# instr_decode_fsm

===== src/rtl/isa_pkg.sv =====
// rtl/isa_pkg.sv - shared ISA definitions: opcode classes, field positions, sequencer states
package isa_pkg;

   // Opcode classes
   localparam logic [3:0] OP_NOP     = 4'h0;
   localparam logic [3:0] OP_JMP     = 4'hE;
   localparam logic [3:0] OP_HALT    = 4'hF;
   localparam logic [3:0] OP_ALU_MIN = 4'h1;
   localparam logic [3:0] OP_ALU_MAX = 4'hD;

   // Instruction word field positions
   localparam int OPC_HI = 15;
   localparam int OPC_LO = 12;
   localparam int P1_HI  = 11;
   localparam int P1_LO  = 6;
   localparam int P2_HI  = 5;
   localparam int P2_LO  = 0;

   // Fetch/decode sequencer states
   typedef enum logic [2:0] {
      ST_IDLE,
      ST_FETCH,
      ST_WAIT_MEM,
      ST_DECODE,
      ST_DISPATCH,
      ST_WAIT_DONE,
      ST_HALT
   } state_t;

   // True for opcodes that are forwarded to the ALU sequencer
   function automatic logic is_alu_op(input logic [3:0] op);
      return (op >= OP_ALU_MIN) && (op <= OP_ALU_MAX);
   endfunction

endpackage


===== src/rtl/instr_decode_fsm.sv =====
// rtl/instr_decode_fsm.sv - fetch/decode sequencer dispatching ALU ops with done watchdog
module instr_decode_fsm #(
   parameter int ADDR_W  = 8,
   parameter int TIMEOUT = 32
) (
   input  logic              clock,
   input  logic              reset,
   input  logic              run,
   output logic [ADDR_W-1:0] instr_addr,
   output logic              instr_rd_en,
   input  logic [15:0]       instr_data,
   output logic              alu_start,
   output logic [3:0]        opcode,
   output logic [5:0]        param1,
   output logic [5:0]        param2,
   input  logic              alu_done,
   output logic [ADDR_W-1:0] pc,
   output logic              busy,
   output logic              halted,
   output logic              timeout_err
);
   import isa_pkg::*;

   localparam int              WD_W    = $clog2(TIMEOUT + 1);
   // Value of the watchdog during the last permitted WAIT_DONE cycle
   localparam logic [WD_W-1:0] WD_LAST = WD_W'(TIMEOUT - 1);

   state_t            state;
   state_t            state_nxt;
   state_t            next_boundary;
   logic [ADDR_W-1:0] pc_nxt;
   logic [ADDR_W-1:0] pc_inc;
   logic [ADDR_W-1:0] jmp_target;
   logic [WD_W-1:0]   wd_cnt;
   logic              wd_expire;

   // Wraps naturally modulo 2^ADDR_W
   assign pc_inc        = pc + ADDR_W'(1);
   // Jump target is the low ADDR_W bits of the concatenated parameters
   assign jmp_target    = ADDR_W'({param1, param2});
   // Instruction boundary: continue only while run is held
   assign next_boundary = run ? ST_FETCH : ST_IDLE;

   // Next-state and next-pc selection; opcode/params already hold the fetched word in DECODE
   always_comb begin
      state_nxt = state;
      pc_nxt    = pc;
      wd_expire = 1'b0;
      case (state)
         ST_IDLE: begin
            if (run) state_nxt = ST_FETCH;
         end
         ST_FETCH: begin
            state_nxt = ST_WAIT_MEM;
         end
         ST_WAIT_MEM: begin
            state_nxt = ST_DECODE;
         end
         ST_DECODE: begin
            case (opcode)
               OP_NOP: begin
                  pc_nxt    = pc_inc;
                  state_nxt = next_boundary;
               end
               OP_JMP: begin
                  pc_nxt    = jmp_target;
                  state_nxt = next_boundary;
               end
               OP_HALT: begin
                  state_nxt = ST_HALT;
               end
               default: begin
                  state_nxt = is_alu_op(opcode) ? ST_DISPATCH : ST_HALT;
               end
            endcase
         end
         ST_DISPATCH: begin
            state_nxt = ST_WAIT_DONE;
         end
         ST_WAIT_DONE: begin
            // A done in the final permitted cycle still wins over the watchdog
            if (alu_done) begin
               pc_nxt    = pc_inc;
               state_nxt = next_boundary;
            end else if (wd_cnt == WD_LAST) begin
               wd_expire = 1'b1;
               state_nxt = ST_HALT;
            end
         end
         ST_HALT: begin
            state_nxt = ST_HALT;
         end
         default: begin
            state_nxt = ST_IDLE;
         end
      endcase
   end

   // State, pc, instruction register, watchdog and registered outputs derived from the next state
   always_ff @(posedge clock) begin
      if (reset) begin
         state       <= ST_IDLE;
         pc          <= '0;
         instr_addr  <= '0;
         instr_rd_en <= 1'b0;
         alu_start   <= 1'b0;
         opcode      <= '0;
         param1      <= '0;
         param2      <= '0;
         busy        <= 1'b0;
         halted      <= 1'b0;
         timeout_err <= 1'b0;
         wd_cnt      <= '0;
      end else begin
         state       <= state_nxt;
         pc          <= pc_nxt;
         instr_rd_en <= (state_nxt == ST_FETCH);
         alu_start   <= (state_nxt == ST_DISPATCH);
         busy        <= (state_nxt != ST_IDLE) && (state_nxt != ST_HALT);
         halted      <= (state_nxt == ST_HALT);

         // ROM address tracks the pc being fetched and holds otherwise
         if (state_nxt == ST_FETCH) instr_addr <= pc_nxt;

         // Instruction register loads once per fetch, so fields stay stable through the ALU op
         if (state == ST_WAIT_MEM) begin
            opcode <= instr_data[OPC_HI:OPC_LO];
            param1 <= instr_data[P1_HI:P1_LO];
            param2 <= instr_data[P2_HI:P2_LO];
         end

         if (state == ST_DISPATCH) begin
            wd_cnt <= '0;
         end else if ((state == ST_WAIT_DONE) && !alu_done && (wd_cnt != WD_LAST)) begin
            wd_cnt <= wd_cnt + WD_W'(1);
         end

         if (wd_expire) timeout_err <= 1'b1;
      end
   end

endmodule


===== config.mk =====
export PLATFORM = sky130hd
export DESIGN_NAME = instr_decode_fsm
export DESIGN_NICKNAME = d
export VERILOG_FILES = /design/src/rtl/isa_pkg.sv /design/src/rtl/instr_decode_fsm.sv
export SDC_FILE = /design/constraint.sdc
export NUM_CORES = 1
export LEC_CHECK = 0
export CAP_MARGIN = 10
export CORE_MARGIN = 4
export CORE_UTILIZATION = 45
export CTS_BUF_LIST = sky130_fd_sc_hd__clkbuf_8
export CTS_CLUSTER_SIZE = 24
export DETAILED_ROUTE_END_ITERATION = 7
export PLACE_DENSITY = 0.75
export SETUP_SLACK_MARGIN = 0.02
export SLEW_MARGIN = 10
export SYNTH_ARGS = -nofsm -noshare
export SYNTH_HDL_FRONTEND = slang
export SYNTH_SLANG_ARGS = --single-unit

===== constraint.sdc =====
create_clock -name clock -period 6 [get_ports clock]
set_input_delay 1.2 -clock clock [delete_from_list [all_inputs] [get_ports clock]]
set_output_delay 1.2 -clock clock [all_outputs]
set_load 0.1 [all_outputs]

# inst_prefetch_buffer

## config.mk

```make
export PLATFORM = sky130hd
export DESIGN_NAME = inst_prefetch_buffer
export DESIGN_NICKNAME = d
export VERILOG_FILES = /design/src/rtl/inst_prefetch_buffer.sv
export SDC_FILE = /design/constraint.sdc
export NUM_CORES = 1
export LEC_CHECK = 0
export CELL_PAD_IN_SITES_DETAIL_PLACEMENT = 2
export CELL_PAD_IN_SITES_GLOBAL_PLACEMENT = 2
export CORE_MARGIN = 10
export CORE_UTILIZATION = 45
export DETAILED_ROUTE_END_ITERATION = 6
export PLACE_DENSITY = 0.93
export SLEW_MARGIN = 0
export SYNTH_ARGS = -nofsm -noshare
export SYNTH_HDL_FRONTEND = slang
export SYNTH_SLANG_ARGS = --single-unit
```

## constraint.sdc

```tcl
create_clock -name clk -period 12.2 [get_ports clk]
set_clock_uncertainty 0.2 [all_clocks]
set_input_delay 1.83 -clock clk [delete_from_list [all_inputs] [get_ports clk]]
set_output_delay 1.83 -clock clk [all_outputs]
set_load 0.1 [all_outputs]
```

## src/rtl/inst_prefetch_buffer.sv

```systemverilog
// Instruction prefetch buffer. It issues sequential word fetches to a
// variable-latency imem, keeps the returned {pc, inst} pairs in an in-order
// FIFO, and feeds the IF stage. A redirect flushes the FIFO and drops any
// responses still in flight.
module inst_prefetch_buffer #(
  parameter int unsigned DEPTH           = 4,
  parameter int unsigned PTR_WIDTH       = 2,
  parameter int unsigned MAX_OUTSTANDING = 2,
  parameter int unsigned CNT_WIDTH       = 2
) (
  input  logic        clk,
  input  logic        reset,
  input  logic        redirect,
  input  logic [31:0] redirect_pc,
  output logic        imem_req_valid,
  input  logic        imem_req_ready,
  output logic [31:0] imem_req_addr,
  input  logic        imem_resp_valid,
  input  logic [31:0] imem_resp_data,
  output logic        if_valid,
  input  logic        if_ready,
  output logic [31:0] if_pc,
  output logic [31:0] if_inst
);

  localparam int unsigned FW = PTR_WIDTH + 1;
  localparam int unsigned AW = ((FW > CNT_WIDTH) ? FW : CNT_WIDTH) + 1;

  typedef enum logic {FETCH, DRAIN} state_t;

  state_t                 state_q;
  logic [31:0]            fetch_pc_q, fetch_pc_d;
  logic [31:0]            resp_pc_q, resp_pc_d;
  logic [FW-1:0]          count_q, count_d;
  logic [CNT_WIDTH-1:0]   outstanding_q, outstanding_d;
  logic [CNT_WIDTH-1:0]   drop_q, drop_d;
  logic [PTR_WIDTH-1:0]   rd_ptr_q, rd_ptr_d;
  logic [PTR_WIDTH-1:0]   wr_ptr_q, wr_ptr_d;
  logic [31:0]            last_pc_q, last_inst_q;
  logic [31:0]            pc_mem   [DEPTH];
  logic [31:0]            inst_mem [DEPTH];

  logic [AW-1:0]          in_use;
  logic                   accept, push, pop;

  // Credit check, request handshake and all next-state values.
  always_comb begin
    // Slots already committed: live in-flight requests plus buffered entries.
    in_use         = AW'(outstanding_q) - AW'(drop_q) + AW'(count_q);
    imem_req_valid = ~reset & ~redirect
                   & (outstanding_q < CNT_WIDTH'(MAX_OUTSTANDING))
                   & (in_use < AW'(DEPTH));
    imem_req_addr  = fetch_pc_q;
    if_valid       = (count_q != '0);
    if_pc          = if_valid ? pc_mem[rd_ptr_q]   : last_pc_q;
    if_inst        = if_valid ? inst_mem[rd_ptr_q] : last_inst_q;

    accept = imem_req_valid & imem_req_ready;
    push   = imem_resp_valid & ~redirect & (drop_q == '0);
    pop    = if_valid & if_ready & ~redirect;

    outstanding_d = outstanding_q + CNT_WIDTH'(accept) - CNT_WIDTH'(imem_resp_valid);
    fetch_pc_d    = fetch_pc_q;
    resp_pc_d     = resp_pc_q;
    count_d       = count_q;
    drop_d        = drop_q;
    rd_ptr_d      = rd_ptr_q;
    wr_ptr_d      = wr_ptr_q;

    if (redirect) begin
      // A response landing in the redirect cycle is itself stale and retires
      // one of the outstanding requests, so it is not counted for dropping.
      fetch_pc_d = redirect_pc;
      resp_pc_d  = redirect_pc;
      count_d    = '0;
      wr_ptr_d   = rd_ptr_q;
      drop_d     = outstanding_q - CNT_WIDTH'(imem_resp_valid);
    end else begin
      if (accept)                            fetch_pc_d = fetch_pc_q + 32'd4;
      if (imem_resp_valid && drop_q != '0)   drop_d     = drop_q - 1'b1;
      if (push) begin
        resp_pc_d = resp_pc_q + 32'd4;
        wr_ptr_d  = wr_ptr_q + 1'b1;
      end
      if (pop)                               rd_ptr_d   = rd_ptr_q + 1'b1;
      count_d = count_q + FW'(push) - FW'(pop);
    end
  end

  // Control registers and the FETCH/DRAIN state machine.
  always_ff @(posedge clk or posedge reset) begin
    if (reset) begin
      state_q       <= FETCH;
      fetch_pc_q    <= '0;
      resp_pc_q     <= '0;
      count_q       <= '0;
      outstanding_q <= '0;
      drop_q        <= '0;
      rd_ptr_q      <= '0;
      wr_ptr_q      <= '0;
      last_pc_q     <= '0;
      last_inst_q   <= '0;
    end else begin
      fetch_pc_q    <= fetch_pc_d;
      resp_pc_q     <= resp_pc_d;
      count_q       <= count_d;
      outstanding_q <= outstanding_d;
      drop_q        <= drop_d;
      rd_ptr_q      <= rd_ptr_d;
      wr_ptr_q      <= wr_ptr_d;
      last_pc_q     <= if_pc;
      last_inst_q   <= if_inst;
      if (redirect)
        state_q <= (drop_d != '0) ? DRAIN : FETCH;
      else if (state_q == DRAIN && drop_d == '0)
        state_q <= FETCH;
    end
  end

  // FIFO storage; contents are qualified by count, so no reset is needed.
  always_ff @(posedge clk) begin
    if (push) begin
      pc_mem[wr_ptr_q]   <= resp_pc_q;
      inst_mem[wr_ptr_q] <= imem_resp_data;
    end
  end

  a_outstanding_max: assert property (@(posedge clk) disable iff (reset)
    outstanding_q <= CNT_WIDTH'(MAX_OUTSTANDING));
  a_count_max: assert property (@(posedge clk) disable iff (reset)
    count_q <= FW'(DEPTH));

endmodule

```

# cond_exec_ctrl

`config.mk`:
```
export PLATFORM = sky130hd
export DESIGN_NAME = cond_exec_ctrl
export DESIGN_NICKNAME = d
export VERILOG_FILES = /design/src/rtl/cond_exec_ctrl_pkg.sv /design/src/rtl/cond_exec_ctrl_cond_eval.sv /design/src/rtl/cond_exec_ctrl.sv
export SDC_FILE = /design/constraint.sdc
export NUM_CORES = 1
export LEC_CHECK = 0
export ABC_AREA = 1
export CAP_MARGIN = 25
export CORE_ASPECT_RATIO = 1.25
export CORE_MARGIN = 2
export CORE_UTILIZATION = 52
export DETAILED_ROUTE_END_ITERATION = 10
export GPL_TIMING_DRIVEN = 0
export PLACE_DENSITY = 0.81
export REMOVE_ABC_BUFFERS = 1
export SYNTH_ARGS = -nofsm -noshare
export SYNTH_HDL_FRONTEND = slang
export SYNTH_SLANG_ARGS = --single-unit
```
`constraint.sdc`:
```
create_clock -name CLK -period 3.8 [get_ports CLK]
set_input_delay 0.76 -clock CLK [delete_from_list [all_inputs] [get_ports CLK]]
set_output_delay 0.76 -clock CLK [all_outputs]
set_load 0.02 [all_outputs]
```
`src/rtl/cond_exec_ctrl_pkg.sv`:
```
// -----------------------------------------------------------------------------
// cond_exec_ctrl_pkg
// Shared definitions for the conditional-execution controller:
//   - ARM 4-bit condition-code constants (EQ..AL, NV)
//   - FSM state encoding
//   - bit positions of N, Z, C, V inside a {N,Z,C,V} flags vector
// -----------------------------------------------------------------------------
package cond_exec_ctrl_pkg;

  localparam logic [3:0] COND_EQ = 4'h0;
  localparam logic [3:0] COND_NE = 4'h1;
  localparam logic [3:0] COND_CS = 4'h2;
  localparam logic [3:0] COND_CC = 4'h3;
  localparam logic [3:0] COND_MI = 4'h4;
  localparam logic [3:0] COND_PL = 4'h5;
  localparam logic [3:0] COND_VS = 4'h6;
  localparam logic [3:0] COND_VC = 4'h7;
  localparam logic [3:0] COND_HI = 4'h8;
  localparam logic [3:0] COND_LS = 4'h9;
  localparam logic [3:0] COND_GE = 4'hA;
  localparam logic [3:0] COND_LT = 4'hB;
  localparam logic [3:0] COND_GT = 4'hC;
  localparam logic [3:0] COND_LE = 4'hD;
  localparam logic [3:0] COND_AL = 4'hE;
  localparam logic [3:0] COND_NV = 4'hF;

  localparam int NZCV_N = 3;
  localparam int NZCV_Z = 2;
  localparam int NZCV_C = 1;
  localparam int NZCV_V = 0;

  typedef enum logic [1:0] {
    ST_IDLE       = 2'd0,
    ST_EVAL       = 2'd1,
    ST_WAIT_FLAGS = 2'd2
  } state_t;

endpackage

```
`src/rtl/cond_exec_ctrl_cond_eval.sv`:
```
// -----------------------------------------------------------------------------
// cond_eval
// Purely combinational ARM condition-code check.
// Ports:
//   cond  in  [3:0]  condition field of the instruction
//   nzcv  in  [3:0]  current flags, {N,Z,C,V}
//   pass  out        1 when the condition holds
// -----------------------------------------------------------------------------
module cond_eval
  import cond_exec_ctrl_pkg::*;
(
  input  logic [3:0] cond,
  input  logic [3:0] nzcv,
  output logic       pass
);

  logic w_n, w_z, w_c, w_v;

  assign w_n = nzcv[NZCV_N];
  assign w_z = nzcv[NZCV_Z];
  assign w_c = nzcv[NZCV_C];
  assign w_v = nzcv[NZCV_V];

  always_comb begin
    pass = 1'b0;
    case (cond)
      COND_EQ: pass = w_z;
      COND_NE: pass = ~w_z;
      COND_CS: pass = w_c;
      COND_CC: pass = ~w_c;
      COND_MI: pass = w_n;
      COND_PL: pass = ~w_n;
      COND_VS: pass = w_v;
      COND_VC: pass = ~w_v;
      COND_HI: pass = w_c & ~w_z;
      COND_LS: pass = ~w_c | w_z;
      COND_GE: pass = (w_n == w_v);
      COND_LT: pass = (w_n != w_v);
      COND_GT: pass = ~w_z & (w_n == w_v);
      COND_LE: pass = w_z | (w_n != w_v);
      COND_AL: pass = 1'b1;
      default: pass = 1'b0;  // NV: never executes
    endcase
  end

endmodule

```
`src/rtl/cond_exec_ctrl.sv`:
```
// -----------------------------------------------------------------------------
// cond_exec_ctrl
// Accepts an instruction's condition field, evaluates it one cycle later
// against the architectural NZCV register, and pulses EXEC or SQUASH.
// Executed flag-setting instructions wait for the ALU flags before the next
// instruction is accepted; squashed instructions never touch NZCV.
//
// Optional feature (macro COND_EXEC_OVERLAP_EN):
//   when defined, the WAIT_FLAGS state accepts a new instruction on the same
//   edge the ALU flags arrive, and that instruction is evaluated against the
//   freshly loaded flags.
//
// Ports:
//   CLK              in   rising-edge clock
//   CLR_N            in   asynchronous active-low reset
//   IR_VALID         in   instruction offered
//   IR_READY         out  controller accepts the offered instruction
//   COND             in   [3:0] condition field
//   SET_FLAGS        in   instruction writes NZCV (S bit)
//   ALU_FLAGS_VALID  in   ALU_NZCV is valid this cycle
//   ALU_NZCV         in   [3:0] ALU result flags {N,Z,C,V}
//   EXEC             out  one-cycle pulse, condition passed
//   SQUASH           out  one-cycle pulse, condition failed
//   NZCV             out  [3:0] architectural flags
//   BUSY             out  FSM not in IDLE
//   SQUASH_CNT       out  [CNT_W-1:0] saturating squash counter
// -----------------------------------------------------------------------------
module cond_exec_ctrl
  import cond_exec_ctrl_pkg::*;
#(
  parameter int CNT_W = 8
) (
  input  logic             CLK,
  input  logic             CLR_N,
  input  logic             IR_VALID,
  output logic             IR_READY,
  input  logic [3:0]       COND,
  input  logic             SET_FLAGS,
  input  logic             ALU_FLAGS_VALID,
  input  logic [3:0]       ALU_NZCV,
  output logic             EXEC,
  output logic             SQUASH,
  output logic [3:0]       NZCV,
  output logic             BUSY,
  output logic [CNT_W-1:0] SQUASH_CNT
);

  state_t           r_state;
  state_t           w_next_state;
  logic [3:0]       r_cond;
  logic             r_set_flags;
  logic [3:0]       r_nzcv;
  logic [CNT_W-1:0] r_squash_cnt;

  logic             w_pass;
  logic             w_xfer;
  logic             w_flag_load;
  logic             w_in_eval;

  cond_eval u_cond_eval (
    .cond (r_cond),
    .nzcv (r_nzcv),
    .pass (w_pass)
  );

  assign w_xfer    = IR_VALID & IR_READY;
  assign w_in_eval = (r_state == ST_EVAL);

  // Pulses are decoded from the state so a reset removes them immediately.
  assign EXEC       = w_in_eval & w_pass;
  assign SQUASH     = w_in_eval & ~w_pass;
  assign BUSY       = (r_state != ST_IDLE);
  assign NZCV       = r_nzcv;
  assign SQUASH_CNT = r_squash_cnt;

  always_comb begin
    w_next_state = r_state;
    IR_READY     = 1'b0;
    w_flag_load  = 1'b0;
    case (r_state)
      ST_IDLE: begin
        IR_READY = 1'b1;
        if (IR_VALID) w_next_state = ST_EVAL;
      end
      ST_EVAL: begin
        // Only an executed S-instruction has flags to wait for.
        if (w_pass && r_set_flags) w_next_state = ST_WAIT_FLAGS;
        else                       w_next_state = ST_IDLE;
      end
      ST_WAIT_FLAGS: begin
`ifdef COND_EXEC_OVERLAP_EN
        IR_READY = ALU_FLAGS_VALID;
`endif
        if (ALU_FLAGS_VALID) begin
          w_flag_load  = 1'b1;
          w_next_state = w_xfer ? ST_EVAL : ST_IDLE;
        end
      end
      default: w_next_state = ST_IDLE;
    endcase
  end

  always_ff @(posedge CLK or negedge CLR_N) begin
    if (!CLR_N) begin
      r_state      <= ST_IDLE;
      r_cond       <= COND_NV;
      r_set_flags  <= 1'b0;
      r_nzcv       <= 4'b0000;
      r_squash_cnt <= '0;
    end else begin
      r_state <= w_next_state;
      if (w_xfer) begin
        r_cond      <= COND;
        r_set_flags <= SET_FLAGS;
      end
      if (w_flag_load) r_nzcv <= ALU_NZCV;
      if (SQUASH && !(&r_squash_cnt))
        r_squash_cnt <= r_squash_cnt + {{(CNT_W-1){1'b0}}, 1'b1};
    end
  end

endmodule
```
instr_decode_fsm/placement.png
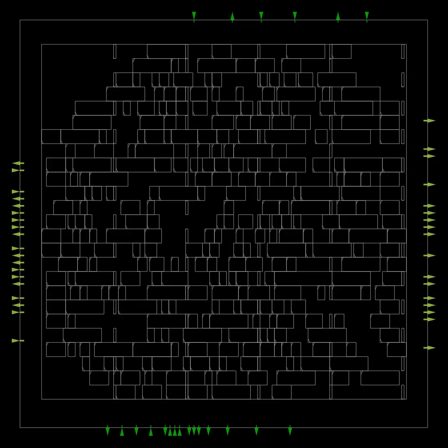
FF+latch count: 46
Final Util: 59.6%
Seq area share: 32.5%
Layout fillers: 457
row cnt: 25

==> results_slide.txt, instr_decode_fsm <==
Synthesis and Place & Route Summary

Global route
  – Tot GR Track Use: 17.9%
  – Largest net degree at the start of global routing: 40
  – Grt peak-use layer: met1
  – Met3 usage: 5.05%
  – Grt met2 use: 25.3%

Drt
  – Routed len/inst: 14.1 µm
  – DR top layer: met4
  – DR vias/cell: 5.47
  – DRT antenna net count: 0

Outcome
  – Status: finished, final reports clean

Cells and area
  – Inserted Diodes: 0
  – Most frequent cells in the layout: clkdlybuf4s50_1 (56), dfxtp_1 (46), nand2_1 (43)

Logic synthesis
  – Post-synthesis cell count: 256
  – Async set or reset register ratio after synthesis: 0%
  – Top cells by area: dfxtp_1 (42%), nand2_1 (7.3%), a21oi_1 (7.2%), nor2_1 (3.9%), a311oi_1 (3.2%)
  – Ys cells: 256
  – Synth Area in Adders: 1.13%
  – Top FF cell, synth: dfxtp_1
  – Cell Area, Synth: 0.00221 mm²
  – YS chip area: 0.00221 mm²
  – Syn_area_per_cell: 8.64 µm²

STA
  – Fmax achieved: 318 MHz
  – Final hold viol count: 0

CTS
  – CTS Buf Count: 5
  – Clk buf depth: 2

Flow run
  – Max Cap Viol: 0

Worst hold path
  – Hold crit path type: reg2reg
## instr_decode_fsm: path summary, 6_finish.rpt
check	from	to	cells after the start
setup reg to reg	opcode[3]	instr_addr[1]	5
setup / recovery	pc[5]	pc[5]	1
hold / removal	param1[4]	param1[4]	2
hold reg to reg	param1[4]	param1[4]	2
## instr_decode_fsm: state kept, by name, indices dropped and copies added (netlist names)
| register | flops |
|---|---|
| instr_addr | 8 |
| pc | 8 |
| param1 | 6 |
| param2 | 6 |
| wd_cnt | 6 |
| opcode | 4 |
| state | 3 |
| alu_start | 1 |
| busy | 1 |
| halted | 1 |
| instr_rd_en | 1 |
| timeout_err | 1 |
## instr_decode_fsm: worst min-delay path, stage by stage (launching register included)
cell and delay [ns]:
dfxtp_1 0.32, nand2_1 0.05, a21oi_1 0.05
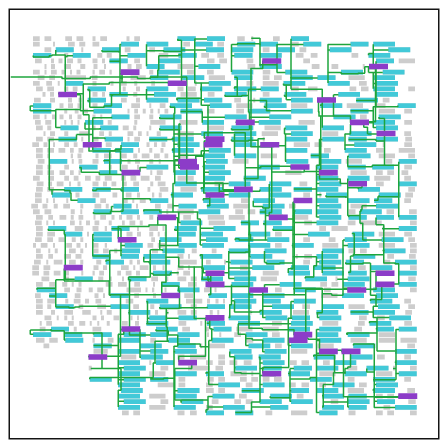
inst_prefetch_buffer/clk_routes.png
green -> clock wires  # length 5,150 µm
purple -> clock drivers  # count 43
cyan -> flip-flops  # count 395
flops lie = widely spread

==> results_slide.txt, inst_prefetch_buffer <==
Synthesis and Place & Route Summary

Logic synthesis
  – Post-synthesis cell count: 925
  – Largest area contributor in the netlist: edfxtp_1
  – Top post-synthesis cells by count: edfxtp_1 (256), dfrtp_1 (139), mux2_2 (70)
  – AO/OA Area Share: 4.04%
  – Mapped Nets: 1,011
  – Main logic family after synthesis: multiplexers
  – YS chip area: 0.0160 mm²
  – Ys cells: 925

Place
  – IO Port Bufs: 167
  – Post-placement cell area: 0.0181 mm²

Worst hold path
  – Hold Path Stages: 1
  – Hold crit path type: reg2reg

Outcome
  – Status: finished, final reports clean

Cells and area
  – Final Util: 56.1%
  – Non-Filler Instances: 1,592
  – Seq area share: 57.3%
  – Layout fillers: 2,982
  – Logic share of the area: 23.4%
  – Largest cell class: sequential cells
  – Layout area overhead: 22.1%
  – FF+latch count: 395
  – Most frequent cells in the layout: edfxtp_1 (256), clkdlybuf4s50_1 (166), dfrtp_1 (137)

CTS
  – Root Buffer: clkbuf_16
  – Resized cells post-CTS: 0
  – Skew-Pair Late Insertion Delay: 0.54 ns

STA
  – Max-slew violations: 0
  – Relative slew slack: 26.0%
  – WHS: 0.297 ns
  – Final WS setup: 6.04 ns
  – RSZ-0062 raised after global routing: no

Drt
  – DR vias/cell: 5.71
  – DRT antenna net count: 0
  – Final wirelength: 44,600 µm
  – DRC errors left: 0

Setup path
  – Arrival time worst endpoint: 4.13 ns
  – Critical Path, Cell by Cell: inv_1 > ha_1 > inv_1 > fa_1 > ha_1 > and3b_1 > a211o_1 > a2111oi_0 > clkdlybuf4s50_1

Global route
  – Initial antenna violation count: 0

Floorplan
  – Chip height: 208 µm
## inst_prefetch_buffer: path summary, 6_finish.rpt
path                               endpoint  slack (ns)
setup / recovery             imem_req_valid        6.04
hold / removal                last_pc_q[31]        0.30
setup reg to reg           outstanding_q[1]        8.25
hold reg to reg               last_pc_q[31]        0.30
max in group asynchronous     last_pc_q[28]        8.66
min in group asynchronous  imem_req_addr[7]        1.67
## inst_prefetch_buffer: critical path, delay by kind of cell (launching register included)
kind,cells,cell delay (ns)
buffers and inverters,3,1.36
adders and majority gates,3,0.90
DFF,1,0.38
and+or+nand+nor,1,0.19
AOI/OAI and AO/OA,2,0.74
## inst_prefetch_buffer: layer usage
| layer | up-vias | share of wire (%) | routed length (µm) | GRT usage [%] |
|---|---|---|---|---|
| met5 | - | 0 | 0 | 0 |
| met4 | 0 | 1.7 | 746 | 4.36 |
| li1 | 3959 | - | - | - |
| met2 | 232 | 52 | 23000 | 34.8 |
| met1 | 4846 | 43 | 19000 | 26.8 |
| met3 | 56 | 4.1 | 1840 | 3.28 |
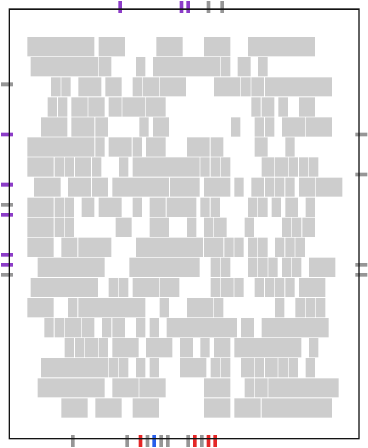
cond_exec_ctrl/io_placement.png
Pins as bars across the die edge, other pins in grey.
blue -> IR_READY  # pins 1, direction output, edge bottom
red -> COND  # pins 4, direction input, edge bottom
purple -> SQUASH_CNT  # pins 8, direction output, edge 5 left, 3 top

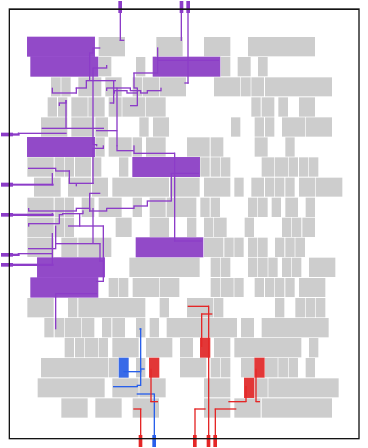
cond_exec_ctrl/io_fan.png
purple -> SQUASH_CNT  # bits 8, direction output, end cells 8, buffers 8, wire 274 µm
red -> COND  # bits 4, direction input, end cells 4, buffers 4, wire 56.4 µm
blue -> IR_READY  # bits 1, direction output, end cells 1, buffers 1, wire 22.6 µm
IO Port Bufs: 28
I/O pin count: 29

==> results_slide.txt, cond_exec_ctrl <==
Synthesis and Place & Route Summary

Outcome
  – Status: finished, final reports clean

Cells and area
  – Commonest Layout Cell: nand2_1
  – Most frequent cells in the layout: nand2_1 (60), clkdlybuf4s50_1 (28), nor2_1 (21)
  – Invs w/o clock: 17
  – Bufs w/o clock: 28
  – Buffering overhead: 18.0%
  – Largest cell class: multi-input combinational cells

STA
  – Fmax achieved: 318 MHz
  – Final worst-path cycle share: 82.7%
  – RSZ-0062 raised after global routing: no
  – Clock Skew: 0.00176 ns

Floorplan
  – Chip height: 58.0 µm
  – DIE AREA: 0.00274 mm²
  – Initial Util: 54.9%
  – Width of the chip: 47.2 µm

Setup path
  – Worst Setup EP: EXEC
  – CP Launch Type: flop
  – Max FO, Critical Path: 4
  – Arrival time worst endpoint: 2.38 ns

CTS
  – CTS tree: done
  – Resized cells post-CTS: 0
  – # hold bufs at CTS: 0

Logic synthesis
  – Top FF cell, synth: dfrtp_1
  – Xor+xnor area frac: 4.33%
  – Unique cell types: 25
  – Top cells by area: dfrtp_1 (31%), nand2_1 (19%), dfstp_2 (8.7%), nor2_1 (6.5%), nand3_1 (5.8%)

Worst hold path
  – Min-Delay Endpoint: r_set_flags
  – Hold crit path type: reg2reg

Drt
  – DR top layer: met4
  – Via count: 1,189
  – DRT Pass-1 Iters: 4

Global route
  – Grt met2 use: 39.7%
  – Grt peak-use layer: met2
  – Tot GR Track Use: 23.9%
==> cond_exec_ctrl: registers in the layout, indices dropped and copies added (netlist names) <==
name / count
r_set_flags: 1
r_cond: 4
NZCV: 4
r_state: 2
SQUASH_CNT: 8
==> cond_exec_ctrl: per-stage QoR <==
stage | cell area [µm²] | worst slack (ns) | hold WS [ns] | cells
floorplan | 1210 | 1.60 | 0.450 | 170
global placement | 1530 | 1.02 | 0.470 | 229
detailed placement | 1530 | 1.02 | 0.478 | 229
CTS | 1560 | 0.659 | 0.506 | 233
global route | 1560 | 0.480 | 0.548 | 233
finish | 1560 | 0.658 | 0.506 | 233
==> cond_exec_ctrl: critical path: stages (launching register included) <==
cell and delay (ns):
dfstp_2 0.58, inv_2 0.06, nor2_1 0.19, nand2_1 0.08
nand3_1 0.09, nand2_1 0.08, nand2_1 0.12, nor2_4 0.06
nand2_2 0.09, nand2_1 0.06, inv_1 0.08, clkdlybuf4s50_1 0.60

# paddle_control

paddle_control/io_fan.png
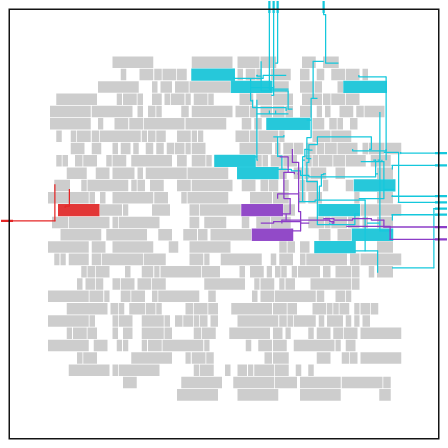

$ cat src/rtl/paddle_control.sv
// Paddle position controller: pushbutton sync + debounce, direction FSM,
// step divider and clamped horizontal position register.
module paddle_control #(
    parameter int unsigned DEBOUNCE_CYCLES = 250000,
    parameter int unsigned STEP_DIV        = 100000,
    parameter int unsigned PADDLE_W        = 80,
    parameter int unsigned SCREEN_W        = 640,
    parameter int unsigned START_X         = 280
) (
    input  logic       Clock,
    input  logic       Reset_n,
    input  logic       btn_left,
    input  logic       btn_right,
    input  logic       center_req,
    output logic [9:0] paddle_location,
    output logic [1:0] paddle_dir
);

    localparam int unsigned LOC_W = 10;
    localparam int unsigned DB_W  = (DEBOUNCE_CYCLES > 1) ? $clog2(DEBOUNCE_CYCLES) : 1;
    localparam int unsigned ST_W  = (STEP_DIV > 1) ? $clog2(STEP_DIV) : 1;
    localparam int unsigned NBTN  = 2;

    localparam logic [LOC_W-1:0] MAX_X   = LOC_W'(SCREEN_W - PADDLE_W);
    localparam logic [LOC_W-1:0] INIT_X  = LOC_W'(START_X);
    localparam logic [DB_W-1:0]  DB_LAST = DB_W'(DEBOUNCE_CYCLES - 1);
    localparam logic [ST_W-1:0]  ST_LAST = ST_W'(STEP_DIV - 1);

    typedef enum logic [1:0] {
        ST_IDLE   = 2'b00,
        ST_MOVE_L = 2'b01,
        ST_MOVE_R = 2'b10
    } state_t;

    // bit 0 = left, bit 1 = right
    logic [NBTN-1:0]  r_sync1;
    logic [NBTN-1:0]  r_sync2;
    logic [NBTN-1:0]  r_db;
    logic [DB_W-1:0]  r_db_cnt [NBTN];

    state_t           r_state;
    state_t           w_state_next;
    state_t           r_dir;

    logic [ST_W-1:0]  r_step_cnt;
    logic [LOC_W-1:0] r_loc;

    logic             w_moving;
    logic             w_dir_stable;
    logic             w_step;

    // Two-flop synchronizer for the raw buttons
    always_ff @(posedge Clock or negedge Reset_n) begin
        if (!Reset_n) begin
            r_sync1 <= '0;
            r_sync2 <= '0;
        end else begin
            r_sync1 <= {btn_right, btn_left};
            r_sync2 <= r_sync1;
        end
    end

    // Per-button debouncer: accept a new level after DEBOUNCE_CYCLES stable samples
    always_ff @(posedge Clock or negedge Reset_n) begin
        if (!Reset_n) begin
            r_db <= '0;
            for (int i = 0; i < int'(NBTN); i++) begin
                r_db_cnt[i] <= '0;
            end
        end else begin
            for (int i = 0; i < int'(NBTN); i++) begin
                if (r_sync2[i] == r_db[i]) begin
                    r_db_cnt[i] <= '0;
                end else if (r_db_cnt[i] == DB_LAST) begin
                    r_db[i]     <= r_sync2[i];
                    r_db_cnt[i] <= '0;
                end else begin
                    r_db_cnt[i] <= r_db_cnt[i] + DB_W'(1);
                end
            end
        end
    end

    // Direction FSM state register
    always_ff @(posedge Clock or negedge Reset_n) begin
        if (!Reset_n) begin
            r_state <= ST_IDLE;
        end else begin
            r_state <= w_state_next;
        end
    end

    // Direction FSM next state from the debounced levels only
    always_comb begin
        w_state_next = ST_IDLE;
        case (r_db)
            2'b01:   w_state_next = ST_MOVE_L;
            2'b10:   w_state_next = ST_MOVE_R;
            default: w_state_next = ST_IDLE;
        endcase
    end

    // Registered copy of the FSM state drives paddle_dir and the mover
    always_ff @(posedge Clock or negedge Reset_n) begin
        if (!Reset_n) begin
            r_dir <= ST_IDLE;
        end else begin
            r_dir <= r_state;
        end
    end

    // A pending direction change (r_dir lagging r_state) restarts the step period
    assign w_moving     = (r_dir != ST_IDLE);
    assign w_dir_stable = (r_dir == r_state);
    assign w_step       = w_moving && w_dir_stable && (r_step_cnt == ST_LAST);

    // Step divider: counts only while steadily moving, cleared by recenter
    always_ff @(posedge Clock or negedge Reset_n) begin
        if (!Reset_n) begin
            r_step_cnt <= '0;
        end else if (center_req || !w_moving || !w_dir_stable || w_step) begin
            r_step_cnt <= '0;
        end else begin
            r_step_cnt <= r_step_cnt + ST_W'(1);
        end
    end

    // Position register: recenter wins, otherwise clamp-checked single-pixel step
    always_ff @(posedge Clock or negedge Reset_n) begin
        if (!Reset_n) begin
            r_loc <= INIT_X;
        end else if (center_req) begin
            r_loc <= INIT_X;
        end else if (w_step) begin
            if ((r_dir == ST_MOVE_L) && (r_loc != '0)) begin
                r_loc <= r_loc - LOC_W'(1);
            end else if ((r_dir == ST_MOVE_R) && (r_loc != MAX_X)) begin
                r_loc <= r_loc + LOC_W'(1);
            end
        end
    end

    assign paddle_location = r_loc;
    assign paddle_dir      = 2'(r_dir);

endmodule

$ cat config.mk
export PLATFORM = sky130hd
export DESIGN_NAME = paddle_control
export DESIGN_NICKNAME = d
export VERILOG_FILES = /design/src/rtl/paddle_control.sv
export SDC_FILE = /design/constraint.sdc
export NUM_CORES = 1
export LEC_CHECK = 0
export CAP_MARGIN = 20
export CORE_MARGIN = 8
export CORE_UTILIZATION = 60
export DETAILED_ROUTE_END_ITERATION = 16
export PLACE_DENSITY = 0.78
export SYNTH_ARGS = -nofsm -noshare
export SYNTH_HDL_FRONTEND = slang
export SYNTH_SLANG_ARGS = --single-unit
$ cat constraint.sdc
create_clock -name Clock -period 6.1 [get_ports Clock]
set_input_delay 1.22 -clock Clock [delete_from_list [all_inputs] [get_ports Clock]]
set_output_delay 1.22 -clock Clock [all_outputs]
set_load 0.05 [all_outputs]
# clusterv_sram_arb

**src/rtl/clusterv_pkg.sv**
```systemverilog
// Shared definitions for the clusterv SRAM arbiter: FSM state encoding and request helper.
package clusterv_pkg;

  typedef enum logic [1:0] {
    IDLE   = 2'd0,
    ACCESS = 2'd1,
    ACK    = 2'd2
  } arb_state_e;

  localparam int unsigned NUM_PORTS = 2;

  function automatic logic port_req(input logic cyc, input logic stb);
    return cyc & stb;
  endfunction

endpackage

```
**src/rtl/clusterv_rr_arb2.sv**
```systemverilog
// Two-requester grant selection, round-robin on contention.
// Defining CLUSTERV_SRAM_ARB_FIXED_PRIO_EN makes requester 0 always win instead.
module clusterv_rr_arb2
  import clusterv_pkg::*;
(
  input  logic [NUM_PORTS-1:0] req,
  input  logic                 last,
  output logic [NUM_PORTS-1:0] gnt
);

`ifdef CLUSTERV_SRAM_ARB_FIXED_PRIO_EN
  logic unused_last;
  assign unused_last = last;
`endif

  // One-hot grant; a tie goes to the requester not served last
  always_comb begin
    gnt = 2'b00;
    case (req)
      2'b01: gnt = 2'b01;
      2'b10: gnt = 2'b10;
      2'b11: begin
`ifdef CLUSTERV_SRAM_ARB_FIXED_PRIO_EN
        gnt = 2'b01;
`else
        if (last) begin
          gnt = 2'b01;
        end else begin
          gnt = 2'b10;
        end
`endif
      end
      default: gnt = 2'b00;
    endcase
  end

endmodule

```
**src/rtl/clusterv_sram_arb.sv**
```systemverilog
// Two Wishbone target ports sharing one single-cycle SRAM: IDLE -> ACCESS -> ACK per access.
// Optional macro CLUSTERV_SRAM_ARB_FIXED_PRIO_EN selects fixed priority for port 0.
module clusterv_sram_arb
  import clusterv_pkg::*;
#(
  parameter int AW = 8,
  parameter int DW = 32
) (
  input  logic              clock,
  input  logic              reset_n,
  input  logic [31:0]       t0_adr,
  input  logic [DW-1:0]     t0_dat_w,
  input  logic [DW/8-1:0]   t0_sel,
  input  logic              t0_we,
  input  logic              t0_cyc,
  input  logic              t0_stb,
  output logic [DW-1:0]     t0_dat_r,
  output logic              t0_ack,
  input  logic [31:0]       t1_adr,
  input  logic [DW-1:0]     t1_dat_w,
  input  logic [DW/8-1:0]   t1_sel,
  input  logic              t1_we,
  input  logic              t1_cyc,
  input  logic              t1_stb,
  output logic [DW-1:0]     t1_dat_r,
  output logic              t1_ack,
  output logic [AW-1:0]     sram_addr,
  output logic              sram_read_en,
  output logic              sram_write_en,
  output logic [DW/8-1:0]   sram_byte_en,
  output logic [DW-1:0]     sram_write_data,
  input  logic [DW-1:0]     sram_read_data
);

  arb_state_e state;
  arb_state_e state_next;

  logic [NUM_PORTS-1:0] req;
  logic [NUM_PORTS-1:0] arb_gnt;
  logic                 gnt_idx;

  logic                 g_req;
  logic                 g_we;
  logic [31:0]          g_adr;
  logic [DW/8-1:0]      g_sel;
  logic [DW-1:0]        g_dat;

  // Only the word-select bits of the bus address reach the SRAM
  logic unused_adr;
  assign unused_adr = ^{t0_adr[31:AW+2], t0_adr[1:0], t1_adr[31:AW+2], t1_adr[1:0]};

  assign req = {port_req(t1_cyc, t1_stb), port_req(t0_cyc, t0_stb)};

`ifdef CLUSTERV_SRAM_ARB_FIXED_PRIO_EN
  clusterv_rr_arb2 u_arb (
    .req  (req),
    .last (1'b0),
    .gnt  (arb_gnt)
  );
`else
  logic last_grant;

  clusterv_rr_arb2 u_arb (
    .req  (req),
    .last (last_grant),
    .gnt  (arb_gnt)
  );

  // Remembers the most recent winner; reset value 1 lets port 0 win the first tie
  always_ff @(posedge clock or negedge reset_n) begin
    if (!reset_n) begin
      last_grant <= 1'b1;
    end else if (state == IDLE && (|req)) begin
      last_grant <= arb_gnt[1];
    end
  end
`endif

  // FSM state register
  always_ff @(posedge clock or negedge reset_n) begin
    if (!reset_n) begin
      state <= IDLE;
    end else begin
      state <= state_next;
    end
  end

  // Granted port index, captured when an access is accepted
  always_ff @(posedge clock or negedge reset_n) begin
    if (!reset_n) begin
      gnt_idx <= 1'b0;
    end else if (state == IDLE && (|req)) begin
      gnt_idx <= arb_gnt[1];
    end
  end

  // Select the granted port's request fields
  always_comb begin
    if (gnt_idx) begin
      g_req = req[1];
      g_we  = t1_we;
      g_adr = t1_adr;
      g_sel = t1_sel;
      g_dat = t1_dat_w;
    end else begin
      g_req = req[0];
      g_we  = t0_we;
      g_adr = t0_adr;
      g_sel = t0_sel;
      g_dat = t0_dat_w;
    end
  end

  // Next-state: a dropped request in ACCESS abandons the access without ack
  always_comb begin
    state_next = state;
    case (state)
      IDLE: begin
        if (|req) begin
          state_next = ACCESS;
        end else begin
          state_next = IDLE;
        end
      end
      ACCESS: begin
        if (g_req) begin
          state_next = ACK;
        end else begin
          state_next = IDLE;
        end
      end
      ACK:     state_next = IDLE;
      default: state_next = IDLE;
    endcase
  end

  // SRAM drive in ACCESS, response to the granted port in ACK; everything else held at 0
  always_comb begin
    sram_read_en    = 1'b0;
    sram_write_en   = 1'b0;
    sram_addr       = {AW{1'b0}};
    sram_byte_en    = {(DW/8){1'b0}};
    sram_write_data = {DW{1'b0}};
    t0_ack          = 1'b0;
    t1_ack          = 1'b0;
    t0_dat_r        = {DW{1'b0}};
    t1_dat_r        = {DW{1'b0}};
    case (state)
      ACCESS: begin
        if (g_req) begin
          sram_read_en    = ~g_we;
          sram_write_en   = g_we;
          sram_addr       = g_adr[AW+1:2];
          sram_byte_en    = g_sel;
          sram_write_data = g_dat;
        end else begin
          sram_read_en    = 1'b0;
          sram_write_en   = 1'b0;
        end
      end
      ACK: begin
        if (gnt_idx) begin
          t1_ack   = 1'b1;
          t1_dat_r = sram_read_data;
        end else begin
          t0_ack   = 1'b1;
          t0_dat_r = sram_read_data;
        end
      end
      default: begin
        sram_read_en  = 1'b0;
        sram_write_en = 1'b0;
      end
    endcase
  end

endmodule

```
**config.mk**
```make
export PLATFORM = sky130hd
export DESIGN_NAME = clusterv_sram_arb
export DESIGN_NICKNAME = d
export VERILOG_FILES = /design/src/rtl/clusterv_pkg.sv /design/src/rtl/clusterv_rr_arb2.sv /design/src/rtl/clusterv_sram_arb.sv
export SDC_FILE = /design/constraint.sdc
export NUM_CORES = 1
export LEC_CHECK = 0
export CAP_MARGIN = 10
export CORE_AREA = 3 3 112 114
export CTS_BUF_LIST = sky130_fd_sc_hd__clkbuf_8
export DETAILED_ROUTE_END_ITERATION = 7
export DIE_AREA = 0 0 115 117
export PLACE_DENSITY = 0.57
export SYNTH_ARGS = -nofsm -noshare
export SYNTH_HDL_FRONTEND = slang
export SYNTH_HIERARCHICAL = 1
export SYNTH_SLANG_ARGS = --single-unit
```
**constraint.sdc**
```tcl
create_clock -name clock -period 2 [get_ports clock]
set_clock_uncertainty 0.2 [all_clocks]
set_input_delay 0.4 -clock clock [delete_from_list [all_inputs] [get_ports clock]]
set_output_delay 0.4 -clock clock [all_outputs]
set_load 0.02 [all_outputs]
```
# operand_fetch

## config.mk

```make
export PLATFORM = sky130hd
export DESIGN_NAME = operand_fetch
export DESIGN_NICKNAME = d
export VERILOG_FILES = /design/src/rtl/operand_fetch.sv
export SDC_FILE = /design/constraint.sdc
export NUM_CORES = 2
export LEC_CHECK = 0
export CAP_MARGIN = 20
export CORE_ASPECT_RATIO = 0.9
export CORE_UTILIZATION = 35
export CTS_CLUSTER_DIAMETER = 50
export DETAILED_ROUTE_END_ITERATION = 8
export GPL_TIMING_DRIVEN = 0
export HOLD_SLACK_MARGIN = 0.03
export SYNTH_ARGS = -nofsm -noshare
export SYNTH_HDL_FRONTEND = slang
export SYNTH_SLANG_ARGS = --single-unit
```

## constraint.sdc

```tcl
create_clock -name CLK -period 1.85 [get_ports CLK]
set_input_delay 0.37 -clock CLK [delete_from_list [all_inputs] [get_ports CLK]]
set_output_delay 0.37 -clock CLK [all_outputs]
set_load 0.02 [all_outputs]
```

## src/rtl/operand_fetch.sv

```systemverilog
// Operand fetch: register file with write-back bypass feeding a registered ALU operand stage.
// Latency 1 cycle accept-to-output; holds outputs while Ex_ready=0 and deasserts Instr_ready.
module operand_fetch #(
    parameter int DATA_WIDTH = 32,
    parameter int ADDR_WIDTH = 5,
    parameter int CTRL_WIDTH = 3
) (
    input  logic                  CLK,
    input  logic                  RST,
    input  logic [31:0]           Instr,
    input  logic                  Instr_valid,
    output logic                  Instr_ready,
    input  logic                  ALUSrc,
    input  logic [CTRL_WIDTH-1:0] ALUControl_in,
    input  logic                  WB_RegWrite,
    input  logic [ADDR_WIDTH-1:0] WB_Addr,
    input  logic [DATA_WIDTH-1:0] WB_Data,
    input  logic                  Ex_ready,
    output logic                  Ex_valid,
    output logic [DATA_WIDTH-1:0] SrcA,
    output logic [DATA_WIDTH-1:0] SrcB,
    output logic [CTRL_WIDTH-1:0] ALUControl
);

    localparam int DEPTH = 2 ** ADDR_WIDTH;

    logic [DATA_WIDTH-1:0] r_regs [DEPTH];
    logic                  r_ex_valid;
    logic [DATA_WIDTH-1:0] r_src_a;
    logic [DATA_WIDTH-1:0] r_src_b;
    logic [CTRL_WIDTH-1:0] r_alu_ctrl;

    logic                  w_wb_en;
    logic [ADDR_WIDTH-1:0] w_rs_addr;
    logic [ADDR_WIDTH-1:0] w_rt_addr;
    logic [DATA_WIDTH-1:0] w_rs_dat;
    logic [DATA_WIDTH-1:0] w_rt_dat;
    logic [DATA_WIDTH-1:0] w_imm_ext;
    logic [DATA_WIDTH-1:0] w_op_b;
    logic                  w_accept;
    logic                  w_unused_opcode;

    assign w_wb_en         = WB_RegWrite && (WB_Addr != '0);
    assign w_rs_addr       = ADDR_WIDTH'(Instr[25:21]);
    assign w_rt_addr       = ADDR_WIDTH'(Instr[20:16]);
    assign w_imm_ext       = {{(DATA_WIDTH-16){Instr[15]}}, Instr[15:0]};
    assign w_unused_opcode = &Instr[31:26];

    // Entry 0 is hard-wired to zero on read, so a write-back to it can never bypass.
    always_comb begin
        w_rs_dat = '0;
        w_rt_dat = '0;
        if (w_rs_addr != '0)
            w_rs_dat = (w_wb_en && WB_Addr == w_rs_addr) ? WB_Data : r_regs[w_rs_addr];
        if (w_rt_addr != '0)
            w_rt_dat = (w_wb_en && WB_Addr == w_rt_addr) ? WB_Data : r_regs[w_rt_addr];
    end

    assign w_op_b      = ALUSrc ? w_imm_ext : w_rt_dat;
    assign Instr_ready = !r_ex_valid || Ex_ready;
    assign w_accept    = Instr_valid && Instr_ready;

    always_ff @(posedge CLK or negedge RST) begin
        if (!RST) begin
            for (int i = 0; i < DEPTH; i++)
                r_regs[i] <= '0;
        end else if (w_wb_en) begin
            r_regs[WB_Addr] <= WB_Data;
        end
    end

    // Operands are captured only on accept, so register writes during a stall cannot leak in.
    always_ff @(posedge CLK or negedge RST) begin
        if (!RST) begin
            r_ex_valid <= 1'b0;
            r_src_a    <= '0;
            r_src_b    <= '0;
            r_alu_ctrl <= '0;
        end else if (w_accept) begin
            r_ex_valid <= 1'b1;
            r_src_a    <= w_rs_dat;
            r_src_b    <= w_op_b;
            r_alu_ctrl <= ALUControl_in;
        end else if (Ex_ready) begin
            r_ex_valid <= 1'b0;
        end
    end

    assign Ex_valid   = r_ex_valid;
    assign SrcA       = r_src_a;
    assign SrcB       = r_src_b;
    assign ALUControl = r_alu_ctrl;

endmodule

```

# br_resolve_q_flat

**src/rtl/br_resolve_q_if.sv**
```systemverilog
// Allocate/resolve/update bundle of the branch resolution queue.
// The slave modport is the queue's side; master is the fetch/execute/predictor side.
interface br_resolve_q_if #(
  parameter int unsigned TW = 3
);
  logic          alloc_valid;
  logic [31:0]   alloc_eip;
  logic [31:0]   alloc_fallthru;
  logic          alloc_pred_taken;
  logic          alloc_pred_hit;
  logic [31:0]   alloc_pred_target;
  logic          alloc_ready;
  logic [TW-1:0] alloc_tag;

  logic          res_valid;
  logic          res_taken;
  logic [31:0]   res_target;
  logic          ext_flush;

  logic          update_valid;
  logic [31:0]   update_eip;
  logic [31:0]   update_target;
  logic          update_taken;
  logic          update_mispred;
  logic          flush_valid;
  logic [31:0]   flush_target;
  logic [TW:0]   count;
  logic          res_err;

  modport slave (
    input  alloc_valid, alloc_eip, alloc_fallthru, alloc_pred_taken,
           alloc_pred_hit, alloc_pred_target, res_valid, res_taken,
           res_target, ext_flush,
    output alloc_ready, alloc_tag, update_valid, update_eip, update_target,
           update_taken, update_mispred, flush_valid, flush_target, count,
           res_err
  );

  modport master (
    output alloc_valid, alloc_eip, alloc_fallthru, alloc_pred_taken,
           alloc_pred_hit, alloc_pred_target, res_valid, res_taken,
           res_target, ext_flush,
    input  alloc_ready, alloc_tag, update_valid, update_eip, update_target,
           update_taken, update_mispred, flush_valid, flush_target, count,
           res_err
  );
endinterface

```
**src/rtl/br_resolve_q.sv**
```systemverilog
// In-order branch resolution queue: holds predictions from fetch, compares them
// with execute's outcome at the head, and drives predictor updates and redirects.
module br_resolve_q #(
  parameter int unsigned DEPTH = 8,
  parameter int unsigned TW    = 3
) (
  input  logic           CLK,
  input  logic           reset,
  br_resolve_q_if.slave  bus
);
  typedef struct packed {
    logic [31:0] eip;
    logic [31:0] fallthru;
    logic        pred_taken;
    logic        pred_hit;
    logic [31:0] pred_target;
  } entry_t;

  localparam logic [TW:0] DEPTH_CNT = (TW+1)'(DEPTH);

  entry_t        mem_q [DEPTH];
  entry_t        mem_d [DEPTH];
  logic [TW-1:0] head_q, head_d;
  logic [TW-1:0] tail_q, tail_d;
  logic [TW:0]   count_q, count_d;
  logic          res_err_q, res_err_d;

  logic          update_valid_q, update_valid_d;
  logic [31:0]   update_eip_q, update_eip_d;
  logic [31:0]   update_target_q, update_target_d;
  logic          update_taken_q, update_taken_d;
  logic          update_mispred_q, update_mispred_d;
  logic          flush_valid_q, flush_valid_d;
  logic [31:0]   flush_target_q, flush_target_d;

  entry_t head_ent;
  logic   empty, full, res_fire, alloc_fire, pred_eff, mispred, squash;

  always_comb begin
    empty    = (count_q == '0);
    full     = (count_q == DEPTH_CNT);
    head_ent = mem_q[head_q];
    res_fire = bus.res_valid & ~empty;
    pred_eff = head_ent.pred_taken & head_ent.pred_hit;
    mispred  = (bus.res_taken != pred_eff) |
               (bus.res_taken & pred_eff & (bus.res_target != head_ent.pred_target));
    // A mispredict or external flush squashes everything younger, including
    // whatever fetch is presenting in the same cycle.
    squash     = bus.ext_flush | (res_fire & mispred);
    alloc_fire = bus.alloc_valid & ~full & ~squash;

    mem_d = mem_q;
    if (alloc_fire) begin
      mem_d[tail_q] = '{eip:         bus.alloc_eip,
                        fallthru:    bus.alloc_fallthru,
                        pred_taken:  bus.alloc_pred_taken,
                        pred_hit:    bus.alloc_pred_hit,
                        pred_target: bus.alloc_pred_target};
    end

    head_d  = head_q;
    tail_d  = tail_q;
    count_d = count_q;
    if (squash) begin
      head_d  = '0;
      tail_d  = '0;
      count_d = '0;
    end else begin
      if (res_fire)   head_d = head_q + TW'(1);
      if (alloc_fire) tail_d = tail_q + TW'(1);
      case ({alloc_fire, res_fire})
        2'b10:   count_d = count_q + (TW+1)'(1);
        2'b01:   count_d = count_q - (TW+1)'(1);
        default: count_d = count_q;
      endcase
    end

    res_err_d = res_err_q | (bus.res_valid & empty);

    update_valid_d   = res_fire;
    update_eip_d     = res_fire ? head_ent.eip : '0;
    update_target_d  = res_fire ? bus.res_target : '0;
    update_taken_d   = res_fire & bus.res_taken;
    update_mispred_d = res_fire & mispred;
    flush_valid_d    = res_fire & mispred & ~bus.ext_flush;
    flush_target_d   = '0;
    if (flush_valid_d) begin
      flush_target_d = bus.res_taken ? bus.res_target : head_ent.fallthru;
    end
  end

  always_ff @(posedge CLK or negedge reset) begin
    if (!reset) begin
      for (int unsigned i = 0; i < DEPTH; i++) mem_q[i] <= '0;
      head_q           <= '0;
      tail_q           <= '0;
      count_q          <= '0;
      res_err_q        <= 1'b0;
      update_valid_q   <= 1'b0;
      update_eip_q     <= '0;
      update_target_q  <= '0;
      update_taken_q   <= 1'b0;
      update_mispred_q <= 1'b0;
      flush_valid_q    <= 1'b0;
      flush_target_q   <= '0;
    end else begin
      for (int unsigned i = 0; i < DEPTH; i++) mem_q[i] <= mem_d[i];
      head_q           <= head_d;
      tail_q           <= tail_d;
      count_q          <= count_d;
      res_err_q        <= res_err_d;
      update_valid_q   <= update_valid_d;
      update_eip_q     <= update_eip_d;
      update_target_q  <= update_target_d;
      update_taken_q   <= update_taken_d;
      update_mispred_q <= update_mispred_d;
      flush_valid_q    <= flush_valid_d;
      flush_target_q   <= flush_target_d;
    end
  end

  assign bus.alloc_ready    = ~full;
  assign bus.alloc_tag      = tail_q;
  assign bus.count          = count_q;
  assign bus.res_err        = res_err_q;
  assign bus.update_valid   = update_valid_q;
  assign bus.update_eip     = update_eip_q;
  assign bus.update_target  = update_target_q;
  assign bus.update_taken   = update_taken_q;
  assign bus.update_mispred = update_mispred_q;
  assign bus.flush_valid    = flush_valid_q;
  assign bus.flush_target   = flush_target_q;
endmodule

```
**src/flat_wrapper.sv**
```systemverilog
// flat-port wrapper written by rule: the top's interface ports become plain ports
module br_resolve_q_flat 
#(
  parameter int unsigned DEPTH = 8,
  parameter int unsigned TW    = 3
)
  (CLK, reset, bus_alloc_valid, bus_alloc_eip, bus_alloc_fallthru, bus_alloc_pred_taken, bus_alloc_pred_hit, bus_alloc_pred_target, bus_res_valid, bus_res_taken, bus_res_target, bus_ext_flush, bus_alloc_ready, bus_alloc_tag, bus_update_valid, bus_update_eip, bus_update_target, bus_update_taken, bus_update_mispred, bus_flush_valid, bus_flush_target, bus_count, bus_res_err);
  br_resolve_q_if #(.TW(TW)) bus_i ();
  input  logic CLK;
  input  logic reset;
  input wire logic [$bits(bus_i.alloc_valid)-1:0] bus_alloc_valid;
  input wire logic [$bits(bus_i.alloc_eip)-1:0] bus_alloc_eip;
  input wire logic [$bits(bus_i.alloc_fallthru)-1:0] bus_alloc_fallthru;
  input wire logic [$bits(bus_i.alloc_pred_taken)-1:0] bus_alloc_pred_taken;
  input wire logic [$bits(bus_i.alloc_pred_hit)-1:0] bus_alloc_pred_hit;
  input wire logic [$bits(bus_i.alloc_pred_target)-1:0] bus_alloc_pred_target;
  input wire logic [$bits(bus_i.res_valid)-1:0] bus_res_valid;
  input wire logic [$bits(bus_i.res_taken)-1:0] bus_res_taken;
  input wire logic [$bits(bus_i.res_target)-1:0] bus_res_target;
  input wire logic [$bits(bus_i.ext_flush)-1:0] bus_ext_flush;
  output wire logic [$bits(bus_i.alloc_ready)-1:0] bus_alloc_ready;
  output wire logic [$bits(bus_i.alloc_tag)-1:0] bus_alloc_tag;
  output wire logic [$bits(bus_i.update_valid)-1:0] bus_update_valid;
  output wire logic [$bits(bus_i.update_eip)-1:0] bus_update_eip;
  output wire logic [$bits(bus_i.update_target)-1:0] bus_update_target;
  output wire logic [$bits(bus_i.update_taken)-1:0] bus_update_taken;
  output wire logic [$bits(bus_i.update_mispred)-1:0] bus_update_mispred;
  output wire logic [$bits(bus_i.flush_valid)-1:0] bus_flush_valid;
  output wire logic [$bits(bus_i.flush_target)-1:0] bus_flush_target;
  output wire logic [$bits(bus_i.count)-1:0] bus_count;
  output wire logic [$bits(bus_i.res_err)-1:0] bus_res_err;
  assign bus_i.alloc_valid = bus_alloc_valid;
  assign bus_i.alloc_eip = bus_alloc_eip;
  assign bus_i.alloc_fallthru = bus_alloc_fallthru;
  assign bus_i.alloc_pred_taken = bus_alloc_pred_taken;
  assign bus_i.alloc_pred_hit = bus_alloc_pred_hit;
  assign bus_i.alloc_pred_target = bus_alloc_pred_target;
  assign bus_i.res_valid = bus_res_valid;
  assign bus_i.res_taken = bus_res_taken;
  assign bus_i.res_target = bus_res_target;
  assign bus_i.ext_flush = bus_ext_flush;
  assign bus_alloc_ready = bus_i.alloc_ready;
  assign bus_alloc_tag = bus_i.alloc_tag;
  assign bus_update_valid = bus_i.update_valid;
  assign bus_update_eip = bus_i.update_eip;
  assign bus_update_target = bus_i.update_target;
  assign bus_update_taken = bus_i.update_taken;
  assign bus_update_mispred = bus_i.update_mispred;
  assign bus_flush_valid = bus_i.flush_valid;
  assign bus_flush_target = bus_i.flush_target;
  assign bus_count = bus_i.count;
  assign bus_res_err = bus_i.res_err;
  br_resolve_q #(.DEPTH(DEPTH), .TW(TW)) u_core (.CLK(CLK), .reset(reset), .bus(bus_i));
endmodule
```
**config.mk**
```make
export PLATFORM = sky130hd
export DESIGN_NAME = br_resolve_q_flat
export DESIGN_NICKNAME = d
export VERILOG_FILES = /design/src/rtl/br_resolve_q_if.sv /design/src/rtl/br_resolve_q.sv /design/src/flat_wrapper.sv
export SDC_FILE = /design/constraint.sdc
export NUM_CORES = 1
export LEC_CHECK = 0
export CORE_UTILIZATION = 44
export CTS_CLUSTER_DIAMETER = 100
export CTS_CLUSTER_SIZE = 10
export DETAILED_ROUTE_END_ITERATION = 8
export PLACE_DENSITY = 0.63
export SLEW_MARGIN = 20
export SYNTH_ARGS = -nofsm -noshare
export SYNTH_HDL_FRONTEND = slang
export SYNTH_SLANG_ARGS = --single-unit
```
**constraint.sdc**
```tcl
create_clock -name CLK -period 5.5 [get_ports CLK]
set_clock_uncertainty 0.05 [all_clocks]
set_input_delay 0.825 -clock CLK [delete_from_list [all_inputs] [get_ports CLK]]
set_output_delay 0.825 -clock CLK [all_outputs]
set_load 0.01 [all_outputs]
```
operand_fetch/placement.png
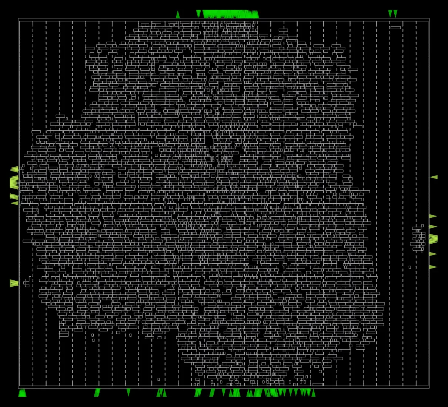
Seq area share: 38.4%
Layout fillers: 14,500
row cnt: 140
FF+latch count: 1,092

==> results_slide.txt, operand_fetch <==
Synthesis and Place & Route Summary

Outcome
  – Status: complete, but fails checks
  – Failing checks: hold timing, setup timing

Setup path
  – R2R setup slack: -0.27 ns
  – Reg2Reg Depth: 5
  – CP Launch Type: primary input
  – Arrival time worst endpoint: 2.84 ns
  – Reg-to-reg startpoint: r_regs[830]
  – Max FO, Critical Path: 10
  – WP buf/inv: 4

Logic synthesis
  – AO/OA Area Share: 4.31%
  – Largest area contributor in the netlist: dfrtp_1
  – Ys cells: 3,854
  – Unique cell types: 53
  – Mux share: 42.2%
  – Top FF cell, synth: dfrtp_1
  – Main logic family after synthesis: multiplexers
  – Synth Area in Adders: 0%
  – Most frequent cell after synthesis: dfrtp_1
  – Cell Area, Synth: 0.0575 mm²

Floorplan
  – Width of the chip: 429 µm
  – Initial Util: 35.4%

Pwr
  – Leakage: 30.6 nW
  – Combinational power: 17.7 mW
  – Clock network fraction of design power: 36.7%
  – Worst IR Drop VDD: 0.769 mV

Drt
  – DR top layer: met5
  – DRT Pass-1 Iters: 6
  – DR vias/cell: 6.53
  – Final wirelength: 254,000 µm
  – Detail Route met3 WL: 32,300 µm

Cells and area
  – Share of cells above drive strength 1: 56.9%
  – Final Util: 43.9%

CTS
  – Post-CTS setup repair buffer count: 40
  – Skew-Pair Late Insertion Delay: 0.80 ns
  – H-tree levels: 4

Global route
  – Grt met2 use: 42.1%
  – Largest net degree at the start of global routing: 161
  – Initial antenna violation count: 18
  – Overflow after GRT: 0
  – Met3 usage: 10.5%

STA
  – Final setup vio count: 226
  – Relative slew slack: 9.79%
  – WHS: -0.501 ns
  – Final hold viol count: 125
  – Final WS setup: -0.329 ns

Place
  – Hpwl dp: 174,000 µm

Flow run
  – Max Cap Viol: 0
-- operand_fetch: area by class of cell --
class | count | area (µm²) | share of cell area, %
tap | 2130 | 2670 | 3.74
clock inverter | 71 | 903 | 1.27
multi-input combinational | 2323 | 29700 | 41.6
inverter | 5 | 36.3 | 0.0509
sequential | 1092 | 27300 | 38.4
buffer | 430 | 3810 | 5.34
antenna | 11 | 27.5 | 0.0386
timing repair buffer | 260 | 2900 | 4.06
clock buffer | 186 | 3960 | 5.55
-- operand_fetch: flip-flops by register name, summed over array words and instances (netlist names) --
register,count
SrcA,32
ALUControl,3
r_regs,1024
Ex_valid,1
SrcB,32
-- operand_fetch: cell usage in the layout (no fill, tap or decap), types with 42 or more instances in the layout --
master | Yosys | routed
clkbuf_2 | 0 | 42
clkbuf_8 | 0 | 42
mux2i_1 | 130 | 130
mux2_2 | 1025 | 1024
buf_12 | 0 | 54
buf_2 | 45 | 93
a22oi_1 | 51 | 42
dfrtp_1 | 1092 | 1074
clkdlybuf4s50_1 | 0 | 54
clkbuf_16 | 0 | 160
buf_4 | 19 | 72
mux4_2 | 508 | 508
nor2_1 | 105 | 66
clkbuf_1 | 287 | 160
clkbuf_4 | 0 | 57
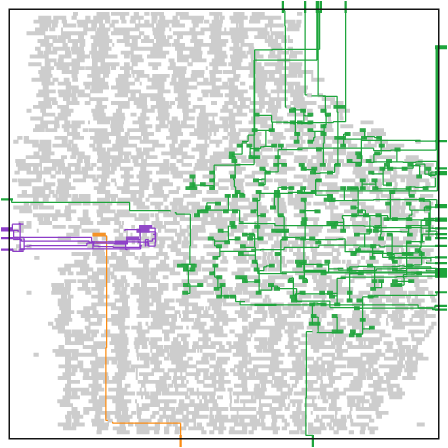
br_resolve_q_flat/io_fan.png
green -> bus_alloc_pred_target  # bits 32, direction input, end cells 256, buffers 32, wire 5,100 µm
orange -> bus_res_err  # bits 1, direction output, end cells 1, buffers 1, wire 199 µm
purple -> bus_count  # bits 4, direction output, end cells 4, buffers 4, wire 513 µm
I/O pin count: 245
IO Port Bufs: 244

==> results_slide.txt, br_resolve_q_flat <==
Synthesis and Place & Route Summary

Cells and area
  – Seq area share: 48.3%
  – Layout area overhead: 18.2%
  – Reg with most FFs: u_core.mem_q
  – Clock-cell share of area: 5.66%
  – Comb area: 0.0159 mm²

Place
  – Hpwl dp: 65,700 µm

CTS
  – Skew-Pair Late Insertion Delay: 0.66 ns

Pwr
  – NetSw: 5.73 mW
  – Combinational power: 5.51 mW

Global route
  – Grt peak-use layer: met2

Setup path
  – Critical Path RT: 5.97 ns
  – Worst Setup EP: u_core.mem_q[453]
  – Critical path class: reg2reg

Outcome
  – Status: finished, final reports clean

Logic synthesis
  – AO/OA Area Share: 1.54%
  – Top post-synthesis cells by count: dfrtp_1 (895), mux2_2 (638), mux4_2 (161)

Drt
  – DRT iter0 DRCs: 1,086
  – M1 wire length: 44,000 µm

Floorplan
  – Area of the core: 0.0884 mm²

STA
  – Slew @ Worst Pin: 0.994 ns
[br_resolve_q_flat: worst max-delay path, cell delays in order (launching register included)]
cell	delay (ns)
dfrtp_4	0.68
buf_12	0.27
buf_4	0.29
nor2b_1	0.08
a211oi_1	0.26
nor4_1	0.11
nor4_1	0.45
nand4_1	0.22
buf_4	0.19
or4_1	0.58
a31o_1	0.31
buf_12	0.18
nor4_4	0.30
buf_4	0.25
buf_12	0.22
mux2_2	0.37
[br_resolve_q_flat: what timing repair did]
item,in CTS,in global routing
endpoints found under the setup margin,0,3
setup buffers,0,0
resized,0,1
[br_resolve_q_flat: layout by cell type, fill, tap and decap left out, types with 28 or more instances in the layout]
master             n
a21oi_1           36
and2_1            33
buf_12            51
buf_4             63
clkbuf_16        101
clkdlybuf4s50_1  242
dfrtp_1          892
mux2_1           160
mux2_2           638
mux2i_1          116
mux4_2           161
nor2_1           111
xnor2_1           28
[br_resolve_q_flat: through the flow]
step / hold WS [ns] / utilization [%]
2_1_floorplan: 0.400 / -
3_3_place_gp: 0.410 / 49.5
3_5_place_dp: 0.416 / 49.5
4_1_cts: 0.209 / 52.4
5_1_grt: 0.258 / 52.5
6_report: 0.220 / 52.5
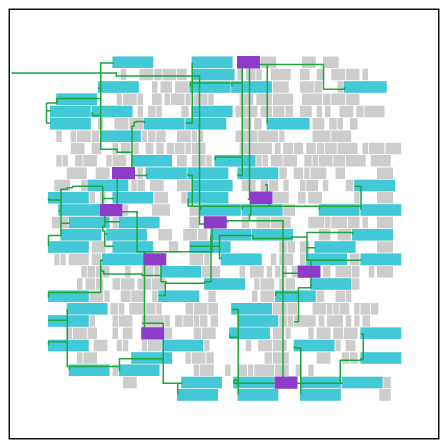
paddle_control/clk_routes.png
green -> clock wires  # length 832 µm
cyan -> flip-flops  # count 73
purple -> clock drivers  # count 9
flops lie = widely spread
routed clock nets = 10
Skew-Pair Late Insertion Delay: 0.34 ns
P_clk: 335 µW

About paddle_control/io_fan.png:
red -> btn_right  # bits 1, direction input, end cells 1, buffers 1, wire 22.4 µm
purple -> paddle_dir  # bits 2, direction output, end cells 2, buffers 2, wire 124 µm
cyan -> paddle_location  # bits 10, direction output, end cells 10, buffers 10, wire 489 µm

==> results_slide.txt, paddle_control <==
Synthesis and Place & Route Summary

Place
  – Hpwl dp: 4620 µm
  – GP Congestion: 0.850

Cells and area
  – Most frequent cells in the layout: dfrtp_1 (70), nor2_1 (65), xor2_1 (30)
  – Non-Filler Instances: 471

Pwr
  – Combinational Power Share: 2.7%
  – Pint: 664 µW
  – Seq pwr share: 57.9%
  – Switching share of power: 21.8%

Drt
  – Detail Route met3 WL: 208 µm
  – DR vias/cell: 5.50
  – M1 wire length: 3050 µm
  – Via count: 2,592
  – DRC errors left: 0

Flow run
  – Max Cap Viol: 0

Global route
  – Overflow after GRT: 0
  – Grt peak-use layer: met2
  – First-pass GRT wire length: 11,400 µm

STA
  – RSZ-0062 raised after global routing: no
  – Fmax achieved: 316 MHz
  – Final WS setup: 2.93 ns
  – Final hold viol count: 0
  – Slew @ Worst Pin: 0.894 ns

Logic synthesis
  – Largest area contributor in the netlist: dfrtp_1
  – Most frequent cell after synthesis: dfrtp_1
  – And+or+nand+nor area frac: 23.2%
  – Number of enable flip-flop cells: 0
  – Cell Area, Synth: 0.00370 mm²

Floorplan
  – DIE AREA: 0.00893 mm²
  – Width of the chip: 94.5 µm
  – I/O pin count: 17

Setup path
  – R2R setup slack: 2.93 ns
  – Critical Path RT: 6.33 ns
  – WP buf/inv: 0
  – Arrival time worst endpoint: 3.40 ns
  – Max FO, Critical Path: 10

CTS
  – Root Buffer: clkbuf_8
  – Post-CTS setup repair buffer count: 0
  – H-tree levels: 3

Outcome
  – Status: finished, final reports clean
==> paddle_control: final timing paths <==
path / end / depth (start not counted)
setup / recovery: paddle_location[9] / 9
hold / removal: r_sync2[0] / 0
setup reg to reg: paddle_location[9] / 9
hold reg to reg: r_sync2[0] / 0
max in group asynchronous: r_db_cnt[4] / 2
min in group asynchronous: r_step_cnt[12] / 2
==> paddle_control: final cells by class <==
cell class              instances  area, µm²
fillers                       463       1870
flip-flops and latches         73       1830
multi-input cells             283       1790
clock buffers                  14        163
repair buffers                 17        163
well taps                      75       93.8
inverters                       7       26.3
clock inverters                 2       12.5
==> paddle_control: power groups by stage <==
| stage | Sequential, mW | Clock (mW) | Combinational [mW] |
|---|---|---|---|
| 2_1_floorplan | 0.501 | 0 | 0.0101 |
| 3_3_place_gp | 0.501 | 0 | 0.0238 |
| 3_5_place_dp | 0.501 | 0 | 0.0242 |
| 4_1_cts | 0.492 | 0.344 | 0.0244 |
| 5_1_grt | 0.492 | 0.365 | 0.0272 |
| 6_report | 0.492 | 0.335 | 0.0233 |
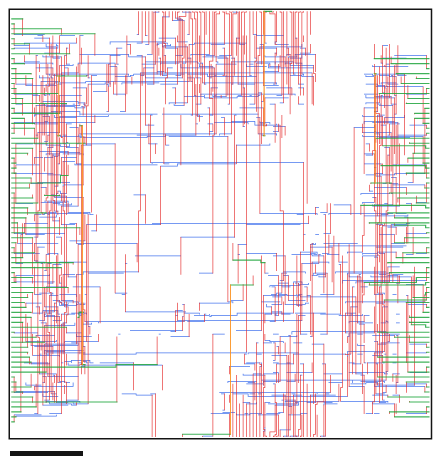
clusterv_sram_arb/wires.png
Scale bar: 20 µm.
blue -> metal 1  # wire length 3,680 µm
orange -> metal 4  # wire length 186 µm
red -> metal 2  # wire length 6,350 µm
green -> metal 3  # wire length 1,070 µm
routed len/inst: 18.3 µm
via count: 2,679
Tot GR Track Use: 14.9%

==> results_slide.txt, clusterv_sram_arb <==
Synthesis and Place & Route Summary

Worst hold path
  – Hold crit path type: in2async

Setup path
  – Arrival time worst endpoint: 1.67 ns
  – Endpoint of the worst register-to-register path: state[1]
  – Reg-to-reg startpoint: gnt_idx
  – R2R setup slack: 0.33 ns
  – CP Launch Type: flop
  – Critical path class: reg2out
  – Max FO, Critical Path: 5

STA
  – RSZ-0062 raised after global routing: yes
  – Max-slew violations: 0
  – Setup TNS: -19.43 ns
  – Final WS setup: -0.267 ns
  – Final worst-path cycle share: 113%
  – Min Tclk post-route: 2.27 ns
  – Final setup vio count: 112

Place
  – Placed cell count: 571

CTS
  – H-tree levels: 1
  – Skew-Pair Late Insertion Delay: 0.22 ns
  – Clk buf depth: 2
  – CTS clk-pin slew, worst paths: 0.03 ns

Outcome
  – Failing checks: setup timing
  – Status: complete, but fails checks

Drt
  – DRC errors left: 0
  – Detail Route met3 WL: 1070 µm
  – M1 wire length: 3680 µm

Floorplan
  – Chip height: 117 µm
  – Area of the core: 0.0115 mm²
  – DIE AREA: 0.0135 mm²

Logic synthesis
  – Cell Area, Synth: 0.00128 mm²
  – Mapped Nets: 375
  – Syn_area_per_cell: 6.44 µm²

Global route
  – First-pass GRT wire length: 15,400 µm
  – Grt met2 use: 29.9%
  – Met1 Use GR: 14.4%

Cells and area
  – Nets: 650
  – Non-Filler Instances: 618
  – Final Util: 47.2%

Pwr
  – Worst IR Drop VDD: 0.177 mV

Flow run
  – OpenROAD warnings: 76
[clusterv_sram_arb: repair_timing]
action,in CTS,in global routing
endpoints found under the setup margin,112,112
cloned,14,2
gates resized,880,46
buffers inserted,28,7
pin swaps,45,57
[clusterv_sram_arb: worst max-delay path: stages (launching register included)]
cell and delay (ns):
dfrtp_2 0.44, buf_6 0.14, nor3b_4 0.23, buf_6 0.16
buf_16 0.11, buf_8 0.10, and2_4 0.14, buf_6 0.11
[clusterv_sram_arb: cell type report]
cell class	count	area, µm²	share of cell area [%]
clock buffer	3	41.3	0.760
tap	143	179	3.29
antenna	2	5.00	0.0921
clock inverter	1	3.75	0.0691
inverter	4	15.0	0.276
multi-input combinational	169	1780	32.7
timing repair buffer	292	3310	60.9
sequential	4	103	1.89
[clusterv_sram_arb: where the power goes]
part	total, mW	switching [mW]	internal [mW]	leakage, nW
combinational	1.98	0.930	1.05	2.10
clock	0.173	0.0423	0.131	0.0269
sequential	0.120	0.0191	0.101	0.0484
total	2.27	0.991	1.28	2.17
[clusterv_sram_arb: state kept, by name, summed over array words and instances, names as in the netlist]
| signal | cells |
|---|---|
| gnt_idx | 1 |
| state | 2 |
| last_grant | 1 |


==> screenshots <==
Nets reached from selected ports.
(a)
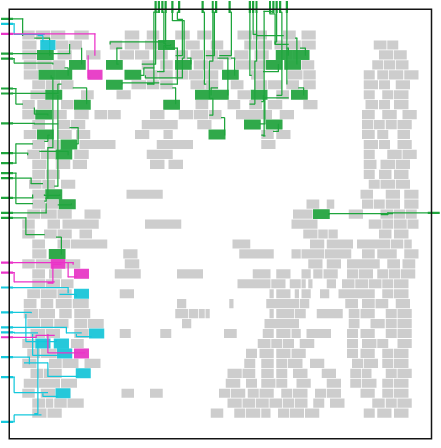
(b)
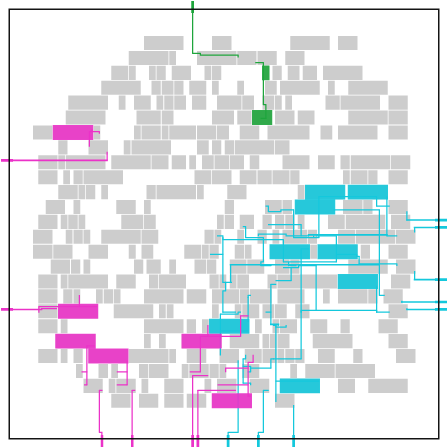
(c)
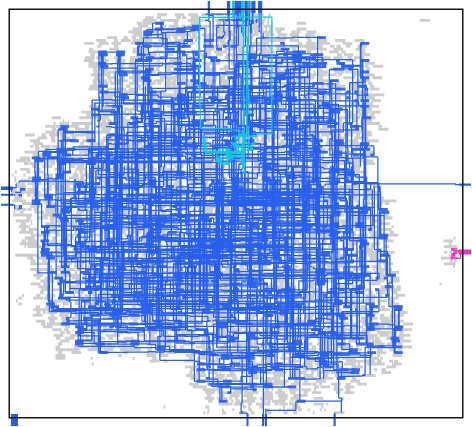
(d)
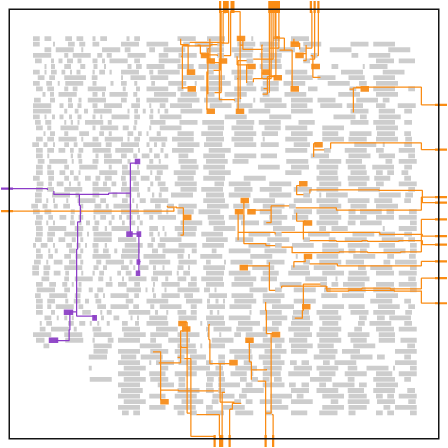
(c) is operand_fetch.
(d) is inst_prefetch_buffer.
(a) is clusterv_sram_arb.
(b) is instr_decode_fsm.
- most cells: (c)

Key to (c):
blue -> Instr  # bits 32, direction input, end cells 832, buffers 207, wire 71.2 mm
cyan -> WB_Addr  # bits 5, direction input, end cells 28, buffers 6, wire 1,240 µm
magenta -> ALUControl_in  # bits 3, direction input, end cells 3, buffers 3, wire 46.2 µm


==> gallery <==
Clock wires, drivers and flops.
image #1
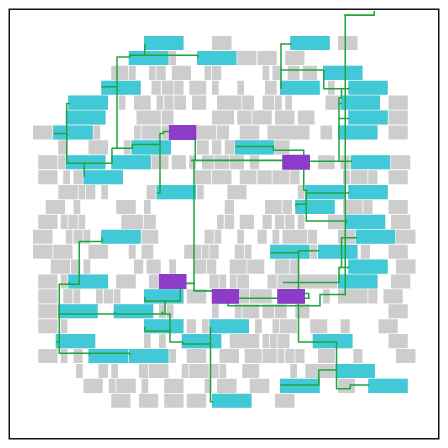
image #2
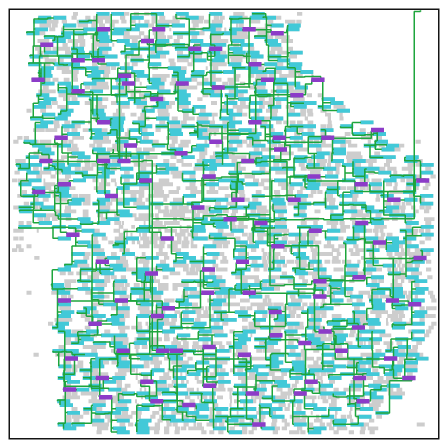
image #3
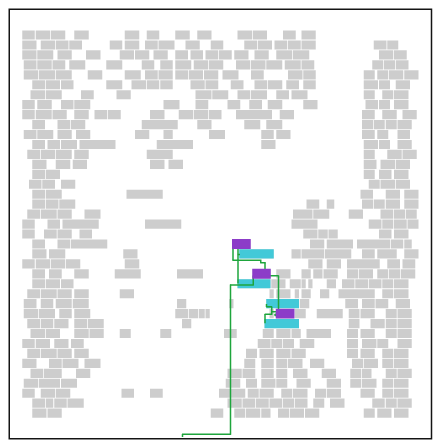
image #4
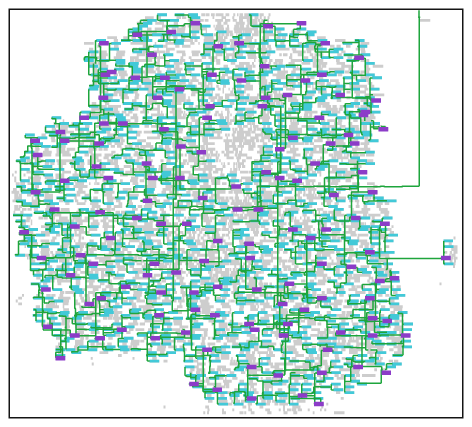
image #5
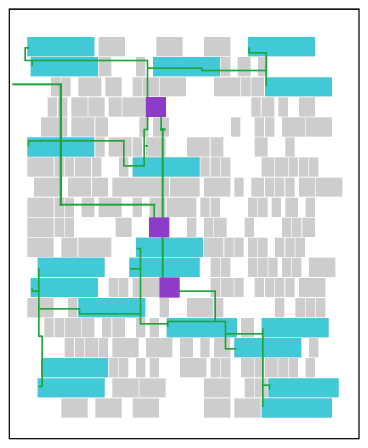
- operand_fetch = image #4
- instr_decode_fsm = image #1
- cond_exec_ctrl = image #5
- br_resolve_q_flat = image #2
- clusterv_sram_arb = image #3

Power and IR drop assume default switching activity.
